# ---- design 1 ----
**Design 1: wire density map**

Bar = 50 µm. The die is cut into 32 by 32 equal tiles; dark blue is low, red is high, scaled to the fullest tile. Values are wire area over tile area, all layers added.
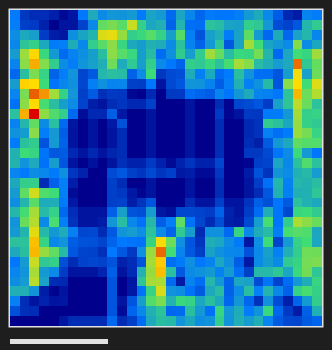
**Design 1: signal wires on met1**

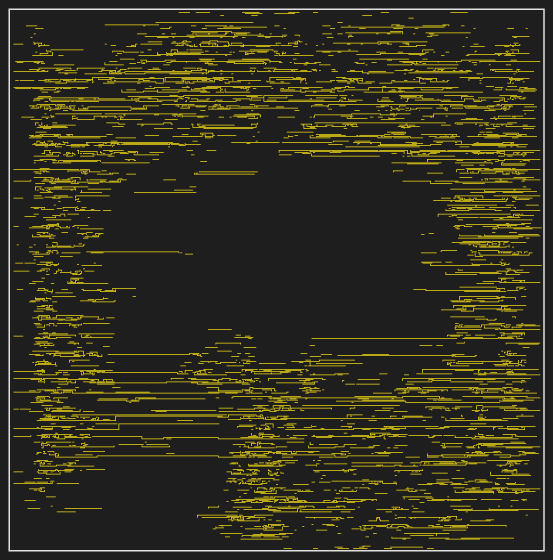
$ cat src/rtl/div_arb_pkg.sv
// Shared types and constants for the divider arbiter.
package div_arb_pkg;

  typedef enum logic [1:0] {
    ARB_IDLE,
    ARB_RUN,
    ARB_ZERO,
    ARB_RESP
  } arb_state_t;

  // Quotient returned for a zero divisor; the Divider is bypassed in that case.
  localparam logic [31:0] DIV_ZERO_RESULT = 32'hFFFF_FFFF;

endpackage

$ cat src/rtl/rr_picker.sv
// Round-robin picker: first set req bit at or after rr_ptr, searching circularly upward.
module rr_picker #(
  parameter int unsigned NUM_REQ = 4,
  parameter int unsigned IDX_W   = $clog2(NUM_REQ)
) (
  input  logic [NUM_REQ-1:0] req,
  input  logic [IDX_W-1:0]   rr_ptr,
  output logic [NUM_REQ-1:0] grant,
  output logic [IDX_W-1:0]   grant_idx
);

  localparam int unsigned PW = IDX_W + 1;

  logic [PW-1:0] pos;
  logic          found;

  always_comb begin
    grant     = '0;
    grant_idx = '0;
    found     = 1'b0;
    pos       = '0;
    for (int unsigned k = 0; k < NUM_REQ; k++) begin
      pos = {1'b0, rr_ptr} + PW'(k);
      if (pos >= PW'(NUM_REQ)) pos = pos - PW'(NUM_REQ);
      if (!found && req[pos[IDX_W-1:0]]) begin
        found     = 1'b1;
        grant_idx = pos[IDX_W-1:0];
      end
    end
    if (found) grant[grant_idx] = 1'b1;
  end

endmodule

$ cat src/rtl/div_arbiter.sv
// Round-robin arbiter sharing one iterative Divider among NUM_REQ exec elements.
module div_arbiter
  import div_arb_pkg::*;
#(
  parameter int unsigned NUM_REQ = 4,
  parameter int unsigned WIDTH   = 32
) (
  input  logic                       clk,
  input  logic                       reset,
  input  logic                       flush,
  input  logic [NUM_REQ-1:0]         req,
  input  logic [NUM_REQ*WIDTH-1:0]   req_a,
  input  logic [NUM_REQ*WIDTH-1:0]   req_b,
  output logic [NUM_REQ-1:0]         grant,
  output logic [NUM_REQ-1:0]         resp_valid,
  output logic [WIDTH-1:0]           resp_data,
  output logic                       busy,
  output logic [WIDTH-1:0]           div_a,
  output logic [WIDTH-1:0]           div_b,
  output logic                       div_enabled,
  input  logic [WIDTH-1:0]           div_c,
  input  logic                       div_completed
);

  localparam int unsigned IDX_W = $clog2(NUM_REQ);

  arb_state_t         state, state_d;
  logic [IDX_W-1:0]   rr_ptr, rr_ptr_d, owner, owner_d, pick_idx;
  logic [NUM_REQ-1:0] pick_gnt, resp_valid_d;
  logic [WIDTH-1:0]   a_sel, b_sel, div_a_d, div_b_d, resp_data_d;
  logic               div_enabled_d;
  logic [WIDTH-1:0]   a_arr [NUM_REQ];
  logic [WIDTH-1:0]   b_arr [NUM_REQ];

  for (genvar i = 0; i < NUM_REQ; i++) begin : g_slot
    assign a_arr[i] = req_a[i*WIDTH +: WIDTH];
    assign b_arr[i] = req_b[i*WIDTH +: WIDTH];
  end

  assign a_sel = a_arr[pick_idx];
  assign b_sel = b_arr[pick_idx];

  rr_picker #(
    .NUM_REQ (NUM_REQ),
    .IDX_W   (IDX_W)
  ) u_picker (
    .req       (req),
    .rr_ptr    (rr_ptr),
    .grant     (pick_gnt),
    .grant_idx (pick_idx)
  );

  // State register
  always_ff @(posedge clk or negedge reset) begin
    if (!reset) state <= ARB_IDLE;
    else        state <= state_d;
  end

  // Next state; flush overrides every transition
  always_comb begin
    state_d = state;
    if (flush) begin
      state_d = ARB_IDLE;
    end else begin
      case (state)
        ARB_IDLE: if (|pick_gnt) state_d = (b_sel == '0) ? ARB_ZERO : ARB_RUN;
        ARB_RUN:  if (div_completed) state_d = ARB_RESP;
        ARB_ZERO: state_d = ARB_RESP;
        ARB_RESP: state_d = ARB_IDLE;
        default:  state_d = ARB_IDLE;
      endcase
    end
  end

  // Grant, busy and next values of the registered outputs
  always_comb begin
    grant         = '0;
    busy          = (state != ARB_IDLE);
    rr_ptr_d      = rr_ptr;
    owner_d       = owner;
    div_a_d       = div_a;
    div_b_d       = div_b;
    div_enabled_d = div_enabled;
    resp_valid_d  = '0;
    resp_data_d   = resp_data;
    if (flush) begin
      div_enabled_d = 1'b0;
    end else begin
      case (state)
        ARB_IDLE: begin
          grant = pick_gnt;
          if (|pick_gnt) begin
            owner_d       = pick_idx;
            div_a_d       = a_sel;
            div_b_d       = b_sel;
            rr_ptr_d      = (pick_idx == IDX_W'(NUM_REQ - 1)) ? '0 : pick_idx + IDX_W'(1);
            div_enabled_d = (b_sel != '0);
          end
        end
        ARB_RUN: begin
          if (div_completed) begin
            resp_data_d   = div_c;
            div_enabled_d = 1'b0;
            resp_valid_d  = NUM_REQ'(1) << owner;
          end
        end
        ARB_ZERO: begin
          resp_data_d  = WIDTH'(DIV_ZERO_RESULT);
          resp_valid_d = NUM_REQ'(1) << owner;
        end
        default: ;
      endcase
    end
  end

  // Operand, result and pointer registers
  always_ff @(posedge clk or negedge reset) begin
    if (!reset) begin
      rr_ptr      <= '0;
      owner       <= '0;
      div_a       <= '0;
      div_b       <= '0;
      div_enabled <= 1'b0;
      resp_valid  <= '0;
      resp_data   <= '0;
    end else begin
      rr_ptr      <= rr_ptr_d;
      owner       <= owner_d;
      div_a       <= div_a_d;
      div_b       <= div_b_d;
      div_enabled <= div_enabled_d;
      resp_valid  <= resp_valid_d;
      resp_data   <= resp_data_d;
    end
  end

endmodule

$ cat config.mk
export PLATFORM = sky130hd
export DESIGN_NAME = div_arbiter
export DESIGN_NICKNAME = d
export VERILOG_FILES = /design/src/rtl/div_arb_pkg.sv /design/src/rtl/rr_picker.sv /design/src/rtl/div_arbiter.sv
export SDC_FILE = /design/constraint.sdc
export NUM_CORES = 1
export LEC_CHECK = 0
export ABC_AREA = 1
export CORE_AREA = 2 2 157 159
export DETAILED_ROUTE_END_ITERATION = 16
export DIE_AREA = 0 0 159 161
export PLACE_DENSITY = 0.75
export SYNTH_ARGS = -nofsm -noshare
export SYNTH_HDL_FRONTEND = slang
export SYNTH_SLANG_ARGS = --single-unit
$ cat constraint.sdc
create_clock -name clk -period 3.55 [get_ports clk]
set_clock_uncertainty 0.2 [all_clocks]
set_input_delay 0.8875 -clock clk [delete_from_list [all_inputs] [get_ports clk]]
set_output_delay 0.8875 -clock clk [all_outputs]
set_load 0.01 [all_outputs]
==> flow_summary_export.csv <==
group,metric,value,unit
clock_network,clk_pin_slew_worst_paths,0.09,ns
logic_synthesis,fp_nets,1222,
cells_and_area,layout_top_cells,"clkdlybuf4s50_1, nand2_1, nand3_1",
critical_path,startpoint,"req[1]",
logic_synthesis,adder_share,0.0132,
timing,max_freq,287,MHz
cells_and_area,postLayoutCellArea,11400,µm²
logic_synthesis,synthMuxAreaShare,0.0211,
critical_path,cp_top_family,"buffers and inverters",
power_and_ir_drop,power_frac_seq,0.182,
critical_path,timing.rr.start,"rr_ptr[0]",
outcome,status,"complete, no violations",
logic_synthesis,synth_xor_xnor_area_share,0,
critical_path,critical_path_class,"in -> out",
clock_network,post-cts-setup-buffers,3,
timing,setup_tns,0,ns
logic_synthesis,async_flop_share,1.00,
cells_and_area,fill_cells,2330,
cells_and_area,drive_above_1_share,0.103,
clock_network,numCtsBuffers,9,
logic_synthesis,top_cells_by_count,"nand2_1, nand3_1, dfrtp_1",
clock_network,cts.sinks,107,
cells_and_area,stdcell_count,1634,
power_and_ir_drop,p_clk_frac,0.089,
critical_path,startpoint_type,"input pin",
critical_path,crit_cells,14,
global_route,grt_max_degree,70,
global_route,antenna_found_initial,0,
logic_synthesis,avgSynthCellArea,7.24,µm²
job,warning_count,31,
timing,worst_slew_margin_rel,0.593,
placement,place_inst,1614,
About 'wire density map' of design 1:
11% of the tiles are over half the peak. 12% of the tiles are nearly empty. The fullest tile reaches 0.67.
vias: 7828
wire length per cell: 16.7 µm
GRT Overall Usage: 0.206
final wirelength: 27.2 mm

About 'signal wires on met1' of design 1:
The layer holds 40% of the routed length. The layer carries 10900 µm of wire. The longest straight run is 46.0 µm.
grt met1 use: 0.240


# ---- design 2 ----
**Design 2: met3 routing**

Bar = 20 µm.
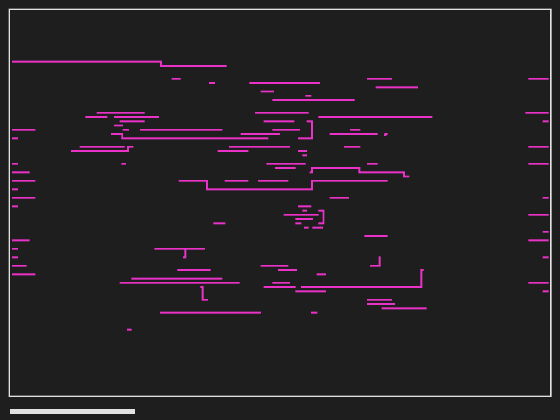
--- config.mk ---
export PLATFORM = sky130hd
export DESIGN_NAME = seq_booth_divider
export DESIGN_NICKNAME = d
export VERILOG_FILES = /design/src/rtl/seq_booth_divider.sv
export SDC_FILE = /design/constraint.sdc
export NUM_CORES = 1
export LEC_CHECK = 0
export ABC_AREA = 1
export CORE_ASPECT_RATIO = 0.7
export CORE_MARGIN = 2
export CORE_UTILIZATION = 50
export DETAILED_ROUTE_END_ITERATION = 7
export PLACE_DENSITY = 0.76
export REMOVE_ABC_BUFFERS = 1
export SLEW_MARGIN = 5
export SYNTH_ARGS = -nofsm -noshare
export SYNTH_HDL_FRONTEND = slang
export SYNTH_SLANG_ARGS = --single-unit
export TNS_END_PERCENT = 1
--- constraint.sdc ---
create_clock -name clk -period 1.45 [get_ports clk]
set_clock_uncertainty 0.1 [all_clocks]
set_input_delay 0.29 -clock clk [delete_from_list [all_inputs] [get_ports clk]]
set_output_delay 0.29 -clock clk [all_outputs]
set_load 0.05 [all_outputs]
--- src/rtl/seq_booth_divider.sv ---
// rtl/seq_booth_divider.sv - sequential restoring divider, 2N/N bits, signed or unsigned, one quotient bit per clock
module seq_booth_divider #(
    parameter int N = 4
) (
    input  logic             clk,
    input  logic             rst,
    input  logic             start,
    input  logic             signed_mode,
    input  logic [2*N-1:0]   dividend,
    input  logic [N-1:0]     divisor,
    output logic [2*N-1:0]   quotient,
    output logic [N-1:0]     remainder,
    output logic             busy,
    output logic             done,
    output logic             dbz,
    output logic             ovf
);

    localparam int CW = (2 * N > 1) ? $clog2(2 * N) : 1;
    localparam logic [CW-1:0]    LAST_ITER = CW'(2 * N - 1);
    localparam logic [2*N-1:0]   MIN_DVD   = {1'b1, {(2 * N - 1){1'b0}}};

    typedef enum logic [1:0] {
        S_IDLE,
        S_RUN,
        S_FIX,
        S_DONE
    } state_t;

    state_t state, next_state;

    logic [2*N-1:0] acc;
    logic [N-1:0]   p;
    logic [N-1:0]   dvs_mag;
    logic [CW-1:0]  cnt;
    logic           q_neg;
    logic           r_neg;
    logic           ovf_pend;

    logic           accept;
    logic           dvd_neg;
    logic           dvs_neg;
    logic           dvs_zero;
    logic [2*N-1:0] dvd_abs;
    logic [N-1:0]   dvs_abs;
    logic [N:0]     trial;
    logic           ge;
    logic [N-1:0]   p_nxt;

    always_comb begin
        dvd_neg  = signed_mode & dividend[2*N-1];
        dvs_neg  = signed_mode & divisor[N-1];
        dvs_zero = (divisor == '0);
        dvd_abs  = dvd_neg ? -dividend : dividend;
        dvs_abs  = dvs_neg ? -divisor : divisor;
    end

    // Acc shifts dividend bits out of the MSB while quotient bits enter at the LSB.
    always_comb begin
        trial = {p, acc[2*N-1]};
        ge    = (trial >= {1'b0, dvs_mag});
        p_nxt = ge ? N'(trial - {1'b0, dvs_mag}) : trial[N-1:0];
    end

    always_ff @(posedge clk) begin
        if (rst) begin
            state <= S_IDLE;
        end else begin
            state <= next_state;
        end
    end

    always_comb begin
        next_state = state;
        busy       = 1'b0;
        done       = 1'b0;
        accept     = 1'b0;
        case (state)
            S_IDLE: begin
                if (start) begin
                    accept     = 1'b1;
                    next_state = dvs_zero ? S_DONE : S_RUN;
                end
            end
            S_RUN: begin
                busy = 1'b1;
                if (cnt == LAST_ITER) begin
                    next_state = S_FIX;
                end
            end
            S_FIX: begin
                busy       = 1'b1;
                next_state = S_DONE;
            end
            S_DONE: begin
                done = 1'b1;
                if (start) begin
                    accept     = 1'b1;
                    next_state = dvs_zero ? S_DONE : S_RUN;
                end else begin
                    next_state = S_IDLE;
                end
            end
            default: next_state = S_IDLE;
        endcase
    end

    // Visible results only move at FIX or on a divide-by-zero accept; RUN works on internal state.
    always_ff @(posedge clk) begin
        if (rst) begin
            acc       <= '0;
            p         <= '0;
            dvs_mag   <= '0;
            cnt       <= '0;
            q_neg     <= 1'b0;
            r_neg     <= 1'b0;
            ovf_pend  <= 1'b0;
            quotient  <= '0;
            remainder <= '0;
            dbz       <= 1'b0;
            ovf       <= 1'b0;
        end else if (accept) begin
            acc      <= dvd_abs;
            p        <= '0;
            dvs_mag  <= dvs_abs;
            cnt      <= '0;
            q_neg    <= dvd_neg ^ dvs_neg;
            r_neg    <= dvd_neg;
            ovf_pend <= signed_mode && (dividend == MIN_DVD) && (divisor == '1);
            if (dvs_zero) begin
                quotient  <= '1;
                remainder <= '0;
                dbz       <= 1'b1;
                ovf       <= 1'b0;
            end
        end else if (state == S_RUN) begin
            acc <= {acc[2*N-2:0], ge};
            p   <= p_nxt;
            cnt <= cnt + CW'(1);
        end else if (state == S_FIX) begin
            quotient  <= q_neg ? -acc : acc;
            remainder <= r_neg ? -p : p;
            dbz       <= 1'b0;
            ovf       <= ovf_pend;
        end
    end

endmodule

==> flow_summary_export.csv <==
group,metric,value,unit
timing,setup_slack,-0.196,ns
routing,highest_layer,"met4",
timing,tightest_slew,0.362,ns
cells_and_area,largest_class,"multi-input combinational cells",
floorplanning,dieArea,5330,µm²
timing,finalCritPeriodShare,1.14,
clock_network,cts_resized,25,
routing,dr_wl_met2,3.53,mm
global_route,busiest_layer,"met2",
logic_synthesis,yosysTopAreaCell,"dfxtp_1",
critical_path,arrival,1.80,ns
hold_path,holdPathStages,2,
critical_path,crit_cells,10,
outcome,status,"complete, but fails checks",
logic_synthesis,seq_area_frac_synth,0.320,
logic_synthesis,synth.ff_latch_count,38,
cells_and_area,seq_area,764,µm²
power_and_ir_drop,pwr-share-comb,0.666,
timing,final-setup-viol-count,39,
critical_path,startpoint_type,"flip-flop",
cells_and_area,clock_buffers,5,
global_route,use_met1,0.372,
global_route,overflow,0,
logic_synthesis,topCombFamilyByArea,"simple AND/OR/NAND/NOR gates",
job,maxCapViolCount,0,
timing,rsz0062_at_grt,"true",
logic_synthesis,syn_area,2370,µm²
hold_path,hold_start,"cnt[1]",
logic_synthesis,synth_xor_xnor_area_share,0.0148,
cells_and_area,reg_top3,"acc x8, quotient x8",
cells_and_area,area_growth,51.6,%
routing,ant_nets,0,
logic_synthesis,async_flop_share,0,
routing,wl_met3,497,µm
outcome,violations,"setup timing",
placement,dpl.hpwl,5.08,mm
logic_synthesis,avgSynthCellArea,7.20,µm²
placement,globalplace.congestion,0.885,
cells_and_area,stdcell_count,475,
clock_network,post-cts-setup-buffers,5,
critical_path,cp_top_family,"buffers and inverters",
power_and_ir_drop,powerSeq,1690,µW
job,warning_count,32,
power_and_ir_drop,power.density,2170,nW/µm²
routing,wl_per_cell,15.7,µm
## Picture notes: 'met3 routing' of design 2
The wires run mostly horizontal. 75 nets have wire on it.
vias: 2667
final wirelength: 7.45 mm
grt met3 use: 0.0563


# ---- design 3 ----
File: config.mk
export PLATFORM = sky130hd
export DESIGN_NAME = instr_fetch
export DESIGN_NICKNAME = d
export VERILOG_FILES = /design/src/rtl/fetch_pkg.sv /design/src/rtl/instr_len_decode.sv /design/src/rtl/instr_fetch.sv
export SDC_FILE = /design/constraint.sdc
export NUM_CORES = 1
export LEC_CHECK = 0
export CORE_AREA = 2 2 137 105
export CTS_BUF_LIST = sky130_fd_sc_hd__clkbuf_16
export DETAILED_ROUTE_END_ITERATION = 10
export DIE_AREA = 0 0 139 107
export GPL_TIMING_DRIVEN = 0
export PLACE_DENSITY_LB_ADDON = 0.1
export SYNTH_ARGS = -nofsm -noshare
export SYNTH_HDL_FRONTEND = slang
export SYNTH_SLANG_ARGS = --single-unit
File: constraint.sdc
create_clock -name clk -period 1.8 [get_ports clk]
set_clock_uncertainty 0.1 [all_clocks]
set_input_delay 0.27 -clock clk [delete_from_list [all_inputs] [get_ports clk]]
set_output_delay 0.27 -clock clk [all_outputs]
set_load 0.1 [all_outputs]
File: src/rtl/fetch_pkg.sv
// -----------------------------------------------------------------------------
// fetch_pkg
// Shared definitions for the SM83 instruction fetch stage and its decoder:
//   - fetch_state_e   : fetch FSM state encoding
//   - CB_PREFIX       : the CB prefix opcode
//   - op_len()        : instruction length in bytes (1..3) implied by an opcode
//   - op_illegal()    : opcode is one of the unused SM83 slots
// -----------------------------------------------------------------------------
package fetch_pkg;

    typedef enum logic [2:0] {
        FETCH_OP = 3'd0,
        FETCH_CB = 3'd1,
        FETCH_LO = 3'd2,
        FETCH_HI = 3'd3,
        HOLD     = 3'd4
    } fetch_state_e;

    localparam logic [7:0] CB_PREFIX = 8'hCB;

    // Total bytes of an unprefixed instruction. The CB prefix itself reports
    // 1 here; the fetch FSM accounts for the second byte separately.
    function automatic logic [1:0] op_len(input logic [7:0] op);
        logic [1:0] len;
        case (op)
            8'h06, 8'h0E, 8'h16, 8'h1E, 8'h26, 8'h2E, 8'h36, 8'h3E,
            8'hC6, 8'hCE, 8'hD6, 8'hDE, 8'hE6, 8'hEE, 8'hF6, 8'hFE,
            8'h10, 8'h18, 8'h20, 8'h28, 8'h30, 8'h38,
            8'hE0, 8'hF0, 8'hE8, 8'hF8:                 len = 2'd2;
            8'h01, 8'h11, 8'h21, 8'h31, 8'h08,
            8'hC2, 8'hC3, 8'hCA, 8'hD2, 8'hDA,
            8'hC4, 8'hCC, 8'hCD, 8'hD4, 8'hDC,
            8'hEA, 8'hFA:                               len = 2'd3;
            default:                                    len = 2'd1;
        endcase
        return len;
    endfunction

    function automatic logic op_illegal(input logic [7:0] op);
        logic ill;
        case (op)
            8'hD3, 8'hDB, 8'hDD, 8'hE3, 8'hE4, 8'hEB,
            8'hEC, 8'hED, 8'hF4, 8'hFC, 8'hFD:          ill = 1'b1;
            default:                                    ill = 1'b0;
        endcase
        return ill;
    endfunction

endpackage

File: src/rtl/instr_len_decode.sv
// -----------------------------------------------------------------------------
// instr_len_decode
// Combinational opcode classifier shared between fetch and decode.
//   op_i       in  8  first instruction byte
//   len_o      out 2  instruction length in bytes (1..3); CB prefix reports 1
//   illegal_o  out 1  opcode is an unused SM83 slot
//   cb_o       out 1  opcode is the CB prefix
// -----------------------------------------------------------------------------
module instr_len_decode
    import fetch_pkg::*;
(
    input  logic [7:0] op_i,
    output logic [1:0] len_o,
    output logic       illegal_o,
    output logic       cb_o
);

    assign len_o     = op_len(op_i);
    assign illegal_o = op_illegal(op_i);
    assign cb_o      = (op_i == CB_PREFIX);

endmodule

File: src/rtl/instr_fetch.sv
// -----------------------------------------------------------------------------
// instr_fetch
// SM83 instruction fetch stage; sole master of the 64 KiB unified memory port
// (async read, sync write). Reads one byte per cycle at the PC, assembles
// opcode / CB prefix / imm8 / imm16 and offers the instruction to the decoder
// over instr_valid/instr_ready. Execute-stage loads and stores take the memory
// port with priority (fetch stalls that cycle). Execute redirects reload the
// PC and flush any partially fetched instruction.
//
// Optional build macro: INSTR_PREFETCH_EN adds a one-byte prefetch buffer that
// reads the next opcode while an instruction waits in HOLD.
//
// Parameters
//   RESET_PC        PC loaded on reset
// Ports
//   clk, rst        clock, synchronous active-high reset
//   mem_adr         out 16  memory address (0 while in reset)
//   mem_rdata       in   8  memory read data, combinational from mem_adr
//   mem_wr_en       out  1  memory write enable
//   mem_wdata       out  8  memory write data
//   exe_req/we/adr/wdata    execute-stage access (we: 1 = store)
//   exe_rdata       out  8  load data (same cycle as exe_req)
//   redirect_valid/pc       load new PC, flush in-progress instruction
//   instr_valid/ready       decoder handshake
//   instr_op        out  8  opcode (second byte when instr_cb)
//   instr_cb        out  1  CB-prefixed instruction
//   instr_imm       out 16  immediate {hi,lo}; imm8 zero-extended
//   instr_len       out  2  bytes consumed (1..3)
//   instr_pc        out 16  address of the first byte
//   instr_illegal   out  1  unused opcode
// -----------------------------------------------------------------------------
module instr_fetch
    import fetch_pkg::*;
#(
    parameter logic [15:0] RESET_PC = 16'h0000
) (
    input  logic        clk,
    input  logic        rst,
    output logic [15:0] mem_adr,
    input  logic [7:0]  mem_rdata,
    output logic        mem_wr_en,
    output logic [7:0]  mem_wdata,
    input  logic        exe_req,
    input  logic        exe_we,
    input  logic [15:0] exe_adr,
    input  logic [7:0]  exe_wdata,
    output logic [7:0]  exe_rdata,
    input  logic        redirect_valid,
    input  logic [15:0] redirect_pc,
    output logic        instr_valid,
    input  logic        instr_ready,
    output logic [7:0]  instr_op,
    output logic        instr_cb,
    output logic [15:0] instr_imm,
    output logic [1:0]  instr_len,
    output logic [15:0] instr_pc,
    output logic        instr_illegal
);

    fetch_state_e state_q, state_d;
    logic [15:0]  pc_q, pc_d;
    logic [7:0]   op_q, op_d;
    logic         cb_q, cb_d;
    logic [15:0]  imm_q, imm_d;
    logic [1:0]   len_q, len_d;
    logic [15:0]  ipc_q, ipc_d;
    logic         ill_q, ill_d;
    logic         valid_q, valid_d;

    logic [15:0]  pc_inc;
    logic [7:0]   op_src;
    logic [1:0]   dec_len;
    logic         dec_ill;
    logic         dec_cb;
    fetch_state_e op_next;

`ifdef INSTR_PREFETCH_EN
    logic         pf_valid_q, pf_valid_d;
    logic [7:0]   pf_byte_q, pf_byte_d;
    logic [15:0]  pf_adr_q, pf_adr_d;
    logic         pf_hit;     // store overwrites the buffered byte
    logic         pf_fill;    // HOLD borrows the idle port to read ahead
    logic         have_byte;
    logic [7:0]   hold_byte;
    logic [15:0]  hold_adr;

    assign pf_hit    = pf_valid_q & exe_req & exe_we & (exe_adr == pf_adr_q);
    assign pf_fill   = (state_q == HOLD) & ~pf_valid_q & ~exe_req;
    assign have_byte = (pf_valid_q & ~pf_hit) | pf_fill;
    assign hold_byte = pf_valid_q ? pf_byte_q : mem_rdata;
    assign hold_adr  = pf_valid_q ? pf_adr_q  : pc_q;
    // In HOLD the decoder looks at the buffered/read-ahead byte.
    assign op_src    = (state_q == HOLD) ? hold_byte : mem_rdata;
`else
    assign op_src    = mem_rdata;
`endif

    // ------------------------------------------------------------------
    // Memory port mux: execute access wins over fetch.
    // ------------------------------------------------------------------
    assign mem_adr   = rst ? 16'h0000 : (exe_req ? exe_adr : pc_q);
    assign mem_wr_en = ~rst & exe_req & exe_we;
    assign mem_wdata = exe_wdata;
    assign exe_rdata = mem_rdata;

    assign pc_inc = pc_q + 16'd1;   // wraps FFFF -> 0000

    instr_len_decode u_len_decode (
        .op_i      (op_src),
        .len_o     (dec_len),
        .illegal_o (dec_ill),
        .cb_o      (dec_cb)
    );

    // State reached after an opcode byte has been captured.
    always_comb begin
        if (dec_cb)                op_next = FETCH_CB;
        else if (dec_len != 2'd1)  op_next = FETCH_LO;
        else                       op_next = HOLD;
    end

    // ------------------------------------------------------------------
    // Next-state logic
    // ------------------------------------------------------------------
    // NOTE: every _d signal is given its hold value first, so no path through
    // this block leaves one unassigned and no latch is inferred.
    always_comb begin
        state_d = state_q;
        pc_d    = pc_q;
        op_d    = op_q;
        cb_d    = cb_q;
        imm_d   = imm_q;
        len_d   = len_q;
        ipc_d   = ipc_q;
        ill_d   = ill_q;
        valid_d = valid_q;
`ifdef INSTR_PREFETCH_EN
        pf_valid_d = pf_valid_q;
        pf_byte_d  = pf_byte_q;
        pf_adr_d   = pf_adr_q;
`endif

        if (redirect_valid) begin
            // Any partial instruction is dropped; a handshake this cycle
            // has already completed on the decoder side.
            pc_d    = redirect_pc;
            state_d = FETCH_OP;
            valid_d = 1'b0;
`ifdef INSTR_PREFETCH_EN
            pf_valid_d = 1'b0;
`endif
        end else begin
            case (state_q)
                FETCH_OP: if (!exe_req) begin
                    op_d    = mem_rdata;
                    ipc_d   = pc_q;
                    cb_d    = 1'b0;
                    imm_d   = 16'h0000;
                    len_d   = dec_len;
                    ill_d   = dec_ill;
                    pc_d    = pc_inc;
                    state_d = op_next;
                    valid_d = (op_next == HOLD);
                end
                FETCH_CB: if (!exe_req) begin
                    op_d    = mem_rdata;
                    cb_d    = 1'b1;
                    len_d   = 2'd2;
                    ill_d   = 1'b0;
                    pc_d    = pc_inc;
                    state_d = HOLD;
                    valid_d = 1'b1;
                end
                FETCH_LO: if (!exe_req) begin
                    imm_d = {8'h00, mem_rdata};
                    pc_d  = pc_inc;
                    if (len_q == 2'd3) begin
                        state_d = FETCH_HI;
                    end else begin
                        state_d = HOLD;
                        valid_d = 1'b1;
                    end
                end
                FETCH_HI: if (!exe_req) begin
                    imm_d[15:8] = mem_rdata;
                    pc_d        = pc_inc;
                    state_d     = HOLD;
                    valid_d     = 1'b1;
                end
                HOLD: begin
`ifdef INSTR_PREFETCH_EN
                    if (pf_hit) begin
                        // Buffered byte is stale; refetch it from memory.
                        pf_valid_d = 1'b0;
                        pc_d       = pf_adr_q;
                    end
                    if (instr_ready) begin
                        if (have_byte) begin
                            // Skip FETCH_OP: decode the held byte directly.
                            op_d       = hold_byte;
                            ipc_d      = hold_adr;
                            cb_d       = 1'b0;
                            imm_d      = 16'h0000;
                            len_d      = dec_len;
                            ill_d      = dec_ill;
                            state_d    = op_next;
                            valid_d    = (op_next == HOLD);
                            pf_valid_d = 1'b0;
                            if (pf_fill) pc_d = pc_inc;
                        end else begin
                            state_d = FETCH_OP;
                            valid_d = 1'b0;
                        end
                    end else if (pf_fill) begin
                        pf_valid_d = 1'b1;
                        pf_byte_d  = mem_rdata;
                        pf_adr_d   = pc_q;
                        pc_d       = pc_inc;
                    end
`else
                    // Acceptance does not use the memory port, so it is
                    // honoured even while execute owns the port.
                    if (instr_ready) begin
                        state_d = FETCH_OP;
                        valid_d = 1'b0;
                    end
`endif
                end
                default: begin
                    state_d = FETCH_OP;
                    valid_d = 1'b0;
                end
            endcase
        end
    end

    // ------------------------------------------------------------------
    // State registers
    // ------------------------------------------------------------------
    // NOTE: sequential state uses non-blocking assignments so every register
    // samples its _d value from before this edge.
    always_ff @(posedge clk) begin
        if (rst) begin
            state_q <= FETCH_OP;
            pc_q    <= RESET_PC;
            op_q    <= 8'h00;
            cb_q    <= 1'b0;
            imm_q   <= 16'h0000;
            len_q   <= 2'd1;
            ipc_q   <= 16'h0000;
            ill_q   <= 1'b0;
            valid_q <= 1'b0;
`ifdef INSTR_PREFETCH_EN
            pf_valid_q <= 1'b0;
            pf_byte_q  <= 8'h00;
            pf_adr_q   <= 16'h0000;
`endif
        end else begin
            state_q <= state_d;
            pc_q    <= pc_d;
            op_q    <= op_d;
            cb_q    <= cb_d;
            imm_q   <= imm_d;
            len_q   <= len_d;
            ipc_q   <= ipc_d;
            ill_q   <= ill_d;
            valid_q <= valid_d;
`ifdef INSTR_PREFETCH_EN
            pf_valid_q <= pf_valid_d;
            pf_byte_q  <= pf_byte_d;
            pf_adr_q   <= pf_adr_d;
`endif
        end
    end

    assign instr_valid   = valid_q;
    assign instr_op      = op_q;
    assign instr_cb      = cb_q;
    assign instr_imm     = imm_q;
    assign instr_len     = len_q;
    assign instr_pc      = ipc_q;
    assign instr_illegal = ill_q;

endmodule

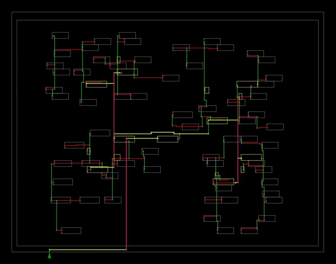
**Above:** design 3 (clock wiring as the flow saved it).
registers: 64
Late-Pin Clk Latency: 0.33 ns
P_clk: 1520 µW

==> flow_summary_export.csv <==
group,metric,value,unit
outcome,status,"complete, but fails checks",
outcome,violations,"setup timing",
global_route,busiest_layer,"met2",
cells_and_area,clockNetworkAreaShare,0.0441,
power_and_ir_drop,switching_share,0.357,
critical_path,crit_end,"state_q[2]",
cells_and_area,clock_buffers,9,
power_and_ir_drop,power.density,755,nW/µm²
critical_path,worst-path-buf-inv,0,
global_route,grt_pass1_vias,3507,
floorplanning,pin_count,132,
logic_synthesis,synthAoiAreaFrac,0.170,
routing,drt-initial-drc-count,197,
timing,setup_slack,-0.0858,ns
global_route,grt_pass1_wl,19.4,mm
cells_and_area,area_growth,74.5,%
timing,rsz0062_at_grt,"true",
timing,max_freq,530,MHz
placement,port_buffers,119,
timing,hold_slack,0.230,ns
power_and_ir_drop,power.total,4390,µW
routing,first_pass_iters,4,
floorplanning,taps,175,
cells_and_area,lay_top_count,"nand2_1",
critical_path,arrival,2.04,ns
cells_and_area,drive_above_1_share,0.364,
placement,dpl_worst_slack,-1.42,ns
routing,drt_wl_total,12.7,mm
cells_and_area,stdcell_count,749,
critical_path,startpoint_type,"flip-flop",
power_and_ir_drop,leakage,0.00209,µW
critical_path,slowest_stage,"or4_4",
clock_network,cts.sinks,64,
routing,highest_layer,"met5",
routing,drc,0,
critical_path,cp_cell_sequence,"or4_4 > a211oi_4 > or3b_4 > o22ai_2",
cells_and_area,diodes,0,
logic_synthesis,most_common_cell,"nand2_1",
floorplanning,dieArea,14900,µm²
power_and_ir_drop,p_switching,1570,µW
logic_synthesis,top_cells_by_count,"nand2_1, dfxtp_1, a21oi_1",
clock_network,clockBufferDepth,2,
logic_synthesis,synth_xor_xnor_area_share,0.0237,
floorplanning,die_y,107,µm
timing,final-setup-viol-count,2,

# ---- design 4 ----
**Design 4: signal wires on met1**

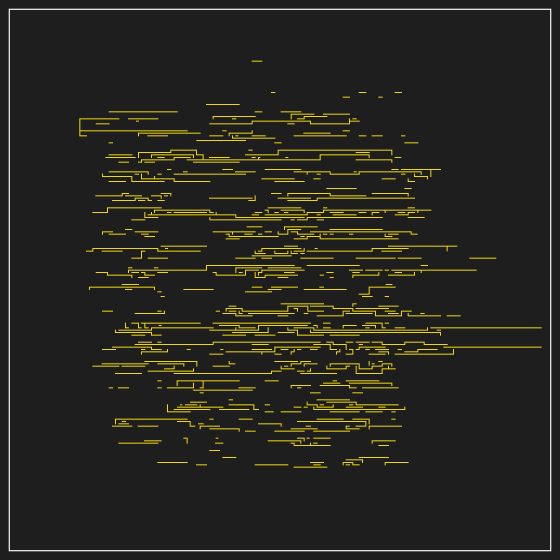
**Design 4: wire density map**

Bar = 20 µm. The die is cut into 15 by 15 equal tiles; dark blue is low, red is high, scaled to the fullest tile. Values are wire area over tile area, all layers added.
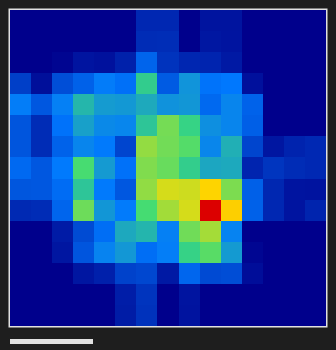
**Design 4: met3 routing**

Bar = 20 µm.
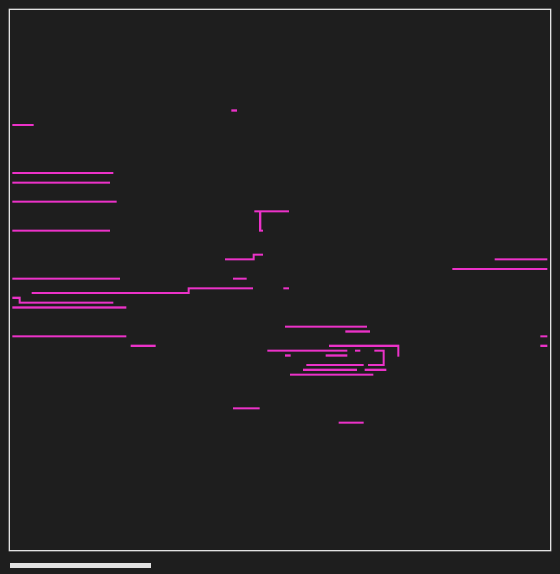
File: config.mk
export PLATFORM = sky130hd
export DESIGN_NAME = max_frame_sequencer
export DESIGN_NICKNAME = d
export VERILOG_FILES = /design/src/rtl/max_frame_sequencer.sv
export SDC_FILE = /design/constraint.sdc
export NUM_CORES = 1
export LEC_CHECK = 0
export CAP_MARGIN = 20
export CORE_MARGIN = 10
export CORE_UTILIZATION = 47
export CTS_CLUSTER_DIAMETER = 100
export CTS_CLUSTER_SIZE = 10
export DETAILED_ROUTE_END_ITERATION = 8
export GPL_TIMING_DRIVEN = 0
export PLACE_DENSITY = 0.74
export SLEW_MARGIN = 20
export SYNTH_ARGS = -nofsm -noshare
export SYNTH_HDL_FRONTEND = slang
export SYNTH_SLANG_ARGS = --single-unit
File: constraint.sdc
create_clock -name clk -period 3.6 [get_ports clk]
set_clock_uncertainty 0.1 [all_clocks]
set_input_delay 0.72 -clock clk [delete_from_list [all_inputs] [get_ports clk]]
set_output_delay 0.72 -clock clk [all_outputs]
set_load 0.02 [all_outputs]
File: src/rtl/max_frame_sequencer.sv
// Frame-maximum sequencer: folds a frame of unsigned samples through one shared
// 3-input max unit and hands the result to a consumer over valid/ready.

module find_max #(
    parameter int WIDTH = 3
) (
    input  logic [WIDTH-1:0] a,
    input  logic [WIDTH-1:0] b,
    input  logic [WIDTH-1:0] c,
    output logic [WIDTH-1:0] y
);

    logic [WIDTH-1:0] ab_s;

    // Two-stage unsigned compare tree
    always_comb begin
        ab_s = (a >= b) ? a : b;
        y    = (ab_s >= c) ? ab_s : c;
    end

endmodule

module max_frame_sequencer #(
    parameter int WIDTH     = 3,
    parameter int FRAME_LEN = 4,
    parameter int CNT_W     = $clog2(FRAME_LEN + 1)
) (
    input  logic             clk,
    input  logic             rst,
    input  logic             in_valid,
    output logic             in_ready,
    input  logic [WIDTH-1:0] in_data,
    input  logic             flush,
    output logic             out_valid,
    input  logic             out_ready,
    output logic [WIDTH-1:0] out_max,
    output logic [CNT_W-1:0] out_count,
    output logic [7:0]       frames_done
);

    typedef enum logic [1:0] {
        S_IDLE  = 2'd0,
        S_ACCUM = 2'd1,
        S_DONE  = 2'd2
    } state_t;

    state_t           state_r, state_n_s;
    logic [WIDTH-1:0] acc_r, acc_n_s;
    logic [WIDTH-1:0] pend_r, pend_n_s;
    logic             pend_vld_r, pend_vld_n_s;
    logic [CNT_W-1:0] cnt_r, cnt_n_s;
    logic             in_ready_r;
    logic             out_valid_r;
    logic [WIDTH-1:0] out_max_r;
    logic [CNT_W-1:0] out_count_r;
    logic [7:0]       frames_done_r;

    logic             accept_s;
    logic [CNT_W-1:0] cnt_inc_s;
    logic             last_s;
    logic             frame_end_s;
    logic [WIDTH-1:0] fm_b_s, fm_c_s, fm_y_s;

    find_max #(.WIDTH(WIDTH)) u_find_max (
        .a (acc_r),
        .b (fm_b_s),
        .c (fm_c_s),
        .y (fm_y_s)
    );

    // Accept/frame-end decode and max-unit operand steering; in_data only reaches
    // the max unit on an accept, otherwise the minimum value 0 takes its place.
    always_comb begin
        accept_s    = in_valid & in_ready_r;
        cnt_inc_s   = cnt_r + {{(CNT_W-1){1'b0}}, 1'b1};
        last_s      = accept_s && (cnt_inc_s == CNT_W'(FRAME_LEN));
        frame_end_s = last_s || (flush && ((state_r == S_ACCUM) || accept_s));
        if (pend_vld_r) begin
            fm_b_s = pend_r;
        end else if (accept_s) begin
            fm_b_s = in_data;
        end else begin
            fm_b_s = {WIDTH{1'b0}};
        end
        if (accept_s && pend_vld_r) begin
            fm_c_s = in_data;
        end else begin
            fm_c_s = {WIDTH{1'b0}};
        end
    end

    // Next-state and accumulator update
    always_comb begin
        state_n_s    = state_r;
        acc_n_s      = acc_r;
        pend_n_s     = pend_r;
        pend_vld_n_s = pend_vld_r;
        cnt_n_s      = cnt_r;
        case (state_r)
            S_IDLE, S_ACCUM: begin
                if (frame_end_s) begin
                    acc_n_s      = fm_y_s;
                    pend_vld_n_s = 1'b0;
                    cnt_n_s      = accept_s ? cnt_inc_s : cnt_r;
                    state_n_s    = S_DONE;
                end else if (accept_s) begin
                    cnt_n_s   = cnt_inc_s;
                    state_n_s = S_ACCUM;
                    if (pend_vld_r) begin
                        acc_n_s      = fm_y_s;
                        pend_vld_n_s = 1'b0;
                    end else begin
                        pend_n_s     = in_data;
                        pend_vld_n_s = 1'b1;
                    end
                end else begin
                    state_n_s = state_r;
                end
            end
            S_DONE: begin
                if (out_ready) begin
                    state_n_s    = S_IDLE;
                    acc_n_s      = {WIDTH{1'b0}};
                    cnt_n_s      = {CNT_W{1'b0}};
                    pend_vld_n_s = 1'b0;
                end else begin
                    state_n_s = S_DONE;
                end
            end
            default: begin
                state_n_s    = S_IDLE;
                acc_n_s      = {WIDTH{1'b0}};
                cnt_n_s      = {CNT_W{1'b0}};
                pend_vld_n_s = 1'b0;
            end
        endcase
    end

    // State, datapath and registered result outputs
    always_ff @(posedge clk) begin
        if (rst) begin
            state_r       <= S_IDLE;
            acc_r         <= {WIDTH{1'b0}};
            pend_r        <= {WIDTH{1'b0}};
            pend_vld_r    <= 1'b0;
            cnt_r         <= {CNT_W{1'b0}};
            in_ready_r    <= 1'b1;
            out_valid_r   <= 1'b0;
            out_max_r     <= {WIDTH{1'b0}};
            out_count_r   <= {CNT_W{1'b0}};
            frames_done_r <= 8'd0;
        end else begin
            state_r    <= state_n_s;
            acc_r      <= acc_n_s;
            pend_r     <= pend_n_s;
            pend_vld_r <= pend_vld_n_s;
            cnt_r      <= cnt_n_s;
            in_ready_r <= (state_n_s != S_DONE);
            if (frame_end_s) begin
                out_valid_r   <= 1'b1;
                out_max_r     <= fm_y_s;
                out_count_r   <= cnt_n_s;
                frames_done_r <= frames_done_r + 8'd1;
            end else if (out_valid_r && out_ready) begin
                out_valid_r <= 1'b0;
            end else begin
                out_valid_r <= out_valid_r;
            end
        end
    end

    assign in_ready    = in_ready_r;
    assign out_valid   = out_valid_r;
    assign out_max     = out_max_r;
    assign out_count   = out_count_r;
    assign frames_done = frames_done_r;

endmodule

==> flow_summary_export.csv <==
group,metric,value,unit
outcome,status,"complete, no violations",
clock_network,clkLatencyLatePin,0.35,ns
power_and_ir_drop,pwr-share-comb,0.273,
global_route,grt_pass1_vias,1306,
timing,slew_violations,0,
logic_synthesis,synth_xor_xnor_area_share,0.0526,
logic_synthesis,yosys_area,1500,µm²
logic_synthesis,synthAoiAreaFrac,0.215,
global_route,busiest_layer,"met2",
routing,first_pass_iters,4,
clock_network,numCtsBuffers,3,
cells_and_area,stdcell_count,250,
critical_path,worst_setup_path_end_kind,"flip-flop",
critical_path,arrival,3.68,ns
cells_and_area,largest_class,"multi-input combinational cells",
critical_path,startpoint,"in_valid",
critical_path,crit_cells,16,
cells_and_area,clockNetworkAreaShare,0.0269,
logic_synthesis,synthTopCellsByArea,"dfxtp_1, ha_1, a21oi_1",
logic_synthesis,ys_cells,174,
floorplanning,taps,44,
cells_and_area,post-route-util,0.641,
power_and_ir_drop,power_frac_seq,0.451,
floorplanning,die_y,76.5,µm
logic_synthesis,top_cells_by_count,"dfxtp_1, nor2_1, nand2_1",
critical_path,timing.rr.start,"pend_vld_r",
critical_path,cp_cell_sequence,"clkdlybuf4s15_1 > nand2_4 > nor3b_4 > a21oi_1 > ha_1 > a21oi_2 > o21a_1 > buf_6 > nor2_1 > a21oi_1 > ha_1 > nand2b_1 > a31oi_4 > nand2b_4 > o221ai_1 > a22o_1",
logic_synthesis,seq_area_frac_synth,0.374,
global_route,met2_usage,0.198,
global_route,overflow,0,
routing,drc,0,
cells_and_area,logic_gate_count,132,
power_and_ir_drop,switching_share,0.295,
cells_and_area,drive_above_1_share,0.150,
timing,setup_tns,0,ns
cells_and_area,diodes,0,
power_and_ir_drop,max-vdd-ir-drop,0.221,mV
hold_path,whs_endpoint,"out_valid",
clock_network,clk_pin_slew_worst_paths,0.16,ns
timing,max_freq,284,MHz
routing,ant_nets,0,
cells_and_area,comb_area_share,0.478,
logic_synthesis,async_flop_share,0,
logic_synthesis,synth.ff_latch_count,28,
cells_and_area,area_growth,30.7,%
## Picture notes: 'signal wires on met1' of design 4
The layer holds 43% of the routed length. The longest straight run is 18.9 µm. The wires run mostly horizontal. 204 nets have wire on it. The layer carries 1650 µm of wire.
grt met1 use: 0.144
final wirelength: 3.80 mm
vias: 1392

## Picture notes: 'wire density map' of design 4
The mean over all tiles is 0.11. 9.3% of the tiles are over half the peak. The densest ninth of the die: center.
GRT Overall Usage: 0.124
wire length per cell: 15.2 µm

## Picture notes: 'met3 routing' of design 4
The wires run mostly horizontal. The layer holds 7.2% of the routed length. 25 nets have wire on it. The layer carries 273 µm of wire. The longest straight run is 22.1 µm.
grt met3 use: 0.0436


# ---- design 5 ----
**Design 5: met3 routing**

Bar = 100 µm.
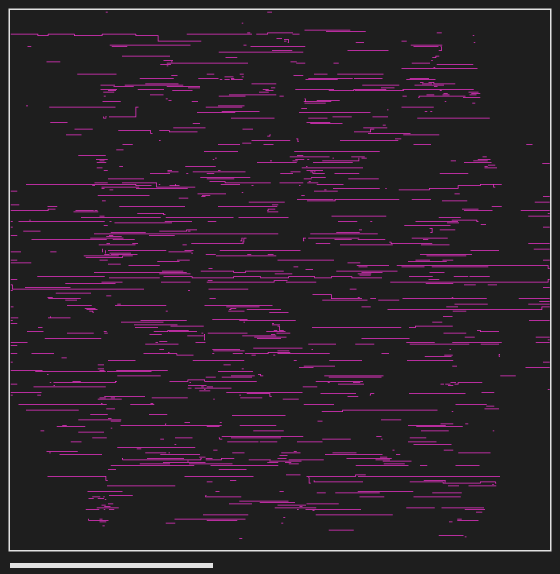
<file path="config.mk">
export PLATFORM = sky130hd
export DESIGN_NAME = hps_instr_fifo
export DESIGN_NICKNAME = d
export VERILOG_FILES = /design/src/rtl/hps_pkg.sv /design/src/rtl/strobe_rise.sv /design/src/rtl/hps_instr_fifo.sv
export SDC_FILE = /design/constraint.sdc
export NUM_CORES = 1
export LEC_CHECK = 0
export ABC_AREA = 1
export CORE_MARGIN = 3
export CORE_UTILIZATION = 65
export CTS_CLUSTER_SIZE = 16
export DETAILED_ROUTE_END_ITERATION = 12
export GPL_TIMING_DRIVEN = 1
export PLACE_DENSITY_LB_ADDON = 0.05
export SYNTH_ARGS = -nofsm -noshare
export SYNTH_HDL_FRONTEND = slang
export SYNTH_SLANG_ARGS = --single-unit
</file>
<file path="constraint.sdc">
create_clock -name s_clk -period 11.4 [get_ports s_clk]
set_clock_uncertainty 0.15 [all_clocks]
set_input_delay 2.28 -clock s_clk [delete_from_list [all_inputs] [get_ports s_clk]]
set_output_delay 2.28 -clock s_clk [all_outputs]
set_load 0.03 [all_outputs]
</file>
<file path="src/rtl/hps_pkg.sv">
// Definitions shared by the HPS terminal and the instruction FIFO.
// An instruction packs a 32-bit data word above a 16-bit address.
package hps_pkg;

  localparam int INSTR_W  = 64;
  localparam int DATA_MSB = 63;
  localparam int DATA_LSB = 32;
  localparam int ADDR_MSB = 15;
  localparam int ADDR_LSB = 0;

  typedef logic [INSTR_W-1:0] instr_t;

  // Source of the next head-of-queue value presented on the read port.
  typedef enum logic [1:0] {
    HEAD_HOLD   = 2'd0,
    HEAD_BYPASS = 2'd1,
    HEAD_MEM    = 2'd2
  } head_sel_t;

  function automatic instr_t make_instr(input logic [31:0] data, input logic [15:0] addr);
    instr_t instr;
    instr                    = '0;
    instr[DATA_MSB:DATA_LSB] = data;
    instr[ADDR_MSB:ADDR_LSB] = addr;
    return instr;
  endfunction

endpackage

</file>
<file path="src/rtl/strobe_rise.sv">
// One-bit rising-edge detector for level strobes that last several cycles.
// The delayed copy clears on reset, so a strobe still high at release counts as a new edge.
module strobe_rise (
  input  logic s_clk,
  input  logic s_reset,
  input  logic strobe,
  output logic rise
);

  logic strobe_q_reg;

  always_ff @(posedge s_clk or posedge s_reset) begin
    if (s_reset) begin
      strobe_q_reg <= 1'b0;
    end else begin
      strobe_q_reg <= strobe;
    end
  end

  assign rise = strobe & ~strobe_q_reg;

endmodule

</file>
<file path="src/rtl/hps_instr_fifo.sv">
// Instruction FIFO between the HPS terminal and the core-side instruction bus.
// Edge-qualified push/pop strobes, registered first-word-fall-through head.
module hps_instr_fifo
  import hps_pkg::*;
#(
  parameter int DEPTH = 16,
  parameter int AW    = $clog2(DEPTH)
) (
  input  logic               s_clk,
  input  logic               s_reset,
  input  logic               clear,
  input  logic               wr,
  input  logic [INSTR_W-1:0] wr_instruction,
  output logic               wr_busy,
  input  logic               rd,
  output logic               rd_valid,
  output logic [INSTR_W-1:0] rd_instruction,
  output logic [AW:0]        level,
  output logic               overflow,
  output logic               underflow
);

  localparam logic [AW:0]   LVL_FULL = (AW+1)'(DEPTH);
  localparam logic [AW:0]   LVL_ONE  = (AW+1)'(1);
  localparam logic [AW-1:0] PTR_ONE  = AW'(1);

  logic [1:0] strobe_vec;
  logic [1:0] rise_vec;
  logic       push;
  logic       pop;

  assign strobe_vec = {rd, wr};

  for (genvar gi = 0; gi < 2; gi++) begin : g_rise
    strobe_rise u_rise (
      .s_clk   (s_clk),
      .s_reset (s_reset),
      .strobe  (strobe_vec[gi]),
      .rise    (rise_vec[gi])
    );
  end

  assign push = rise_vec[0];
  assign pop  = rise_vec[1];

  instr_t        mem [DEPTH];
  logic [AW-1:0] wr_ptr_reg;
  logic [AW-1:0] rd_ptr_reg;
  logic [AW-1:0] rd_ptr_inc;
  logic [AW:0]   level_reg;
  logic [AW:0]   level_next;
  logic          rd_valid_reg;
  logic          wr_busy_reg;
  logic          overflow_reg;
  logic          underflow_reg;
  instr_t        rd_instruction_reg;

  logic      is_full;
  logic      is_empty;
  logic      do_push;
  logic      do_pop;
  logic      ovf_set;
  logic      unf_set;
  head_sel_t head_sel;

  assign is_full    = (level_reg == LVL_FULL);
  assign is_empty   = (level_reg == '0);
  assign rd_ptr_inc = rd_ptr_reg + PTR_ONE;

  always_comb begin
    do_push    = 1'b0;
    do_pop     = 1'b0;
    ovf_set    = 1'b0;
    unf_set    = 1'b0;
    level_next = level_reg;
    head_sel   = HEAD_HOLD;

    if (clear) begin
      level_next = '0;
    end else begin
      // A full FIFO still accepts a push when a pop frees the slot in the same cycle.
      do_push = push & (~is_full | pop);
      do_pop  = pop & ~is_empty;
      ovf_set = push & is_full & ~pop;
      unf_set = pop & is_empty;

      if (do_push && !do_pop) begin
        level_next = level_reg + LVL_ONE;
      end else if (!do_push && do_pop) begin
        level_next = level_reg - LVL_ONE;
      end

      // With one entry left, the next head is the word being written right now.
      if (do_push && is_empty) begin
        head_sel = HEAD_BYPASS;
      end else if (do_pop && level_next != '0) begin
        head_sel = (level_reg == LVL_ONE) ? HEAD_BYPASS : HEAD_MEM;
      end
    end
  end

  always_ff @(posedge s_clk) begin
    if (do_push) begin
      mem[wr_ptr_reg] <= wr_instruction;
    end
  end

  always_ff @(posedge s_clk or posedge s_reset) begin
    if (s_reset) begin
      wr_ptr_reg         <= '0;
      rd_ptr_reg         <= '0;
      level_reg          <= '0;
      rd_valid_reg       <= 1'b0;
      wr_busy_reg        <= 1'b0;
      overflow_reg       <= 1'b0;
      underflow_reg      <= 1'b0;
      rd_instruction_reg <= '0;
    end else begin
      level_reg    <= level_next;
      rd_valid_reg <= (level_next != '0);
      wr_busy_reg  <= (level_next == LVL_FULL) | push;

      if (clear) begin
        wr_ptr_reg    <= '0;
        rd_ptr_reg    <= '0;
        overflow_reg  <= 1'b0;
        underflow_reg <= 1'b0;
      end else begin
        if (do_push) wr_ptr_reg <= wr_ptr_reg + PTR_ONE;
        if (do_pop)  rd_ptr_reg <= rd_ptr_inc;
        if (ovf_set) overflow_reg <= 1'b1;
        if (unf_set) underflow_reg <= 1'b1;
      end

      case (head_sel)
        HEAD_BYPASS: rd_instruction_reg <= wr_instruction;
        HEAD_MEM:    rd_instruction_reg <= mem[rd_ptr_inc];
        default:     rd_instruction_reg <= rd_instruction_reg;
      endcase
    end
  end

  assign wr_busy        = wr_busy_reg;
  assign rd_valid       = rd_valid_reg;
  assign rd_instruction = rd_instruction_reg;
  assign level          = level_reg;
  assign overflow       = overflow_reg;
  assign underflow      = underflow_reg;

endmodule

</file>
==> flow_summary_export.csv <==
group,metric,value,unit
outcome,status,"complete, no violations",
logic_synthesis,edf_count,1024,
cells_and_area,logic_gate_count,1992,
timing,finalCritPeriodShare,0.517,
clock_network,cts_resized,0,
logic_synthesis,async_flop_share,0.0750,
global_route,grt_pass1_wl,165,mm
cells_and_area,lay_top_count,"edfxtp_1",
clock_network,root_buffer,"clkbuf_16",
logic_synthesis,netlist.area_leader.share,0.696,
timing,setup_tns,0,ns
logic_synthesis,synth.ff_latch_count,1107,
logic_synthesis,ys.flop_type,"edfxtp_1",
floorplanning,taps,864,
cells_and_area,final-comb-area,10000,µm²
power_and_ir_drop,max-vdd-ir-drop,0.230,mV
critical_path,cp_top_family,"buffers and inverters",
logic_synthesis,synth_cells,3369,
clock_network,clockBufferDepth,3,
cells_and_area,inv_count,31,
timing,setup_slack,5.51,ns
cells_and_area,nNetsFinal,3509,
hold_path,hold_start,"rd_instruction[58]",
power_and_ir_drop,pg_comb,3060,µW
timing,tightest_slew,1.27,ns
power_and_ir_drop,powerSeq,4750,µW
timing,final-setup-viol-count,0,
hold_path,hp-class,"reg -> reg",
floorplanning,rows,94,
clock_network,cts_tree,"yes",
critical_path,crit_cells,16,
critical_path,crit_end,"rd_instruction[39]",
power_and_ir_drop,switching_share,0.323,
logic_synthesis,synthAoiAreaFrac,0.144,
logic_synthesis,yosys_area,44100,µm²
global_route,met2_usage,0.510,
floorplanning,dieArea,71100,µm²
critical_path,critical_path.max_stage_delay,0.74,ns
placement,placed_area,45900,µm²
floorplanning,die_y,267,µm
routing,vias_per_cell,6.50,
routing,highest_layer,"met4",
global_route,use_met1,0.416,
cells_and_area,area_growth,12.4,%
## Picture notes: 'met3 routing' of design 5
The wires run mostly horizontal. 288 nets have wire on it. The longest straight run is 90.6 µm. The layer holds 8.2% of the routed length. The layer carries 8960 µm of wire.
vias: 28600
final wirelength: 109 mm
grt met3 use: 0.0420


# ---- design 6 ----
**Design 6: met3 routing**

Bar = 20 µm.
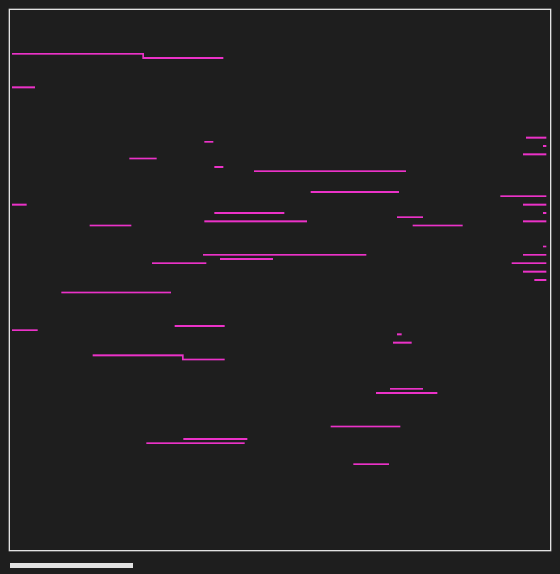
File: config.mk
export PLATFORM = sky130hd
export DESIGN_NAME = kypd_entry_display_flat
export DESIGN_NICKNAME = d
export VERILOG_FILES = /design/src/rtl/kypd_pkg.sv /design/src/rtl/kypd_if.sv /design/src/rtl/kypd_scan_timer.sv /design/src/rtl/kypd_entry_display.sv /design/src/flat_wrapper.sv
export SDC_FILE = /design/constraint.sdc
export NUM_CORES = 1
export LEC_CHECK = 0
export CORE_MARGIN = 2
export CORE_UTILIZATION = 51
export DETAILED_ROUTE_END_ITERATION = 16
export PLACE_DENSITY_LB_ADDON = 0.3
export SYNTH_ARGS = -nofsm -noshare
export SYNTH_HDL_FRONTEND = slang
export SYNTH_HIERARCHICAL = 1
export SYNTH_SLANG_ARGS = --single-unit
File: constraint.sdc
create_clock -name clk -period 3.4 [get_ports clk]
set_clock_uncertainty 0.05 [all_clocks]
set_input_delay 0.51 -clock clk [delete_from_list [all_inputs] [get_ports clk]]
set_output_delay 0.51 -clock clk [all_outputs]
set_load 0.02 [all_outputs]
File: src/rtl/kypd_pkg.sv
// Shared constants for the keypad entry display:
// glyph table, blank pattern and default digit count.
package kypd_pkg;

    localparam int NUM_DIGITS_DEF = 8;

    localparam logic [6:0] SEG_BLANK = 7'b1111111;

    // Active-low {g,f,e,d,c,b,a} patterns for hex 0..F
    localparam logic [6:0] GLYPH [16] = '{
        7'b1000000, 7'b1111001, 7'b0100100, 7'b0110000,
        7'b0011001, 7'b0010010, 7'b0000010, 7'b1111000,
        7'b0000000, 7'b0010000, 7'b0001000, 7'b0000011,
        7'b1000110, 7'b0100001, 7'b0000110, 7'b0001110
    };

    function automatic logic [6:0] hex_glyph(input logic [3:0] v);
        return GLYPH[v];
    endfunction

endpackage

File: src/rtl/kypd_if.sv
// Keypad strobes in, multiplexed display and status out.
// master = stimulus side, slave = display block.
interface kypd_if
    import kypd_pkg::*;
#(
    parameter int NUM_DIGITS = NUM_DIGITS_DEF
) ();

    logic [3:0]            key;
    logic                  key_valid;
    logic                  del;
    logic                  clear;
    logic [NUM_DIGITS-1:0] an;
    logic [6:0]            seg;
    logic                  dp;
    logic [3:0]            count;
    logic                  overflow;

    modport master (
        output key, key_valid, del, clear,
        input  an, seg, dp, count, overflow
    );

    modport slave (
        input  key, key_valid, del, clear,
        output an, seg, dp, count, overflow
    );

endinterface

File: src/rtl/kypd_scan_timer.sv
// Digit scan timer: prescaler of REFRESH_DIV clocks per slot
// and a scan index that walks 0..NUM_DIGITS-1.
module kypd_scan_timer
    import kypd_pkg::*;
#(
    parameter int NUM_DIGITS  = NUM_DIGITS_DEF,
    parameter int REFRESH_DIV = 100000
) (
    input  logic       clk,
    input  logic       rst,
    output logic [2:0] scan_idx,
    output logic       scan_tick
);

    localparam int PW = $clog2(REFRESH_DIV);
    localparam logic [PW-1:0] PRE_LAST = PW'(REFRESH_DIV - 1);
    localparam logic [2:0] IDX_LAST = 3'(NUM_DIGITS - 1);

    logic [PW-1:0] presc;

    assign scan_tick = (presc == PRE_LAST);

    // Prescaler wraps at the slot end; index advances on that edge
    always_ff @(posedge clk) begin
        if (rst) begin
            presc    <= '0;
            scan_idx <= '0;
        end else if (scan_tick) begin
            presc    <= '0;
            scan_idx <= (scan_idx == IDX_LAST) ? 3'd0 : scan_idx + 3'd1;
        end else begin
            presc    <= presc + 1'b1;
        end
    end

endmodule

File: src/rtl/kypd_entry_display.sv
// Keypad entry buffer with count/overflow tracking and a
// registered, multiplexed seven-segment display driver.
module kypd_entry_display
    import kypd_pkg::*;
#(
    parameter int NUM_DIGITS  = NUM_DIGITS_DEF,
    parameter int REFRESH_DIV = 100000
) (
    input  logic   clk,
    input  logic   rst,
    kypd_if.slave  bus
);

    localparam logic [3:0] FULL     = 4'(NUM_DIGITS);
    localparam logic [2:0] IDX_LAST = 3'(NUM_DIGITS - 1);

    logic [3:0]            digits [NUM_DIGITS];
    logic [3:0]            count_q;
    logic                  ovf_q;
    logic [2:0]            scan_idx;
    logic                  tick_unused;
    logic [3:0]            cur_digit;
    logic                  lit;
    logic [NUM_DIGITS-1:0] an_d;
    logic [6:0]            seg_d;
    logic                  dp_d;
    logic [NUM_DIGITS-1:0] an_q;
    logic [6:0]            seg_q;
    logic                  dp_q;

    kypd_scan_timer #(
        .NUM_DIGITS  (NUM_DIGITS),
        .REFRESH_DIV (REFRESH_DIV)
    ) u_timer (
        .clk       (clk),
        .rst       (rst),
        .scan_idx  (scan_idx),
        .scan_tick (tick_unused)
    );

    // Buffer and status update; clear beats del beats key_valid
    always_ff @(posedge clk) begin
        if (rst || bus.clear) begin
            for (int i = 0; i < NUM_DIGITS; i++) digits[i] <= '0;
            count_q <= '0;
            ovf_q   <= 1'b0;
        end else if (bus.del) begin
            if (count_q != 4'd0) begin
                for (int i = 0; i < NUM_DIGITS - 1; i++)
                    digits[i] <= digits[i+1];
                digits[NUM_DIGITS-1] <= '0;
                count_q <= count_q - 4'd1;
            end
        end else if (bus.key_valid) begin
            for (int i = NUM_DIGITS - 1; i > 0; i--)
                digits[i] <= digits[i-1];
            digits[0] <= bus.key;
            if (count_q == FULL) ovf_q <= 1'b1;
            else                 count_q <= count_q + 4'd1;
        end
    end

    // Decode the digit under the scan index; unoccupied slots blank
    always_comb begin
        cur_digit = '0;
        an_d      = '1;
        lit       = ({1'b0, scan_idx} < count_q);
        for (int i = 0; i < NUM_DIGITS; i++) begin
            if (3'(i) == scan_idx) begin
                cur_digit = digits[i];
                if (lit) an_d[i] = 1'b0;
            end
        end
        seg_d = lit ? hex_glyph(cur_digit) : SEG_BLANK;
        dp_d  = !(ovf_q && lit && scan_idx == IDX_LAST);
    end

    // Register display outputs for glitch-free pins
    always_ff @(posedge clk) begin
        if (rst) begin
            an_q  <= '1;
            seg_q <= SEG_BLANK;
            dp_q  <= 1'b1;
        end else begin
            an_q  <= an_d;
            seg_q <= seg_d;
            dp_q  <= dp_d;
        end
    end

    assign bus.an       = an_q;
    assign bus.seg      = seg_q;
    assign bus.dp       = dp_q;
    assign bus.count    = count_q;
    assign bus.overflow = ovf_q;

endmodule
File: src/flat_wrapper.sv
// flat-port wrapper written by rule: the top's interface ports become plain ports
module kypd_entry_display_flat import kypd_pkg::*;
#(
    parameter int NUM_DIGITS  = NUM_DIGITS_DEF,
    parameter int REFRESH_DIV = 100000
)
  (clk, rst, bus_key, bus_key_valid, bus_del, bus_clear, bus_an, bus_seg, bus_dp, bus_count, bus_overflow);
  kypd_if #(.NUM_DIGITS(NUM_DIGITS)) bus_i ();
  input  logic clk;
  input  logic rst;
  input wire logic [$bits(bus_i.key)-1:0] bus_key;
  input wire logic [$bits(bus_i.key_valid)-1:0] bus_key_valid;
  input wire logic [$bits(bus_i.del)-1:0] bus_del;
  input wire logic [$bits(bus_i.clear)-1:0] bus_clear;
  output wire logic [$bits(bus_i.an)-1:0] bus_an;
  output wire logic [$bits(bus_i.seg)-1:0] bus_seg;
  output wire logic [$bits(bus_i.dp)-1:0] bus_dp;
  output wire logic [$bits(bus_i.count)-1:0] bus_count;
  output wire logic [$bits(bus_i.overflow)-1:0] bus_overflow;
  assign bus_i.key = bus_key;
  assign bus_i.key_valid = bus_key_valid;
  assign bus_i.del = bus_del;
  assign bus_i.clear = bus_clear;
  assign bus_an = bus_i.an;
  assign bus_seg = bus_i.seg;
  assign bus_dp = bus_i.dp;
  assign bus_count = bus_i.count;
  assign bus_overflow = bus_i.overflow;
  kypd_entry_display #(.NUM_DIGITS(NUM_DIGITS), .REFRESH_DIV(REFRESH_DIV)) u_core (.clk(clk), .rst(rst), .bus(bus_i));
endmodule
==> flow_summary_export.csv <==
group,metric,value,unit
outcome,status,"complete, no violations",
cells_and_area,post-route-util,0.598,
logic_synthesis,fp_nets,353,
clock_network,post-cts-setup-buffers,0,
power_and_ir_drop,max-vdd-ir-drop,0.270,mV
critical_path,critPathMostFrequentCell,"inv_1",
timing,finalCritPeriodShare,0.783,
timing,worst_slew_margin_rel,0.497,
global_route,grt_pass1_vias,2308,
global_route,grt_max_degree,24,
placement,port_buffers,29,
cells_and_area,seq_area,1700,µm²
power_and_ir_drop,pwr-share-comb,0.122,
timing,setup_tns,0,ns
hold_path,holdPathStages,1,
cells_and_area,comb_area_share,0.419,
critical_path,r2r-end,"u_core/bus.seg[3]",
cells_and_area,lay_top_count,"dfxtp_1",
cells_and_area,seq_share,0.419,
global_route,busiest_layer,"met2",
power_and_ir_drop,power.density,438,nW/µm²
placement,dpl.hpwl,4.58,mm
logic_synthesis,syn_area,3570,µm²
cells_and_area,largest_register_ff_count,32,
critical_path,reg2reg_depth,8,
critical_path,worst-path-buf-inv,2,
floorplanning,dieArea,7690,µm²
logic_synthesis,synth_cells,329,
critical_path,startpoint_type,"flip-flop",
cells_and_area,final-comb-area,1700,µm²
power_and_ir_drop,pg_comb,218,µW
cells_and_area,diodes,0,
Notes on 'met3 routing' of design 6 above:
The longest straight run is 26.2 µm. The layer carries 320 µm of wire.
grt met3 use: 0.0547
final wirelength: 6.60 mm


# ---- design 7 ----
File: config.mk
export PLATFORM = sky130hd
export DESIGN_NAME = video_timing_gen
export DESIGN_NICKNAME = d
export VERILOG_FILES = /design/src/rtl/video_timing_gen.sv
export SDC_FILE = /design/constraint.sdc
export NUM_CORES = 1
export LEC_CHECK = 0
export CORE_MARGIN = 8
export CORE_UTILIZATION = 30
export DETAILED_ROUTE_END_ITERATION = 10
export HOLD_SLACK_MARGIN = 0.02
export SLEW_MARGIN = 10
export SYNTH_ARGS = -nofsm -noshare
export SYNTH_HDL_FRONTEND = slang
export SYNTH_SLANG_ARGS = --single-unit
File: constraint.sdc
create_clock -name clk -period 2 [get_ports clk]
set_input_delay 0.3 -clock clk [delete_from_list [all_inputs] [get_ports clk]]
set_output_delay 0.3 -clock clk [all_outputs]
set_load 0.02 [all_outputs]
File: src/rtl/video_timing_gen.sv
// Raster timing generator: h/v counters with registered x/y/valid/hsync/vsync and line/frame strobes.
// Define VIDEO_TIMING_GEN_PATTERN_EN to add an 8-bar colour test pattern on r/g/b.
module video_timing_gen #(
    parameter int H_ACTIVE = 1280,
    parameter int H_FP     = 48,
    parameter int H_SYNC   = 112,
    parameter int H_BP     = 248,
    parameter int V_ACTIVE = 1024,
    parameter int V_FP     = 1,
    parameter int V_SYNC   = 3,
    parameter int V_BP     = 38
) (
    input  logic        clk,
    input  logic        reset,
    input  logic        pix_ce,
    output logic [10:0] x,
    output logic [9:0]  y,
    output logic        valid,
    output logic        hsync,
    output logic        vsync,
    output logic        line_start,
    output logic        frame_start
`ifdef VIDEO_TIMING_GEN_PATTERN_EN
    ,
    output logic [7:0]  r,
    output logic [7:0]  g,
    output logic [7:0]  b
`endif
);

    localparam int H_TOTAL = H_ACTIVE + H_FP + H_SYNC + H_BP;
    localparam int V_TOTAL = V_ACTIVE + V_FP + V_SYNC + V_BP;

    // Compare limits are 12 bits wide so a 2048 end value never wraps to 0.
    localparam logic [11:0] H_ACT  = 12'(H_ACTIVE);
    localparam logic [11:0] H_LAST = 12'(H_TOTAL - 1);
    localparam logic [11:0] HS_BEG = 12'(H_ACTIVE + H_FP);
    localparam logic [11:0] HS_END = 12'(H_ACTIVE + H_FP + H_SYNC);
    localparam logic [11:0] V_ACT  = 12'(V_ACTIVE);
    localparam logic [11:0] V_LAST = 12'(V_TOTAL - 1);
    localparam logic [11:0] VS_BEG = 12'(V_ACTIVE + V_FP);
    localparam logic [11:0] VS_END = 12'(V_ACTIVE + V_FP + V_SYNC);

    logic [10:0] h, v;
    logic [10:0] h_nxt, v_nxt;
    logic [11:0] h_w, v_w;
    logic        v_act;
    logic        valid_d, hsync_d, vsync_d, line_d, frame_d;
    logic [10:0] x_d;
    logic [9:0]  y_d;

    assign h_w = {1'b0, h};
    assign v_w = {1'b0, v};

    always_comb begin
        // NOTE: every combinational output is given a default first, so no path can infer a latch.
        h_nxt = h + 11'd1;
        v_nxt = v;
        if (h_w == H_LAST) begin
            h_nxt = '0;
            v_nxt = (v_w == V_LAST) ? '0 : v + 11'd1;
        end
    end

    // Decode of the pixel the counters currently hold; registered on the next pix_ce edge.
    always_comb begin
        v_act   = v_w < V_ACT;
        valid_d = (h_w < H_ACT) && v_act;
        x_d     = valid_d ? h : '0;
        y_d     = v_act ? v[9:0] : '0;
        hsync_d = !((h_w >= HS_BEG) && (h_w < HS_END));
        vsync_d = !((v_w >= VS_BEG) && (v_w < VS_END));
        line_d  = (h == '0);
        frame_d = line_d && (v == '0);
    end

`ifdef VIDEO_TIMING_GEN_PATTERN_EN
    localparam int BAR_W = H_ACTIVE / 8;

    logic [2:0]  bar;
    logic [23:0] rgb_d;

    // Bar order white, yellow, cyan, green, magenta, red, blue, black maps to
    // r = ~bar[1], g = ~bar[2], b = ~bar[0].
    always_comb begin
        bar = '0;
        for (int i = 1; i < 8; i++) begin
            if (h_w >= 12'(i * BAR_W)) bar = 3'(i);
        end
        rgb_d = valid_d ? {{8{~bar[1]}}, {8{~bar[2]}}, {8{~bar[0]}}} : '0;
    end

    always_ff @(posedge clk) begin
        if (reset) begin
            {r, g, b} <= '0;
        end else if (pix_ce) begin
            {r, g, b} <= rgb_d;
        end
    end
`endif

    always_ff @(posedge clk) begin
        // NOTE: sequential state uses non-blocking assignments so every register sees pre-edge values.
        if (reset) begin
            h           <= '0;
            v           <= '0;
            x           <= '0;
            y           <= '0;
            valid       <= 1'b0;
            hsync       <= 1'b1;
            vsync       <= 1'b1;
            line_start  <= 1'b0;
            frame_start <= 1'b0;
        end else if (pix_ce) begin
            h           <= h_nxt;
            v           <= v_nxt;
            x           <= x_d;
            y           <= y_d;
            valid       <= valid_d;
            hsync       <= hsync_d;
            vsync       <= vsync_d;
            line_start  <= line_d;
            frame_start <= frame_d;
        end else begin
            // Level outputs hold; strobes must not stretch across a stalled cycle.
            line_start  <= 1'b0;
            frame_start <= 1'b0;
        end
    end

endmodule
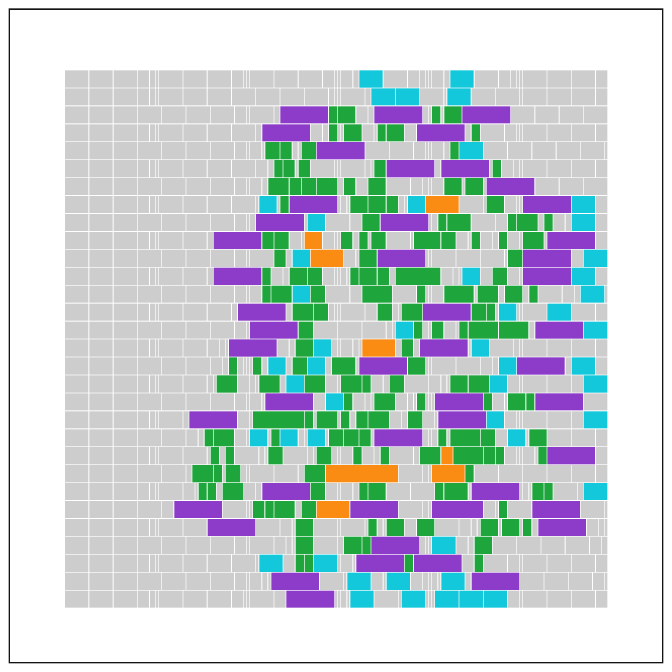
**Above:** design 7 (cell classes on the final placement).
Fill, decap, tap and diode cells in gray.
Key: purple = registers [cells 48, share of their area 38%]; orange = clock drivers and dummy loads [cells 8, share of their area 4.4%]; green = remaining logic cells [cells 163, share of their area 40%]; cyan = remaining buffers and delay cells [cells 49, share of their area 17%]
fin area: 2640 µm²
Seq area share: 0.365
FP Rows: 30

==> flow_summary_export.csv <==
group,metric,value,unit
clock_network,root_buffer,"clkbuf_8",
timing,worst_slew_margin_rel,0.731,
critical_path,cp_cell_sequence,"or4_1 > or4_4 > o21bai_4 > nor2_1",
timing,rsz0062_at_grt,"false",
cells_and_area,buffer_area_frac,0.166,
timing,slew_violations,0,
clock_network,clockBufferDepth,2,
routing,wl_met1,2.28,mm
routing,drt-initial-drc-count,80,
routing,dr_wl_met2,2.14,mm
logic_synthesis,edf_count,0,
global_route,busiest_layer,"met2",
global_route,grt_pass1_vias,1675,
critical_path,crit_end,"v[4]",
logic_synthesis,fp_nets,236,
global_route,met2_usage,0.157,
routing,drt_wl_total,4.63,mm
global_route,antenna_found_initial,0,
hold_path,holdPathStages,2,
logic_synthesis,simple_gate_area_frac,0.251,
cells_and_area,stdcell_count,348,
power_and_ir_drop,power.internal,1380,µW
placement,globalplace.congestion,0.823,
power_and_ir_drop,pwr-share-comb,0.056,
logic_synthesis,top_cells_by_count,"dfxtp_1, nor2_1, a22oi_1",
critical_path,reg2reg_depth,4,
outcome,status,"complete, no violations",
critical_path,startpoint_type,"flip-flop",
logic_synthesis,synth_warnings,0,
logic_synthesis,async_flop_share,0,

# ---- design 8 ----
### src/rtl/risc_spm_defs.sv
// Shared encodings for the RISC stored-program machine: opcodes, FSM states,
// bus mux selects and instruction field positions.
package risc_spm_defs;

    localparam logic [3:0] OP_NOP = 4'd0;
    localparam logic [3:0] OP_ADD = 4'd1;
    localparam logic [3:0] OP_SUB = 4'd2;
    localparam logic [3:0] OP_AND = 4'd3;
    localparam logic [3:0] OP_NOT = 4'd4;
    localparam logic [3:0] OP_RD  = 4'd5;
    localparam logic [3:0] OP_WR  = 4'd6;
    localparam logic [3:0] OP_BR  = 4'd7;
    localparam logic [3:0] OP_BRZ = 4'd8;

    typedef enum logic [3:0] {
        S_idle = 4'd0,
        S_fet1 = 4'd1,
        S_fet2 = 4'd2,
        S_dec  = 4'd3,
        S_ex1  = 4'd4,
        S_rd1  = 4'd5,
        S_rd2  = 4'd6,
        S_wr1  = 4'd7,
        S_wr2  = 4'd8,
        S_br1  = 4'd9,
        S_br2  = 4'd10,
        S_halt = 4'd11
    } state_t;

    localparam logic [2:0] SEL1_R0 = 3'd0;
    localparam logic [2:0] SEL1_R1 = 3'd1;
    localparam logic [2:0] SEL1_R2 = 3'd2;
    localparam logic [2:0] SEL1_R3 = 3'd3;
    localparam logic [2:0] SEL1_PC = 3'd4;

    localparam logic [1:0] SEL2_ALU  = 2'd0;
    localparam logic [1:0] SEL2_BUS1 = 2'd1;
    localparam logic [1:0] SEL2_MEM  = 2'd2;

    localparam int OP_MSB   = 7;
    localparam int OP_LSB   = 4;
    localparam int SRC_MSB  = 3;
    localparam int SRC_LSB  = 2;
    localparam int DEST_MSB = 1;
    localparam int DEST_LSB = 0;

endpackage

### src/rtl/control_unit.sv
// Fetch/decode/execute sequencer for the RISC-SPM: registered state, with all
// datapath controls decoded combinationally from state, instruction and Zflag.
module control_unit
    import risc_spm_defs::*;
#(
    parameter int word_size  = 8,
    parameter int op_size    = 4,
    parameter int state_size = 4,
    parameter int Sel1_size  = 3,
    parameter int Sel2_size  = 2
) (
    input  logic                 clk,
    input  logic                 rst,
    input  logic [word_size-1:0] instruction,
    input  logic                 Zflag,
    output logic                 Load_R0,
    output logic                 Load_R1,
    output logic                 Load_R2,
    output logic                 Load_R3,
    output logic                 Load_PC,
    output logic                 Inc_PC,
    output logic [Sel1_size-1:0] Sel_Bus_1_Mux,
    output logic [Sel2_size-1:0] Sel_Bus_2_Mux,
    output logic                 Load_IR,
    output logic                 Load_Add_R,
    output logic                 Load_Reg_Y,
    output logic                 Load_Reg_Z,
    output logic                 write,
    output logic                 halted
);

    logic [state_size-1:0] state_q, state_d;
    logic [op_size-1:0]    opcode;
    logic [1:0]            src, dest;
    logic [3:0]            ld_r;

    assign opcode = instruction[OP_MSB:OP_LSB];
    assign src    = instruction[SRC_MSB:SRC_LSB];
    assign dest   = instruction[DEST_MSB:DEST_LSB];

    assign Load_R0 = ld_r[0];
    assign Load_R1 = ld_r[1];
    assign Load_R2 = ld_r[2];
    assign Load_R3 = ld_r[3];

    always_ff @(posedge clk) begin
        if (rst) state_q <= S_idle;
        else     state_q <= state_d;
    end

    always_comb begin
        state_d       = state_q;
        ld_r          = 4'b0000;
        Load_PC       = 1'b0;
        Inc_PC        = 1'b0;
        Sel_Bus_1_Mux = SEL1_R0;
        Sel_Bus_2_Mux = SEL2_ALU;
        Load_IR       = 1'b0;
        Load_Add_R    = 1'b0;
        Load_Reg_Y    = 1'b0;
        Load_Reg_Z    = 1'b0;
        write         = 1'b0;
        halted        = 1'b0;

        case (state_q)
            S_idle: state_d = S_fet1;
            S_fet1: begin
                Sel_Bus_1_Mux = SEL1_PC;
                Sel_Bus_2_Mux = SEL2_BUS1;
                Load_Add_R    = 1'b1;
                state_d       = S_fet2;
            end
            S_fet2: begin
                Sel_Bus_2_Mux = SEL2_MEM;
                Load_IR       = 1'b1;
                Inc_PC        = 1'b1;
                state_d       = S_dec;
            end
            S_dec: begin
                case (opcode)
                    OP_NOP: state_d = S_fet1;
                    OP_ADD, OP_SUB, OP_AND: begin
                        Sel_Bus_1_Mux = {1'b0, src};
                        Sel_Bus_2_Mux = SEL2_BUS1;
                        Load_Reg_Y    = 1'b1;
                        state_d       = S_ex1;
                    end
                    OP_NOT: begin
                        Sel_Bus_1_Mux = {1'b0, src};
                        Sel_Bus_2_Mux = SEL2_ALU;
                        Load_Reg_Z    = 1'b1;
                        ld_r          = 4'b0001 << dest;
                        state_d       = S_fet1;
                    end
                    OP_RD, OP_WR, OP_BR: begin
                        Sel_Bus_1_Mux = SEL1_PC;
                        Sel_Bus_2_Mux = SEL2_BUS1;
                        Load_Add_R    = 1'b1;
                        state_d       = (opcode == OP_RD) ? S_rd1 :
                                        (opcode == OP_WR) ? S_wr1 : S_br1;
                    end
                    OP_BRZ: begin
                        if (Zflag) begin
                            Sel_Bus_1_Mux = SEL1_PC;
                            Sel_Bus_2_Mux = SEL2_BUS1;
                            Load_Add_R    = 1'b1;
                            state_d       = S_br1;
                        end else begin
                            // Skip over the branch-target byte
                            Inc_PC  = 1'b1;
                            state_d = S_fet1;
                        end
                    end
                    default: state_d = S_halt;
                endcase
            end
            S_ex1: begin
                Sel_Bus_1_Mux = {1'b0, dest};
                Sel_Bus_2_Mux = SEL2_ALU;
                Load_Reg_Z    = 1'b1;
                ld_r          = 4'b0001 << dest;
                state_d       = S_fet1;
            end
            S_rd1: begin
                Sel_Bus_2_Mux = SEL2_MEM;
                Load_Add_R    = 1'b1;
                Inc_PC        = 1'b1;
                state_d       = S_rd2;
            end
            S_rd2: begin
                Sel_Bus_2_Mux = SEL2_MEM;
                ld_r          = 4'b0001 << dest;
                state_d       = S_fet1;
            end
            S_wr1: begin
                Sel_Bus_2_Mux = SEL2_MEM;
                Load_Add_R    = 1'b1;
                Inc_PC        = 1'b1;
                state_d       = S_wr2;
            end
            S_wr2: begin
                Sel_Bus_1_Mux = {1'b0, src};
                write         = 1'b1;
                state_d       = S_fet1;
            end
            S_br1: begin
                Sel_Bus_2_Mux = SEL2_MEM;
                Load_Add_R    = 1'b1;
                state_d       = S_br2;
            end
            S_br2: begin
                Sel_Bus_2_Mux = SEL2_MEM;
                Load_PC       = 1'b1;
                state_d       = S_fet1;
            end
            S_halt: begin
                halted  = 1'b1;
                state_d = S_halt;
            end
            default: state_d = S_halt;
        endcase
    end

endmodule

### config.mk
export PLATFORM = sky130hd
export DESIGN_NAME = control_unit
export DESIGN_NICKNAME = d
export VERILOG_FILES = /design/src/rtl/risc_spm_defs.sv /design/src/rtl/control_unit.sv
export SDC_FILE = /design/constraint.sdc
export NUM_CORES = 1
export LEC_CHECK = 0
export ABC_AREA = 1
export ABC_CLOCK_PERIOD_IN_PS = 1150
export CELL_PAD_IN_SITES_DETAIL_PLACEMENT = 1
export CELL_PAD_IN_SITES_GLOBAL_PLACEMENT = 1
export CORE_ASPECT_RATIO = 1.5
export CORE_MARGIN = 2
export CORE_UTILIZATION = 25
export DETAILED_ROUTE_END_ITERATION = 8
export GPL_TIMING_DRIVEN = 0
export PLACE_DENSITY = 0.86
export SLEW_MARGIN = 20
export SYNTH_ARGS = -nofsm -noshare
export SYNTH_HDL_FRONTEND = slang
export SYNTH_SLANG_ARGS = --single-unit
### constraint.sdc
create_clock -name clk -period 1.15 [get_ports clk]
set_input_delay 0.115 -clock clk [delete_from_list [all_inputs] [get_ports clk]]
set_output_delay 0.115 -clock clk [all_outputs]
set_load 0.01 [all_outputs]
==> flow_summary_export.csv <==
group,metric,value,unit
outcome,status,"complete, but fails checks",
outcome,violations,"setup timing",
floorplanning,dieArea,2850,µm²
routing,ant_nets,0,
cells_and_area,stdcell_count,182,
routing,wl_met3,72,µm
cells_and_area,largest_register_ff_count,4,
floorplanning,die_y,64.4,µm
power_and_ir_drop,p_switching,301,µW
job,warning_count,29,
routing,drt-initial-drc-count,6,
logic_synthesis,top_cells_by_count,"nand2_1, inv_1, nor2_1",
routing,vias_per_cell,5.04,
power_and_ir_drop,pg_comb,399,µW
critical_path,startpoint_type,"flip-flop",
timing,worst_slew_margin_rel,0.871,
timing,rsz0062_at_grt,"true",
logic_synthesis,synth_warnings,0,
timing,finalCriticalPeriod,1.52,ns
routing,drt_wl_total,2.87,mm
logic_synthesis,edf_count,0,
cells_and_area,seq_share,0.0785,
timing,tightest_slew,0.191,ns
routing,first_pass_iters,4,
routing,highest_layer,"met4",
cells_and_area,nNetsFinal,172,
clock_network,postCtsHoldBufs,0,
cells_and_area,reg_top3,"state_q x4",
power_and_ir_drop,leakage,0.000618,µW
cells_and_area,buffer_area_frac,0.341,
floorplanning,rows,21,
routing,dr_wl_met2,1.71,mm
power_and_ir_drop,p_clk_frac,0.244,
logic_synthesis,yosys_area,608,µm²
power_and_ir_drop,power.total,748,µW
cells_and_area,diodes,0,
cells_and_area,seq_area,92.6,µm²
timing,setup_slack,-0.367,ns
critical_path,crit_end,"Load_R3",
timing,final-setup-viol-count,21,
logic_synthesis,async_flop_share,0,
timing,hold_slack,0.423,ns
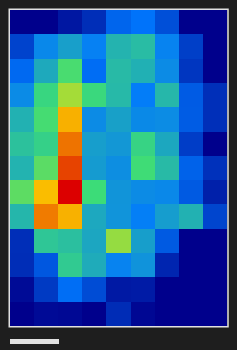
**Above:** design 8 (wire density map).
Bar = 10 µm. The die is cut into 9 by 13 equal tiles; dark blue is low, red is high, scaled to the fullest tile. Values are wire area over tile area, all layers added.
The fullest tile reaches 0.57. The mean over all tiles is 0.16. 12% of the tiles are over half the peak. The densest ninth of the die: west. 18% of the tiles are nearly empty. The emptiest ninth of the die: south-east.
GRT Overall Usage: 0.186
vias: 917

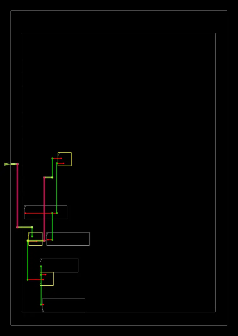
**Above:** design 8 (clock wiring as the flow saved it).
TritonCTS Sinks: 4
Late-Pin Clk Latency: 0.24 ns
registers: 4
P_clk: 182 µW


# ---- design 9 ----
**Design 9: met3 routing**

Bar = 50 µm.
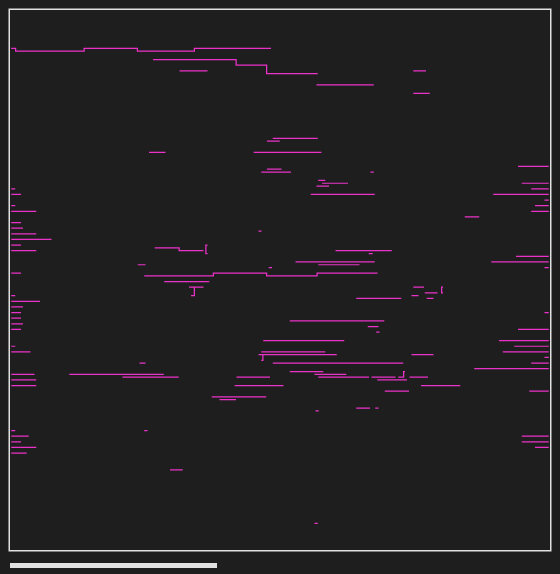
**Design 9: wire density map**

Bar = 50 µm. The die is cut into 26 by 26 equal tiles; dark blue is low, red is high, scaled to the fullest tile. Values are wire area over tile area, all layers added.
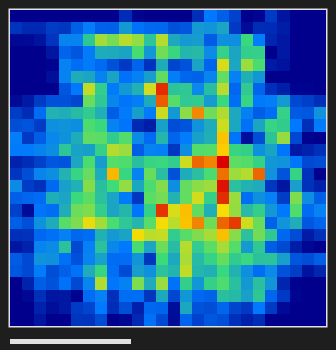
[config.mk]
export PLATFORM = sky130hd
export DESIGN_NAME = controlador_partida_flat
export DESIGN_NICKNAME = d
export VERILOG_FILES = /design/src/rtl/controlador_partida_pkg.sv /design/src/rtl/controlador_partida_if.sv /design/src/rtl/controlador_partida_contador_celulas.sv /design/src/rtl/controlador_partida.sv /design/src/flat_wrapper.sv
export SDC_FILE = /design/constraint.sdc
export NUM_CORES = 1
export LEC_CHECK = 0
export CORE_MARGIN = 2
export CORE_UTILIZATION = 40
export CTS_BUF_LIST = sky130_fd_sc_hd__clkbuf_16
export CTS_CLUSTER_DIAMETER = 100
export CTS_CLUSTER_SIZE = 10
export DETAILED_ROUTE_END_ITERATION = 10
export GPL_TIMING_DRIVEN = 0
export PLACE_DENSITY_LB_ADDON = 0.08
export SETUP_SLACK_MARGIN = 0.05
export SYNTH_ARGS = -nofsm -noshare
export SYNTH_HDL_FRONTEND = slang
export SYNTH_SLANG_ARGS = --single-unit
[constraint.sdc]
create_clock -name clock -period 4.9 [get_ports clock]
set_input_delay 1.47 -clock clock [delete_from_list [all_inputs] [get_ports clock]]
set_output_delay 1.47 -clock clock [all_outputs]
set_load 0.1 [all_outputs]
[src/rtl/controlador_partida_pkg.sv]
// Shared types and geometry for the match controller: state codes, board size
// and the (coluna, linha) -> bit-index mapping.
package controlador_partida_pkg;

  localparam int NUM_COLUNAS = 5;
  localparam int NUM_LINHAS  = 7;
  localparam int CELULAS     = NUM_COLUNAS * NUM_LINHAS;

  localparam logic [1:0] MODO_PREP   = 2'b01;
  localparam logic [1:0] MODO_ATAQUE = 2'b10;

  typedef enum logic [2:0] {
    DESLIGADO  = 3'd0,
    PREPARACAO = 3'd1,
    CONTAGEM   = 3'd2,
    ATAQUE     = 3'd3,
    VITORIA    = 3'd4,
    DERROTA    = 3'd5
  } estado_t;

  function automatic logic [5:0] indice_celula(input logic [2:0] coluna, input logic [2:0] linha);
    return 6'(coluna) * 6'(NUM_LINHAS) + 6'(linha);
  endfunction

endpackage

[src/rtl/controlador_partida_if.sv]
// Player/board-side signal bundle of the match controller.
interface controlador_partida_if;
  import controlador_partida_pkg::*;

  logic [1:0]         modo;
  logic               confirmar;
  logic [2:0]         coordColuna;
  logic [2:0]         coordLinha;
  logic [CELULAS-1:0] mapa;

  logic [2:0]         estado;
  logic [CELULAS-1:0] atingido;
  logic [5:0]         acertos;
  logic [5:0]         navios;
  logic [3:0]         tiros_restantes;
  logic               LED_R;
  logic               LED_G;
  logic               LED_B;
  logic               fim;

  modport master (
    output modo, confirmar, coordColuna, coordLinha, mapa,
    input  estado, atingido, acertos, navios, tiros_restantes, LED_R, LED_G, LED_B, fim
  );

  modport slave (
    input  modo, confirmar, coordColuna, coordLinha, mapa,
    output estado, atingido, acertos, navios, tiros_restantes, LED_R, LED_G, LED_B, fim
  );
endinterface

[src/rtl/controlador_partida_contador_celulas.sv]
// Serial popcount of the latched map: one cell per cycle, done is high during
// the last cell so the caller can load resultado on the same edge.
module contador_celulas
  import controlador_partida_pkg::*;
(
  input  logic               clock,
  input  logic               reset_n,
  input  logic               start,
  input  logic               abortar,
  input  logic [CELULAS-1:0] dados,
  output logic               done,
  output logic [5:0]         resultado
);

  logic       ocupado_q, ocupado_d;
  logic [5:0] indice_q, indice_d;
  logic [5:0] soma_q, soma_d;
  logic       fim_varredura;

  always_comb begin
    fim_varredura = ocupado_q && (indice_q == 6'(CELULAS - 1));
    resultado     = soma_q + 6'(dados[indice_q]);
    ocupado_d     = ocupado_q;
    indice_d      = indice_q;
    soma_d        = soma_q;
    if (abortar || fim_varredura) begin
      ocupado_d = 1'b0;
      indice_d  = 6'd0;
      soma_d    = 6'd0;
    end else if (start) begin
      ocupado_d = 1'b1;
      indice_d  = 6'd0;
      soma_d    = 6'd0;
    end else if (ocupado_q) begin
      soma_d   = resultado;
      indice_d = indice_q + 6'd1;
    end
  end

  assign done = fim_varredura;

  always_ff @(posedge clock or negedge reset_n) begin
    if (!reset_n) begin
      ocupado_q <= 1'b0;
      indice_q  <= 6'd0;
      soma_q    <= 6'd0;
    end else begin
      ocupado_q <= ocupado_d;
      indice_q  <= indice_d;
      soma_q    <= soma_d;
    end
  end

endmodule

[src/rtl/controlador_partida.sv]
// Battleship match sequencer: latches a map, counts its ships, then scores shots.
// state      | meaning
// DESLIGADO  | off, match registers cleared
// PREPARACAO | waiting for attack mode to latch the map
// CONTAGEM   | serial ship count of the snapshot (35 cycles)
// ATAQUE     | accepting shots
// VITORIA    | all ship cells hit, outputs frozen
// DERROTA    | out of shots, outputs frozen
module controlador_partida
  import controlador_partida_pkg::*;
#(
  parameter int MAX_TIROS = 15
) (
  input logic                  clock,
  input logic                  reset_n,
  controlador_partida_if.slave bus
);

  localparam logic [3:0] TIROS_INI = 4'(MAX_TIROS);

  estado_t            estado_q, estado_d;
  logic [CELULAS-1:0] atingido_q, atingido_d;
  logic [CELULAS-1:0] snapshot_q, snapshot_d;
  logic [5:0]         acertos_q, acertos_d;
  logic [5:0]         navios_q, navios_d;
  logic [3:0]         tiros_q, tiros_d;
  logic               led_r_q, led_r_d;
  logic               led_g_q, led_g_d;
  logic               led_b_q, led_b_d;
  logic               fim_q, fim_d;

  logic       modo_off, retorno_prep, coord_valida, ja_atingida, e_navio;
  logic       inicia_contagem, aborta_contagem, cont_done;
  logic [5:0] celula, cont_resultado;

  contador_celulas u_contador (
    .clock     (clock),
    .reset_n   (reset_n),
    .start     (inicia_contagem),
    .abortar   (aborta_contagem),
    .dados     (snapshot_q),
    .done      (cont_done),
    .resultado (cont_resultado)
  );

  always_comb begin
    modo_off        = (bus.modo == 2'b00) || (bus.modo == 2'b11);
    retorno_prep    = (bus.modo == MODO_PREP) &&
                      (estado_q inside {CONTAGEM, ATAQUE, VITORIA, DERROTA});
    coord_valida    = (bus.coordColuna < 3'(NUM_COLUNAS)) && (bus.coordLinha < 3'(NUM_LINHAS));
    celula          = coord_valida ? indice_celula(bus.coordColuna, bus.coordLinha) : 6'd0;
    ja_atingida     = atingido_q[celula];
    e_navio         = snapshot_q[celula];
    aborta_contagem = (estado_q == CONTAGEM) && (bus.modo != MODO_ATAQUE);
    inicia_contagem = 1'b0;

    estado_d   = estado_q;
    atingido_d = atingido_q;
    snapshot_d = snapshot_q;
    acertos_d  = acertos_q;
    navios_d   = navios_q;
    tiros_d    = tiros_q;
    led_r_d    = led_r_q;
    led_g_d    = led_g_q;
    led_b_d    = led_b_q;

    if (modo_off) begin
      estado_d   = DESLIGADO;
      atingido_d = '0;
      snapshot_d = '0;
      acertos_d  = 6'd0;
      navios_d   = 6'd0;
      tiros_d    = TIROS_INI;
      {led_r_d, led_g_d, led_b_d} = 3'b000;
    end else if (retorno_prep) begin
      // the snapshot is kept; it is overwritten on the next attack entry
      estado_d   = PREPARACAO;
      atingido_d = '0;
      acertos_d  = 6'd0;
      navios_d   = 6'd0;
      tiros_d    = TIROS_INI;
      {led_r_d, led_g_d, led_b_d} = 3'b000;
    end else begin
      case (estado_q)
        DESLIGADO: estado_d = PREPARACAO;
        PREPARACAO: begin
          if (bus.modo == MODO_ATAQUE) begin
            snapshot_d      = bus.mapa;
            inicia_contagem = 1'b1;
            estado_d        = CONTAGEM;
          end
        end
        CONTAGEM: begin
          if (cont_done) begin
            navios_d = cont_resultado;
            estado_d = (cont_resultado == 6'd0) ? VITORIA : ATAQUE;
          end
        end
        ATAQUE: begin
          if (bus.confirmar) begin
            if (coord_valida && !ja_atingida && (tiros_q != 4'd0)) begin
              atingido_d[celula] = 1'b1;
              tiros_d = tiros_q - 4'd1;
              {led_r_d, led_g_d, led_b_d} = e_navio ? 3'b010 : 3'b100;
              if (e_navio) acertos_d = acertos_q + 6'd1;
              // a winning last shot is a victory, not a defeat
              if (e_navio && ((acertos_q + 6'd1) == navios_q)) estado_d = VITORIA;
              else if (tiros_q == 4'd1)                         estado_d = DERROTA;
            end else begin
              {led_r_d, led_g_d, led_b_d} = 3'b001;
            end
          end
        end
        default: ;
      endcase
    end

    fim_d = (estado_d == VITORIA) || (estado_d == DERROTA);
  end

  always_ff @(posedge clock or negedge reset_n) begin
    if (!reset_n) begin
      estado_q   <= DESLIGADO;
      atingido_q <= '0;
      snapshot_q <= '0;
      acertos_q  <= 6'd0;
      navios_q   <= 6'd0;
      tiros_q    <= TIROS_INI;
      led_r_q    <= 1'b0;
      led_g_q    <= 1'b0;
      led_b_q    <= 1'b0;
      fim_q      <= 1'b0;
    end else begin
      estado_q   <= estado_d;
      atingido_q <= atingido_d;
      snapshot_q <= snapshot_d;
      acertos_q  <= acertos_d;
      navios_q   <= navios_d;
      tiros_q    <= tiros_d;
      led_r_q    <= led_r_d;
      led_g_q    <= led_g_d;
      led_b_q    <= led_b_d;
      fim_q      <= fim_d;
    end
  end

  assign bus.estado          = estado_q;
  assign bus.atingido        = atingido_q;
  assign bus.acertos         = acertos_q;
  assign bus.navios          = navios_q;
  assign bus.tiros_restantes = tiros_q;
  assign bus.LED_R           = led_r_q;
  assign bus.LED_G           = led_g_q;
  assign bus.LED_B           = led_b_q;
  assign bus.fim             = fim_q;

endmodule

[src/flat_wrapper.sv]
// flat-port wrapper written by rule: the top's interface ports become plain ports
module controlador_partida_flat import controlador_partida_pkg::*;
#(
  parameter int MAX_TIROS = 15
)
  (clock, reset_n, bus_modo, bus_confirmar, bus_coordColuna, bus_coordLinha, bus_mapa, bus_estado, bus_atingido, bus_acertos, bus_navios, bus_tiros_restantes, bus_LED_R, bus_LED_G, bus_LED_B, bus_fim);
  controlador_partida_if bus_i ();
  input logic clock;
  input logic reset_n;
  input wire logic [$bits(bus_i.modo)-1:0] bus_modo;
  input wire logic [$bits(bus_i.confirmar)-1:0] bus_confirmar;
  input wire logic [$bits(bus_i.coordColuna)-1:0] bus_coordColuna;
  input wire logic [$bits(bus_i.coordLinha)-1:0] bus_coordLinha;
  input wire logic [$bits(bus_i.mapa)-1:0] bus_mapa;
  output wire logic [$bits(bus_i.estado)-1:0] bus_estado;
  output wire logic [$bits(bus_i.atingido)-1:0] bus_atingido;
  output wire logic [$bits(bus_i.acertos)-1:0] bus_acertos;
  output wire logic [$bits(bus_i.navios)-1:0] bus_navios;
  output wire logic [$bits(bus_i.tiros_restantes)-1:0] bus_tiros_restantes;
  output wire logic [$bits(bus_i.LED_R)-1:0] bus_LED_R;
  output wire logic [$bits(bus_i.LED_G)-1:0] bus_LED_G;
  output wire logic [$bits(bus_i.LED_B)-1:0] bus_LED_B;
  output wire logic [$bits(bus_i.fim)-1:0] bus_fim;
  assign bus_i.modo = bus_modo;
  assign bus_i.confirmar = bus_confirmar;
  assign bus_i.coordColuna = bus_coordColuna;
  assign bus_i.coordLinha = bus_coordLinha;
  assign bus_i.mapa = bus_mapa;
  assign bus_estado = bus_i.estado;
  assign bus_atingido = bus_i.atingido;
  assign bus_acertos = bus_i.acertos;
  assign bus_navios = bus_i.navios;
  assign bus_tiros_restantes = bus_i.tiros_restantes;
  assign bus_LED_R = bus_i.LED_R;
  assign bus_LED_G = bus_i.LED_G;
  assign bus_LED_B = bus_i.LED_B;
  assign bus_fim = bus_i.fim;
  controlador_partida #(.MAX_TIROS(MAX_TIROS)) u_core (.clock(clock), .reset_n(reset_n), .bus(bus_i));
endmodule
==> flow_summary_export.csv <==
group,metric,value,unit
outcome,status,"complete, but fails checks",
outcome,violations,"setup timing",
routing,dr_wl_met2,8.42,mm
clock_network,cts_tree,"yes",
logic_synthesis,synthMuxAreaShare,0.0975,
cells_and_area,post-route-util,0.531,
cells_and_area,lay_top_count,"dfrtp_1",
timing,setup_slack,-0.0907,ns
floorplanning,core,15800,µm²
timing,worst_slew_margin_rel,0.293,
timing,setup_tns,-1.41,ns
critical_path,cp_top_family,"adder cells",
cells_and_area,nNetsFinal,858,
critical_path,crit_fanout,8,
power_and_ir_drop,switching_share,0.372,
power_and_ir_drop,p_clk_frac,0.253,
placement,globalplace.congestion,0.899,
critical_path,crit_cells,16,
logic_synthesis,yosys_area,6420,µm²
floorplanning,dieArea,17100,µm²
hold_path,hp-class,"reg -> reg",
hold_path,holdPathStages,2,
timing,final-setup-viol-count,28,
logic_synthesis,ys_types,62,
cells_and_area,fill_cells,1461,
routing,wl_met3,853,µm
logic_synthesis,netlist.area_leader.share,0.398,
global_route,use_met1,0.318,
cells_and_area,postLayoutCellArea,8370,µm²
job,warning_count,38,
logic_synthesis,synthAoiAreaFrac,0.175,
floorplanning,die_y,131,µm
## Picture notes: 'met3 routing' of design 9
The longest straight run is 31.3 µm. The wires run mostly horizontal. The layer holds 4.7% of the routed length. The layer carries 853 µm of wire. 97 nets have wire on it.
vias: 5565
grt met3 use: 0.0358
final wirelength: 18.1 mm

## Picture notes: 'wire density map' of design 9
13% of the tiles are nearly empty. The densest ninth of the die: center. The mean over all tiles is 0.17. 17% of the tiles are over half the peak. The fullest tile reaches 0.57.
GRT Overall Usage: 0.224
wire length per cell: 17.9 µm


# ---- design 10 ----
**Design 10: wire density map**

Bar = 20 µm. The die is cut into 16 by 16 equal tiles; dark blue is low, red is high, scaled to the fullest tile. Values are wire area over tile area, all layers added.
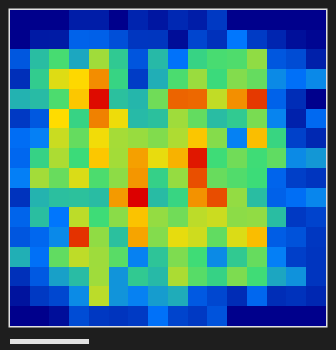
**Design 10: clock wiring as the flow saved it**

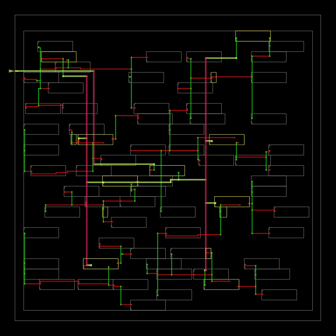
**Design 10: cell classes on the final placement**

Fill, decap, tap and diode cells in gray.
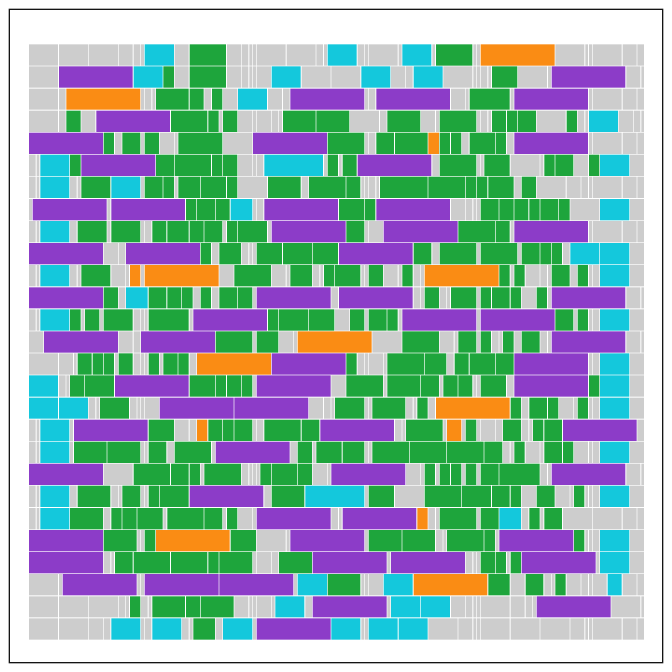
## src/rtl/bcd_seg_pkg.sv

```systemverilog
// Shared constants, FSM state type and sizing helpers
// for the binary-to-BCD seven-segment converter.
package bcd_seg_pkg;

    localparam logic [6:0] SEG_0     = 7'b1111110;
    localparam logic [6:0] SEG_1     = 7'b0110000;
    localparam logic [6:0] SEG_2     = 7'b1101101;
    localparam logic [6:0] SEG_3     = 7'b1111001;
    localparam logic [6:0] SEG_4     = 7'b0110011;
    localparam logic [6:0] SEG_5     = 7'b1011011;
    localparam logic [6:0] SEG_6     = 7'b1011111;
    localparam logic [6:0] SEG_7     = 7'b1110000;
    localparam logic [6:0] SEG_8     = 7'b1111111;
    localparam logic [6:0] SEG_9     = 7'b1111011;
    localparam logic [6:0] SEG_BLANK = 7'b0000000;

    typedef enum logic [1:0] {
        IDLE,
        SHIFT,
        ENCODE,
        OUT
    } state_e;

    function automatic int cnt_width(input int bin_w);
        return $clog2(bin_w + 1);
    endfunction

    // True when DIGITS decimal digits can hold every BIN_W-bit value
    function automatic bit digits_fit(input int bin_w, input int digits);
        longint p;
        p = 1;
        for (int i = 0; i < digits; i++) begin
            p = p * 10;
        end
        return p > ((longint'(1) << bin_w) - 1);
    endfunction

endpackage

```

## src/rtl/seg7_dec.sv

```systemverilog
// One BCD nibble to active-high {a,b,c,d,e,f,g} segment code.
// Non-decimal nibbles decode to a blank digit.
module seg7_dec
    import bcd_seg_pkg::*;
(
    input  logic [3:0] bcd_i,
    output logic [6:0] seg_o
);

    always_comb begin
        case (bcd_i)
            4'd0:    seg_o = SEG_0;
            4'd1:    seg_o = SEG_1;
            4'd2:    seg_o = SEG_2;
            4'd3:    seg_o = SEG_3;
            4'd4:    seg_o = SEG_4;
            4'd5:    seg_o = SEG_5;
            4'd6:    seg_o = SEG_6;
            4'd7:    seg_o = SEG_7;
            4'd8:    seg_o = SEG_8;
            4'd9:    seg_o = SEG_9;
            default: seg_o = SEG_BLANK;
        endcase
    end

endmodule

```

## src/rtl/bin2bcd_seg.sv

```systemverilog
// Serial double-dabble binary-to-BCD converter with
// seven-segment output, leading-zero blanking and backpressure.
module bin2bcd_seg
    import bcd_seg_pkg::*;
#(
    parameter int BIN_W       = 8,
    parameter int DIGITS      = 3,
    parameter bit SEG_ACT_LOW = 1'b0
) (
    input  logic                  clk,
    input  logic                  rst_n,
    input  logic                  in_valid,
    output logic                  in_ready,
    input  logic [BIN_W-1:0]      in_data,
    input  logic                  blank_lz,
    output logic                  out_valid,
    input  logic                  out_ready,
    output logic [4*DIGITS-1:0]   bcd,
    output logic [7*DIGITS-1:0]   seg
);

    localparam int BCD_W = 4 * DIGITS;
    localparam int SR_W  = BCD_W + BIN_W;
    localparam int CNT_W = cnt_width(BIN_W);
    localparam logic [7*DIGITS-1:0] SEG_RST = {(7*DIGITS){SEG_ACT_LOW}};

    if (!digits_fit(BIN_W, DIGITS)) begin : g_bad_digits
        $error("bin2bcd_seg: DIGITS too small for BIN_W");
    end

    state_e               state_q;
    logic [SR_W-1:0]      sr_q;
    logic [SR_W-1:0]      sr_d;
    logic [CNT_W-1:0]     cnt_q;
    logic                 blank_q;
    logic                 out_valid_q;
    logic [BCD_W-1:0]     bcd_q;
    logic [7*DIGITS-1:0]  seg_q;
    logic [BCD_W-1:0]     bcd_d;
    logic [7*DIGITS-1:0]  seg_raw;
    logic [7*DIGITS-1:0]  seg_d;
    logic                 nz_seen;

    always_comb begin
        sr_d = sr_q;
        for (int k = 0; k < DIGITS; k++) begin
            if (sr_q[BIN_W+4*k +: 4] >= 4'd5) begin
                sr_d[BIN_W+4*k +: 4] = sr_q[BIN_W+4*k +: 4] + 4'd3;
            end
        end
        sr_d = sr_d << 1;
    end

    assign bcd_d = sr_q[SR_W-1 -: BCD_W];

    for (genvar g = 0; g < DIGITS; g++) begin : g_dig
        seg7_dec u_dec (
            .bcd_i (bcd_d[4*g +: 4]),
            .seg_o (seg_raw[7*g +: 7])
        );
    end

    // Walk from the top digit down; blank zeros until a non-zero appears
    always_comb begin
        seg_d   = seg_raw;
        nz_seen = 1'b0;
        for (int k = DIGITS - 1; k >= 0; k--) begin
            if (bcd_d[4*k +: 4] != 4'd0) begin
                nz_seen = 1'b1;
            end
            if (blank_q && !nz_seen && k != 0) begin
                seg_d[7*k +: 7] = SEG_BLANK;
            end
        end
    end

    always_ff @(posedge clk or negedge rst_n) begin
        if (!rst_n) begin
            state_q     <= IDLE;
            sr_q        <= '0;
            cnt_q       <= '0;
            blank_q     <= 1'b0;
            out_valid_q <= 1'b0;
            bcd_q       <= '0;
            seg_q       <= SEG_RST;
        end else begin
            case (state_q)
                IDLE: begin
                    if (in_valid) begin
                        sr_q    <= {{BCD_W{1'b0}}, in_data};
                        blank_q <= blank_lz;
                        cnt_q   <= '0;
                        state_q <= SHIFT;
                    end
                end
                SHIFT: begin
                    sr_q  <= sr_d;
                    cnt_q <= cnt_q + 1'b1;
                    if (cnt_q == CNT_W'(BIN_W - 1)) begin
                        state_q <= ENCODE;
                    end
                end
                ENCODE: begin
                    bcd_q   <= bcd_d;
                    seg_q   <= seg_d ^ SEG_RST;
                    state_q <= OUT;
                end
                OUT: begin
                    if (!out_valid_q) begin
                        out_valid_q <= 1'b1;
                    end else if (out_ready) begin
                        out_valid_q <= 1'b0;
                        state_q     <= IDLE;
                    end
                end
                default: state_q <= IDLE;
            endcase
        end
    end

    assign in_ready  = (state_q == IDLE);
    assign out_valid = out_valid_q;
    assign bcd       = bcd_q;
    assign seg       = seg_q;

endmodule

```

## config.mk

```make
export PLATFORM = sky130hd
export DESIGN_NAME = bin2bcd_seg
export DESIGN_NICKNAME = d
export VERILOG_FILES = /design/src/rtl/bcd_seg_pkg.sv /design/src/rtl/seg7_dec.sv /design/src/rtl/bin2bcd_seg.sv
export SDC_FILE = /design/constraint.sdc
export NUM_CORES = 1
export LEC_CHECK = 0
export CORE_MARGIN = 2
export CORE_UTILIZATION = 59
export CTS_BUF_LIST = sky130_fd_sc_hd__clkbuf_16
export CTS_CLUSTER_DIAMETER = 60
export DETAILED_ROUTE_END_ITERATION = 10
export PLACE_DENSITY = 0.84
export SLEW_MARGIN = 25
export SYNTH_ARGS = -nofsm -noshare
export SYNTH_HDL_FRONTEND = slang
export SYNTH_HIERARCHICAL = 1
export SYNTH_SLANG_ARGS = --single-unit
export TNS_END_PERCENT = 5
```

## constraint.sdc

```tcl
create_clock -name clk -period 2.6 [get_ports clk]
set_input_delay 0.52 -clock clk [delete_from_list [all_inputs] [get_ports clk]]
set_output_delay 0.52 -clock clk [all_outputs]
set_load 0.005 [all_outputs]
```

==> flow_summary_export.csv <==
group,metric,value,unit
outcome,status,"complete, no violations",
timing,final-setup-viol-count,0,
power_and_ir_drop,pg_comb,1900,µW
routing,ant_nets,0,
cells_and_area,drive_above_1_share,0.141,
timing,rsz0062_at_grt,"false",
clock_network,post-cts-setup-buffers,0,
logic_synthesis,async_flop_share,1.00,
logic_synthesis,ys_cells,332,
power_and_ir_drop,pwr-share-comb,0.431,
critical_path,crit_required,2.08,ns
timing,setup_slack,0.302,ns
logic_synthesis,synth_warnings,6,
timing,hold_viol_final,0,
floorplanning,die_w,80.4,µm
cells_and_area,largest_class,"multi-input combinational cells",
power_and_ir_drop,pg_clk,994,µW
placement,globalplace.congestion,0.809,
power_and_ir_drop,power.internal,2850,µW
cells_and_area,lay_top_count,"dfrtp_1",
cells_and_area,clockNetworkAreaShare,0.0583,
routing,first_pass_iters,4,
power_and_ir_drop,leakage,0.00183,µW
logic_synthesis,top_cells_by_count,"dfrtp_1, inv_1, nand2_1",
cells_and_area,final-comb-area,1670,µm²
timing,hold_slack,0.214,ns
critical_path,arrival,1.78,ns
floorplanning,die_y,80.4,µm
logic_synthesis,seq_area_frac_synth,0.444,
placement,port_buffers,47,
global_route,use_met3,0.0461,
floorplanning,dieArea,6460,µm²
hold_path,hp-class,"in -> async",
logic_synthesis,topCombFamilyByArea,"AND-OR/OR-AND gates",
critical_path,critical_path_class,"reg -> out",
critical_path,crit_fanout,11,
power_and_ir_drop,power.total,4410,µW
logic_synthesis,synth_xor_xnor_area_share,0.0178,
cells_and_area,num-nonclk-buffers,52,
logic_synthesis,netlist.area_leader.share,0.444,
logic_synthesis,synth_cells,332,
About 'wire density map' of design 10:
7.4% of the tiles are nearly empty. The mean over all tiles is 0.16. The densest ninth of the die: center.
final wirelength: 6.66 mm
GRT Overall Usage: 0.233
vias: 2544

About 'clock wiring as the flow saved it' of design 10:
registers: 61
number of clock buffers in the layout: 9
TritonCTS Sinks: 61
Inserted Clock Buffers: 9

About 'cell classes on the final placement' of design 10:
Key: cyan = remaining buffers and delay cells [cells 52, share of their area 13%]; green = remaining logic cells [cells 256, share of their area 44%]; orange = clock drivers and dummy loads [cells 14, share of their area 6.0%]; purple = registers [cells 61, share of their area 37%]
final core occ: 0.754
Seq area share: 0.363
Core Footprint: 5570 µm²


# ---- design 11 ----
**Design 11: met3 routing**

Bar = 20 µm.
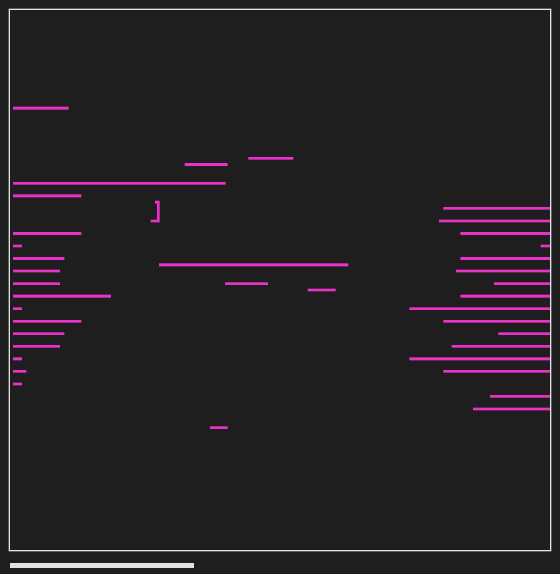
===== config.mk =====
export PLATFORM = sky130hd
export DESIGN_NAME = fpga_issue_ctrl
export DESIGN_NICKNAME = d
export VERILOG_FILES = /design/src/rtl/fpga_issue_ctrl.sv
export SDC_FILE = /design/constraint.sdc
export NUM_CORES = 1
export LEC_CHECK = 0
export CORE_MARGIN = 5
export CORE_UTILIZATION = 37
export CTS_CLUSTER_SIZE = 28
export DETAILED_ROUTE_END_ITERATION = 8
export PLACE_DENSITY = 0.75
export SLEW_MARGIN = 20
export SYNTH_ARGS = -nofsm -noshare
export SYNTH_HDL_FRONTEND = slang
export SYNTH_SLANG_ARGS = --single-unit

===== constraint.sdc =====
create_clock -name clk -period 1.6 [get_ports clk]
set_input_delay 0.16 -clock clk [delete_from_list [all_inputs] [get_ports clk]]
set_output_delay 0.16 -clock clk [all_outputs]
set_load 0.02 [all_outputs]

===== src/rtl/fpga_issue_ctrl.sv =====
// fpga_issue_ctrl: allocation and issue control for the FPGA-accelerator
// reservation station. Allocates free entries to two dispatch slots,
// picks a ready entry round-robin, launches it on the accelerator and
// tracks it through completion or a branch-mispredict squash.
// Optional feature: define FPGA_TIMEOUT_EN to enable the EXEC/DRAIN
// timeout watchdog (sticky timeout_err, forced kill and squash).
module fpga_issue_ctrl #(
  parameter int ENT_NUM     = 2,
  parameter int ENT_SEL     = 1,
  parameter int SPECTAG_LEN = 5,
  parameter int TIMEOUT     = 1023
) (
  input  logic                   clk,
  input  logic                   reset,
  input  logic [ENT_NUM-1:0]     busyvec,
  input  logic [ENT_NUM-1:0]     ready,
  input  logic                   req1,
  input  logic                   req2,
  input  logic [SPECTAG_LEN-1:0] issue_spectag,
  input  logic                   prmiss,
  input  logic                   prsuccess,
  input  logic [SPECTAG_LEN-1:0] prtag,
  input  logic [SPECTAG_LEN-1:0] specfixtag,
  input  logic                   fu_ready,
  input  logic                   fu_done,
  output logic                   we1,
  output logic                   we2,
  output logic [ENT_SEL-1:0]     waddr1,
  output logic [ENT_SEL-1:0]     waddr2,
  output logic                   stall,
  output logic                   clearbusy,
  output logic [ENT_SEL-1:0]     issueaddr,
  output logic                   fu_start,
  output logic                   fu_kill,
  output logic                   done_valid,
  output logic                   done_squash,
  output logic                   timeout_err
);

  typedef enum logic [1:0] {IDLE, EXEC, DRAIN} state_t;

  state_t                 state_q, state_d;
  logic [ENT_SEL-1:0]     rr_ptr_q, rr_ptr_d;
  logic [ENT_SEL-1:0]     issued_q, issued_d;
  logic [SPECTAG_LEN-1:0] act_tag_q, act_tag_d;
  logic                   clearbusy_q, clearbusy_d;
  logic                   fu_start_q, fu_start_d;
  logic                   fu_kill_q, fu_kill_d;
  logic                   done_valid_q, done_valid_d;
  logic                   done_squash_q, done_squash_d;

  logic [ENT_SEL-1:0]     freeFirst, freeSecond;
  logic                   freeFirstFound, freeSecondFound;
  logic                   lackEntries;
  logic [ENT_SEL-1:0]     candIdx;
  logic                   candFound;
  logic [ENT_SEL-1:0]     rrNext;
  logic                   issueGo;
  logic                   killHit;

`ifdef FPGA_TIMEOUT_EN
  logic [15:0]            cnt_q, cnt_d;
  logic                   timeout_q, timeout_d;
  logic                   timeoutHit;
`endif

  // Find the two lowest-index free entries for the dispatch slots.
  always_comb begin
    freeFirst       = '0;
    freeSecond      = '0;
    freeFirstFound  = 1'b0;
    freeSecondFound = 1'b0;
    for (int i = 0; i < ENT_NUM; i++) begin
      if (!busyvec[i]) begin
        if (!freeFirstFound) begin
          freeFirst      = ENT_SEL'(i);
          freeFirstFound = 1'b1;
        end else if (!freeSecondFound) begin
          freeSecond      = ENT_SEL'(i);
          freeSecondFound = 1'b1;
        end
      end
    end
  end

  // A lone req2 uses the first free entry, so it only needs one slot.
  assign lackEntries = (req1 && req2) ? !freeSecondFound :
                       (req1 || req2) ? !freeFirstFound  : 1'b0;
  assign stall  = lackEntries | prmiss | prsuccess;
  assign we1    = req1 & ~stall;
  assign we2    = req2 & ~stall;
  assign waddr1 = freeFirst;
  assign waddr2 = (req2 && !req1) ? freeFirst : freeSecond;

  // Round-robin search for an occupied, operand-ready entry from rr_ptr.
  always_comb begin
    int idx;
    idx       = 0;
    candFound = 1'b0;
    candIdx   = rr_ptr_q;
    for (int i = 0; i < ENT_NUM; i++) begin
      idx = int'(rr_ptr_q) + i;
      if (idx >= ENT_NUM) idx = idx - ENT_NUM;
      if (!candFound && busyvec[idx] && ready[idx]) begin
        candFound = 1'b1;
        candIdx   = ENT_SEL'(idx);
      end
    end
  end

  assign rrNext    = (candIdx == ENT_SEL'(ENT_NUM - 1)) ? '0 : candIdx + ENT_SEL'(1);
  assign issueGo   = (state_q == IDLE) && candFound && fu_ready && !prmiss;
  assign killHit   = prmiss && (|(act_tag_q & specfixtag));
  // While an operation is in flight the station still sees the issued entry.
  assign issueaddr = (state_q == IDLE) ? candIdx : issued_q;

`ifdef FPGA_TIMEOUT_EN
  // Count in-flight cycles, restarting at each issue and saturating.
  always_comb begin
    cnt_d = cnt_q;
    if (issueGo) begin
      cnt_d = '0;
    end else if (state_q != IDLE && cnt_q != 16'hFFFF) begin
      cnt_d = cnt_q + 16'd1;
    end
  end

  assign timeoutHit = (state_q != IDLE) &&
                      (({1'b0, cnt_q} + 17'd1) >= 17'(TIMEOUT));
`endif

  // Next-state logic and one-cycle pulse generation for the issue FSM.
  always_comb begin
    state_d       = state_q;
    rr_ptr_d      = rr_ptr_q;
    issued_d      = issued_q;
    act_tag_d     = act_tag_q;
    clearbusy_d   = 1'b0;
    fu_start_d    = 1'b0;
    fu_kill_d     = 1'b0;
    done_valid_d  = 1'b0;
    done_squash_d = 1'b0;
`ifdef FPGA_TIMEOUT_EN
    timeout_d     = timeout_q;
`endif
    case (state_q)
      IDLE: begin
        if (issueGo) begin
          clearbusy_d = 1'b1;
          fu_start_d  = 1'b1;
          act_tag_d   = issue_spectag;
          rr_ptr_d    = rrNext;
          issued_d    = candIdx;
          state_d     = EXEC;
        end
      end
      EXEC: begin
        if (killHit) begin
          fu_kill_d = 1'b1;
          if (fu_done) begin
            done_squash_d = 1'b1;
            state_d       = IDLE;
          end else begin
            state_d = DRAIN;
          end
        end else if (fu_done) begin
          done_valid_d = 1'b1;
          state_d      = IDLE;
        end else begin
          if (prsuccess && (prtag == act_tag_q)) begin
            act_tag_d = '0;
          end
`ifdef FPGA_TIMEOUT_EN
          if (timeoutHit) begin
            fu_kill_d     = 1'b1;
            done_squash_d = 1'b1;
            timeout_d     = 1'b1;
            state_d       = IDLE;
          end
`endif
        end
      end
      DRAIN: begin
        if (fu_done) begin
          done_squash_d = 1'b1;
          state_d       = IDLE;
        end
`ifdef FPGA_TIMEOUT_EN
        else if (timeoutHit) begin
          fu_kill_d     = 1'b1;
          done_squash_d = 1'b1;
          timeout_d     = 1'b1;
          state_d       = IDLE;
        end
`endif
      end
      default: begin
        state_d = IDLE;
      end
    endcase
  end

  // State and pulse registers; reset abandons any in-flight operation silently.
  always_ff @(posedge clk or negedge reset) begin
    if (!reset) begin
      state_q       <= IDLE;
      rr_ptr_q      <= '0;
      issued_q      <= '0;
      act_tag_q     <= '0;
      clearbusy_q   <= 1'b0;
      fu_start_q    <= 1'b0;
      fu_kill_q     <= 1'b0;
      done_valid_q  <= 1'b0;
      done_squash_q <= 1'b0;
    end else begin
      state_q       <= state_d;
      rr_ptr_q      <= rr_ptr_d;
      issued_q      <= issued_d;
      act_tag_q     <= act_tag_d;
      clearbusy_q   <= clearbusy_d;
      fu_start_q    <= fu_start_d;
      fu_kill_q     <= fu_kill_d;
      done_valid_q  <= done_valid_d;
      done_squash_q <= done_squash_d;
    end
  end

`ifdef FPGA_TIMEOUT_EN
  // Cycle counter and sticky timeout flag.
  always_ff @(posedge clk or negedge reset) begin
    if (!reset) begin
      cnt_q     <= '0;
      timeout_q <= 1'b0;
    end else begin
      cnt_q     <= cnt_d;
      timeout_q <= timeout_d;
    end
  end

  assign timeout_err = timeout_q;
`else
  assign timeout_err = 1'b0;
`endif

  assign clearbusy   = clearbusy_q;
  assign fu_start    = fu_start_q;
  assign fu_kill     = fu_kill_q;
  assign done_valid  = done_valid_q;
  assign done_squash = done_squash_q;

endmodule


==> flow_summary_export.csv <==
group,metric,value,unit
logic_synthesis,avgSynthCellArea,9.60,µm²
clock_network,clk_pin_slew_worst_paths,0.08,ns
cells_and_area,largest_register,"act_tag_q",
cells_and_area,comb_area_share,0.368,
critical_path,critical_path_class,"in -> out",
cells_and_area,stdcell_count,176,
cells_and_area,num-nonclk-buffers,57,
cells_and_area,area_growth,64.0,%
timing,skew,0.00431,ns
power_and_ir_drop,p_clk_frac,0.116,
logic_synthesis,fp_nets,122,
outcome,status,"complete, no violations",
routing,drc,0,
cells_and_area,clockNetworkAreaShare,0.0183,
critical_path,cp_cell_sequence,"clkdlybuf4s50_1 > a311o_1 > a21oi_2 > and2_1 > buf_2",
cells_and_area,final-comb-area,527,µm²
## Picture notes: 'met3 routing' of design 11
37 nets have wire on it. The layer carries 280 µm of wire. The longest straight run is 22.8 µm.
final wirelength: 2.45 mm
vias: 916



## Gallery

Cell classes on the final placement.
Fill, decap, tap and diode cells in gray.
Plate I
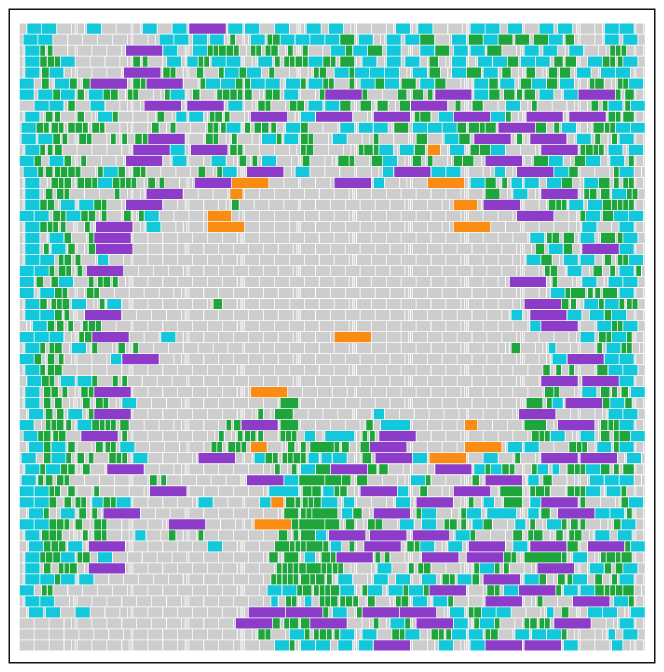
Plate II
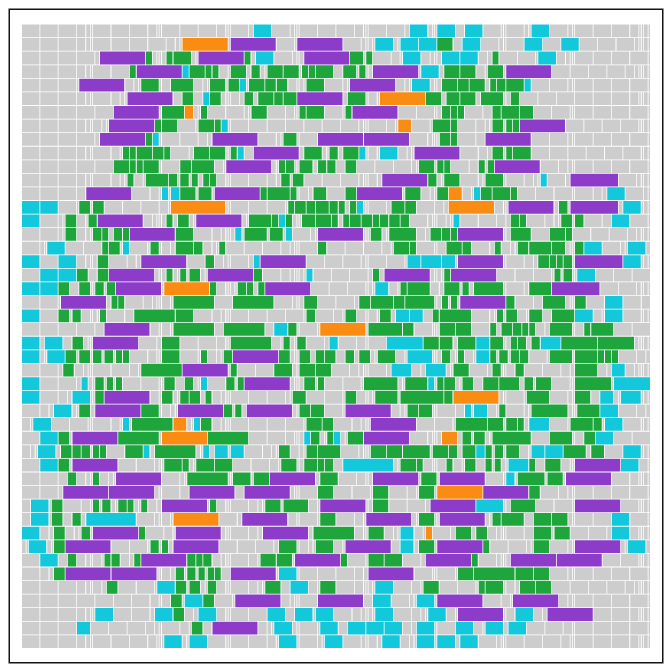
Plate III
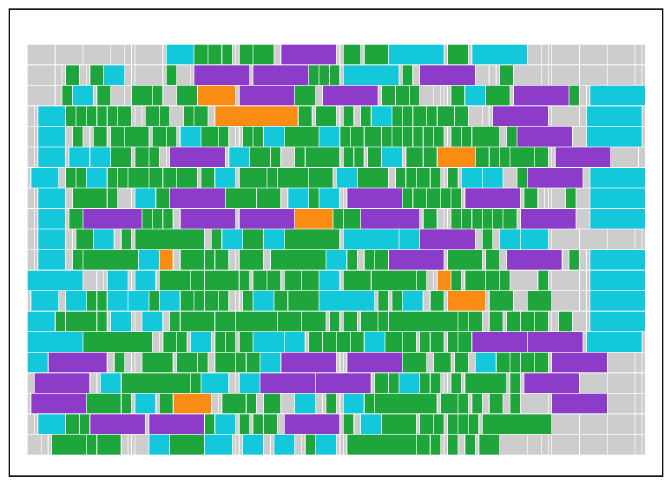
Plate IV
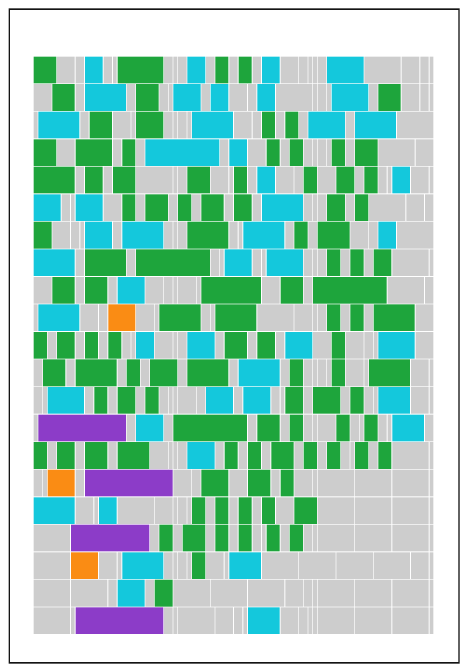
Plate V
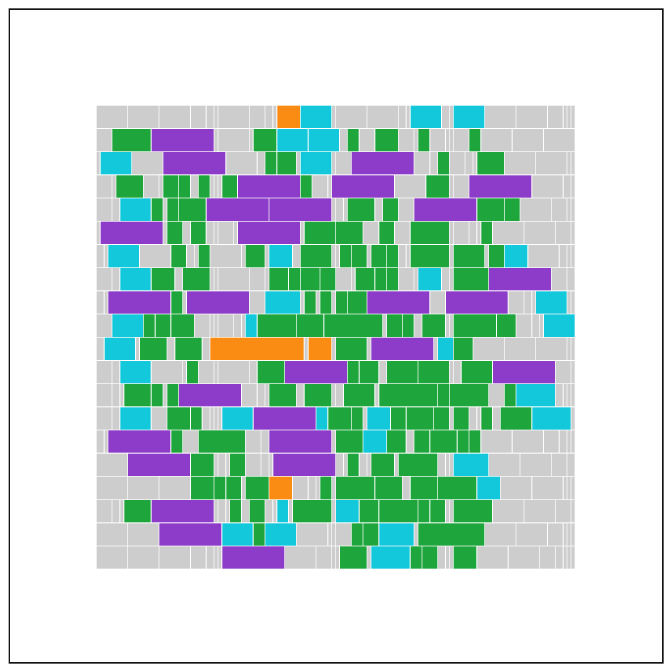
Plate VI
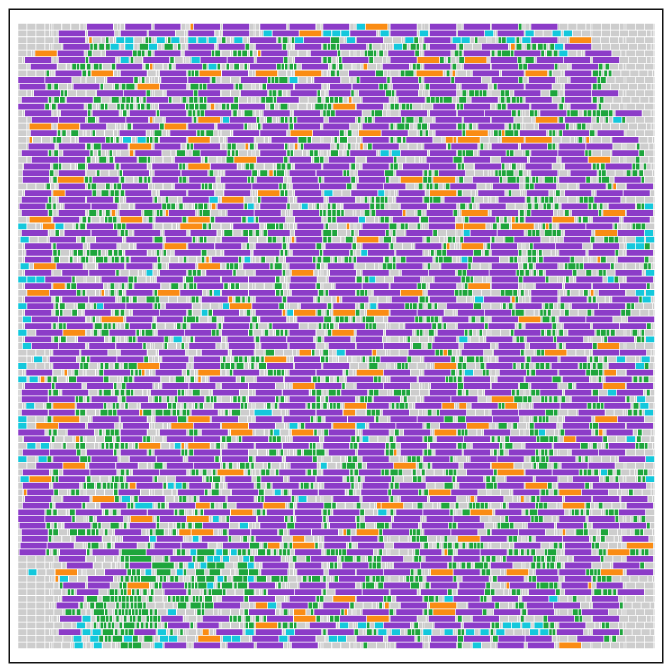
- fewest cells: Plate IV
- most cells: Plate VI
design 4: Plate V
design 5: Plate VI
design 2: Plate III
design 1: Plate I
design 9: Plate II
design 8: Plate IV


## Gallery

Clock wiring as the flow saved it.
panel A
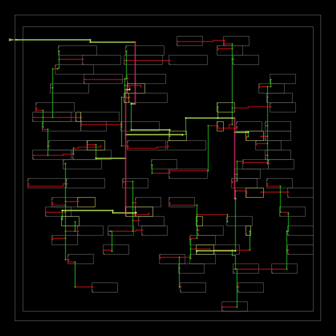
panel B
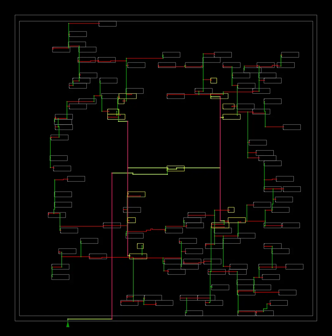
panel C
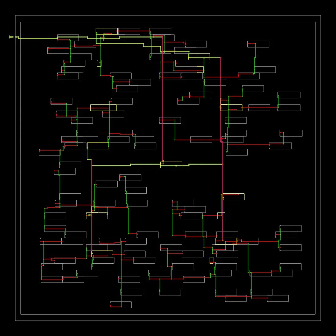
panel D
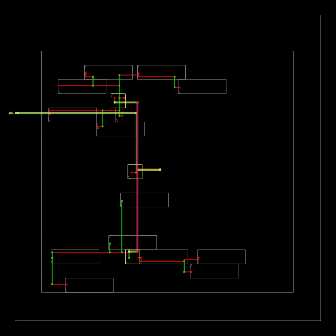
panel E
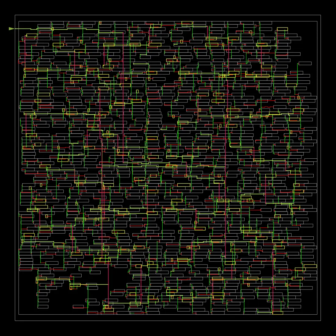
panel F
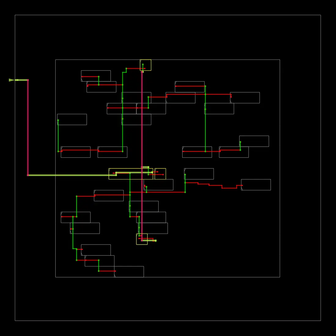
For design 5, see panel E.
For design 6, see panel A.
For design 11, see panel D.
For design 4, see panel F.
For design 9, see panel C.
For design 1, see panel B.
Of these, most sequential cells: panel E
Of these, fewest sequential cells: panel D

No activity file was given, so power comes from the tool's default toggle rates.
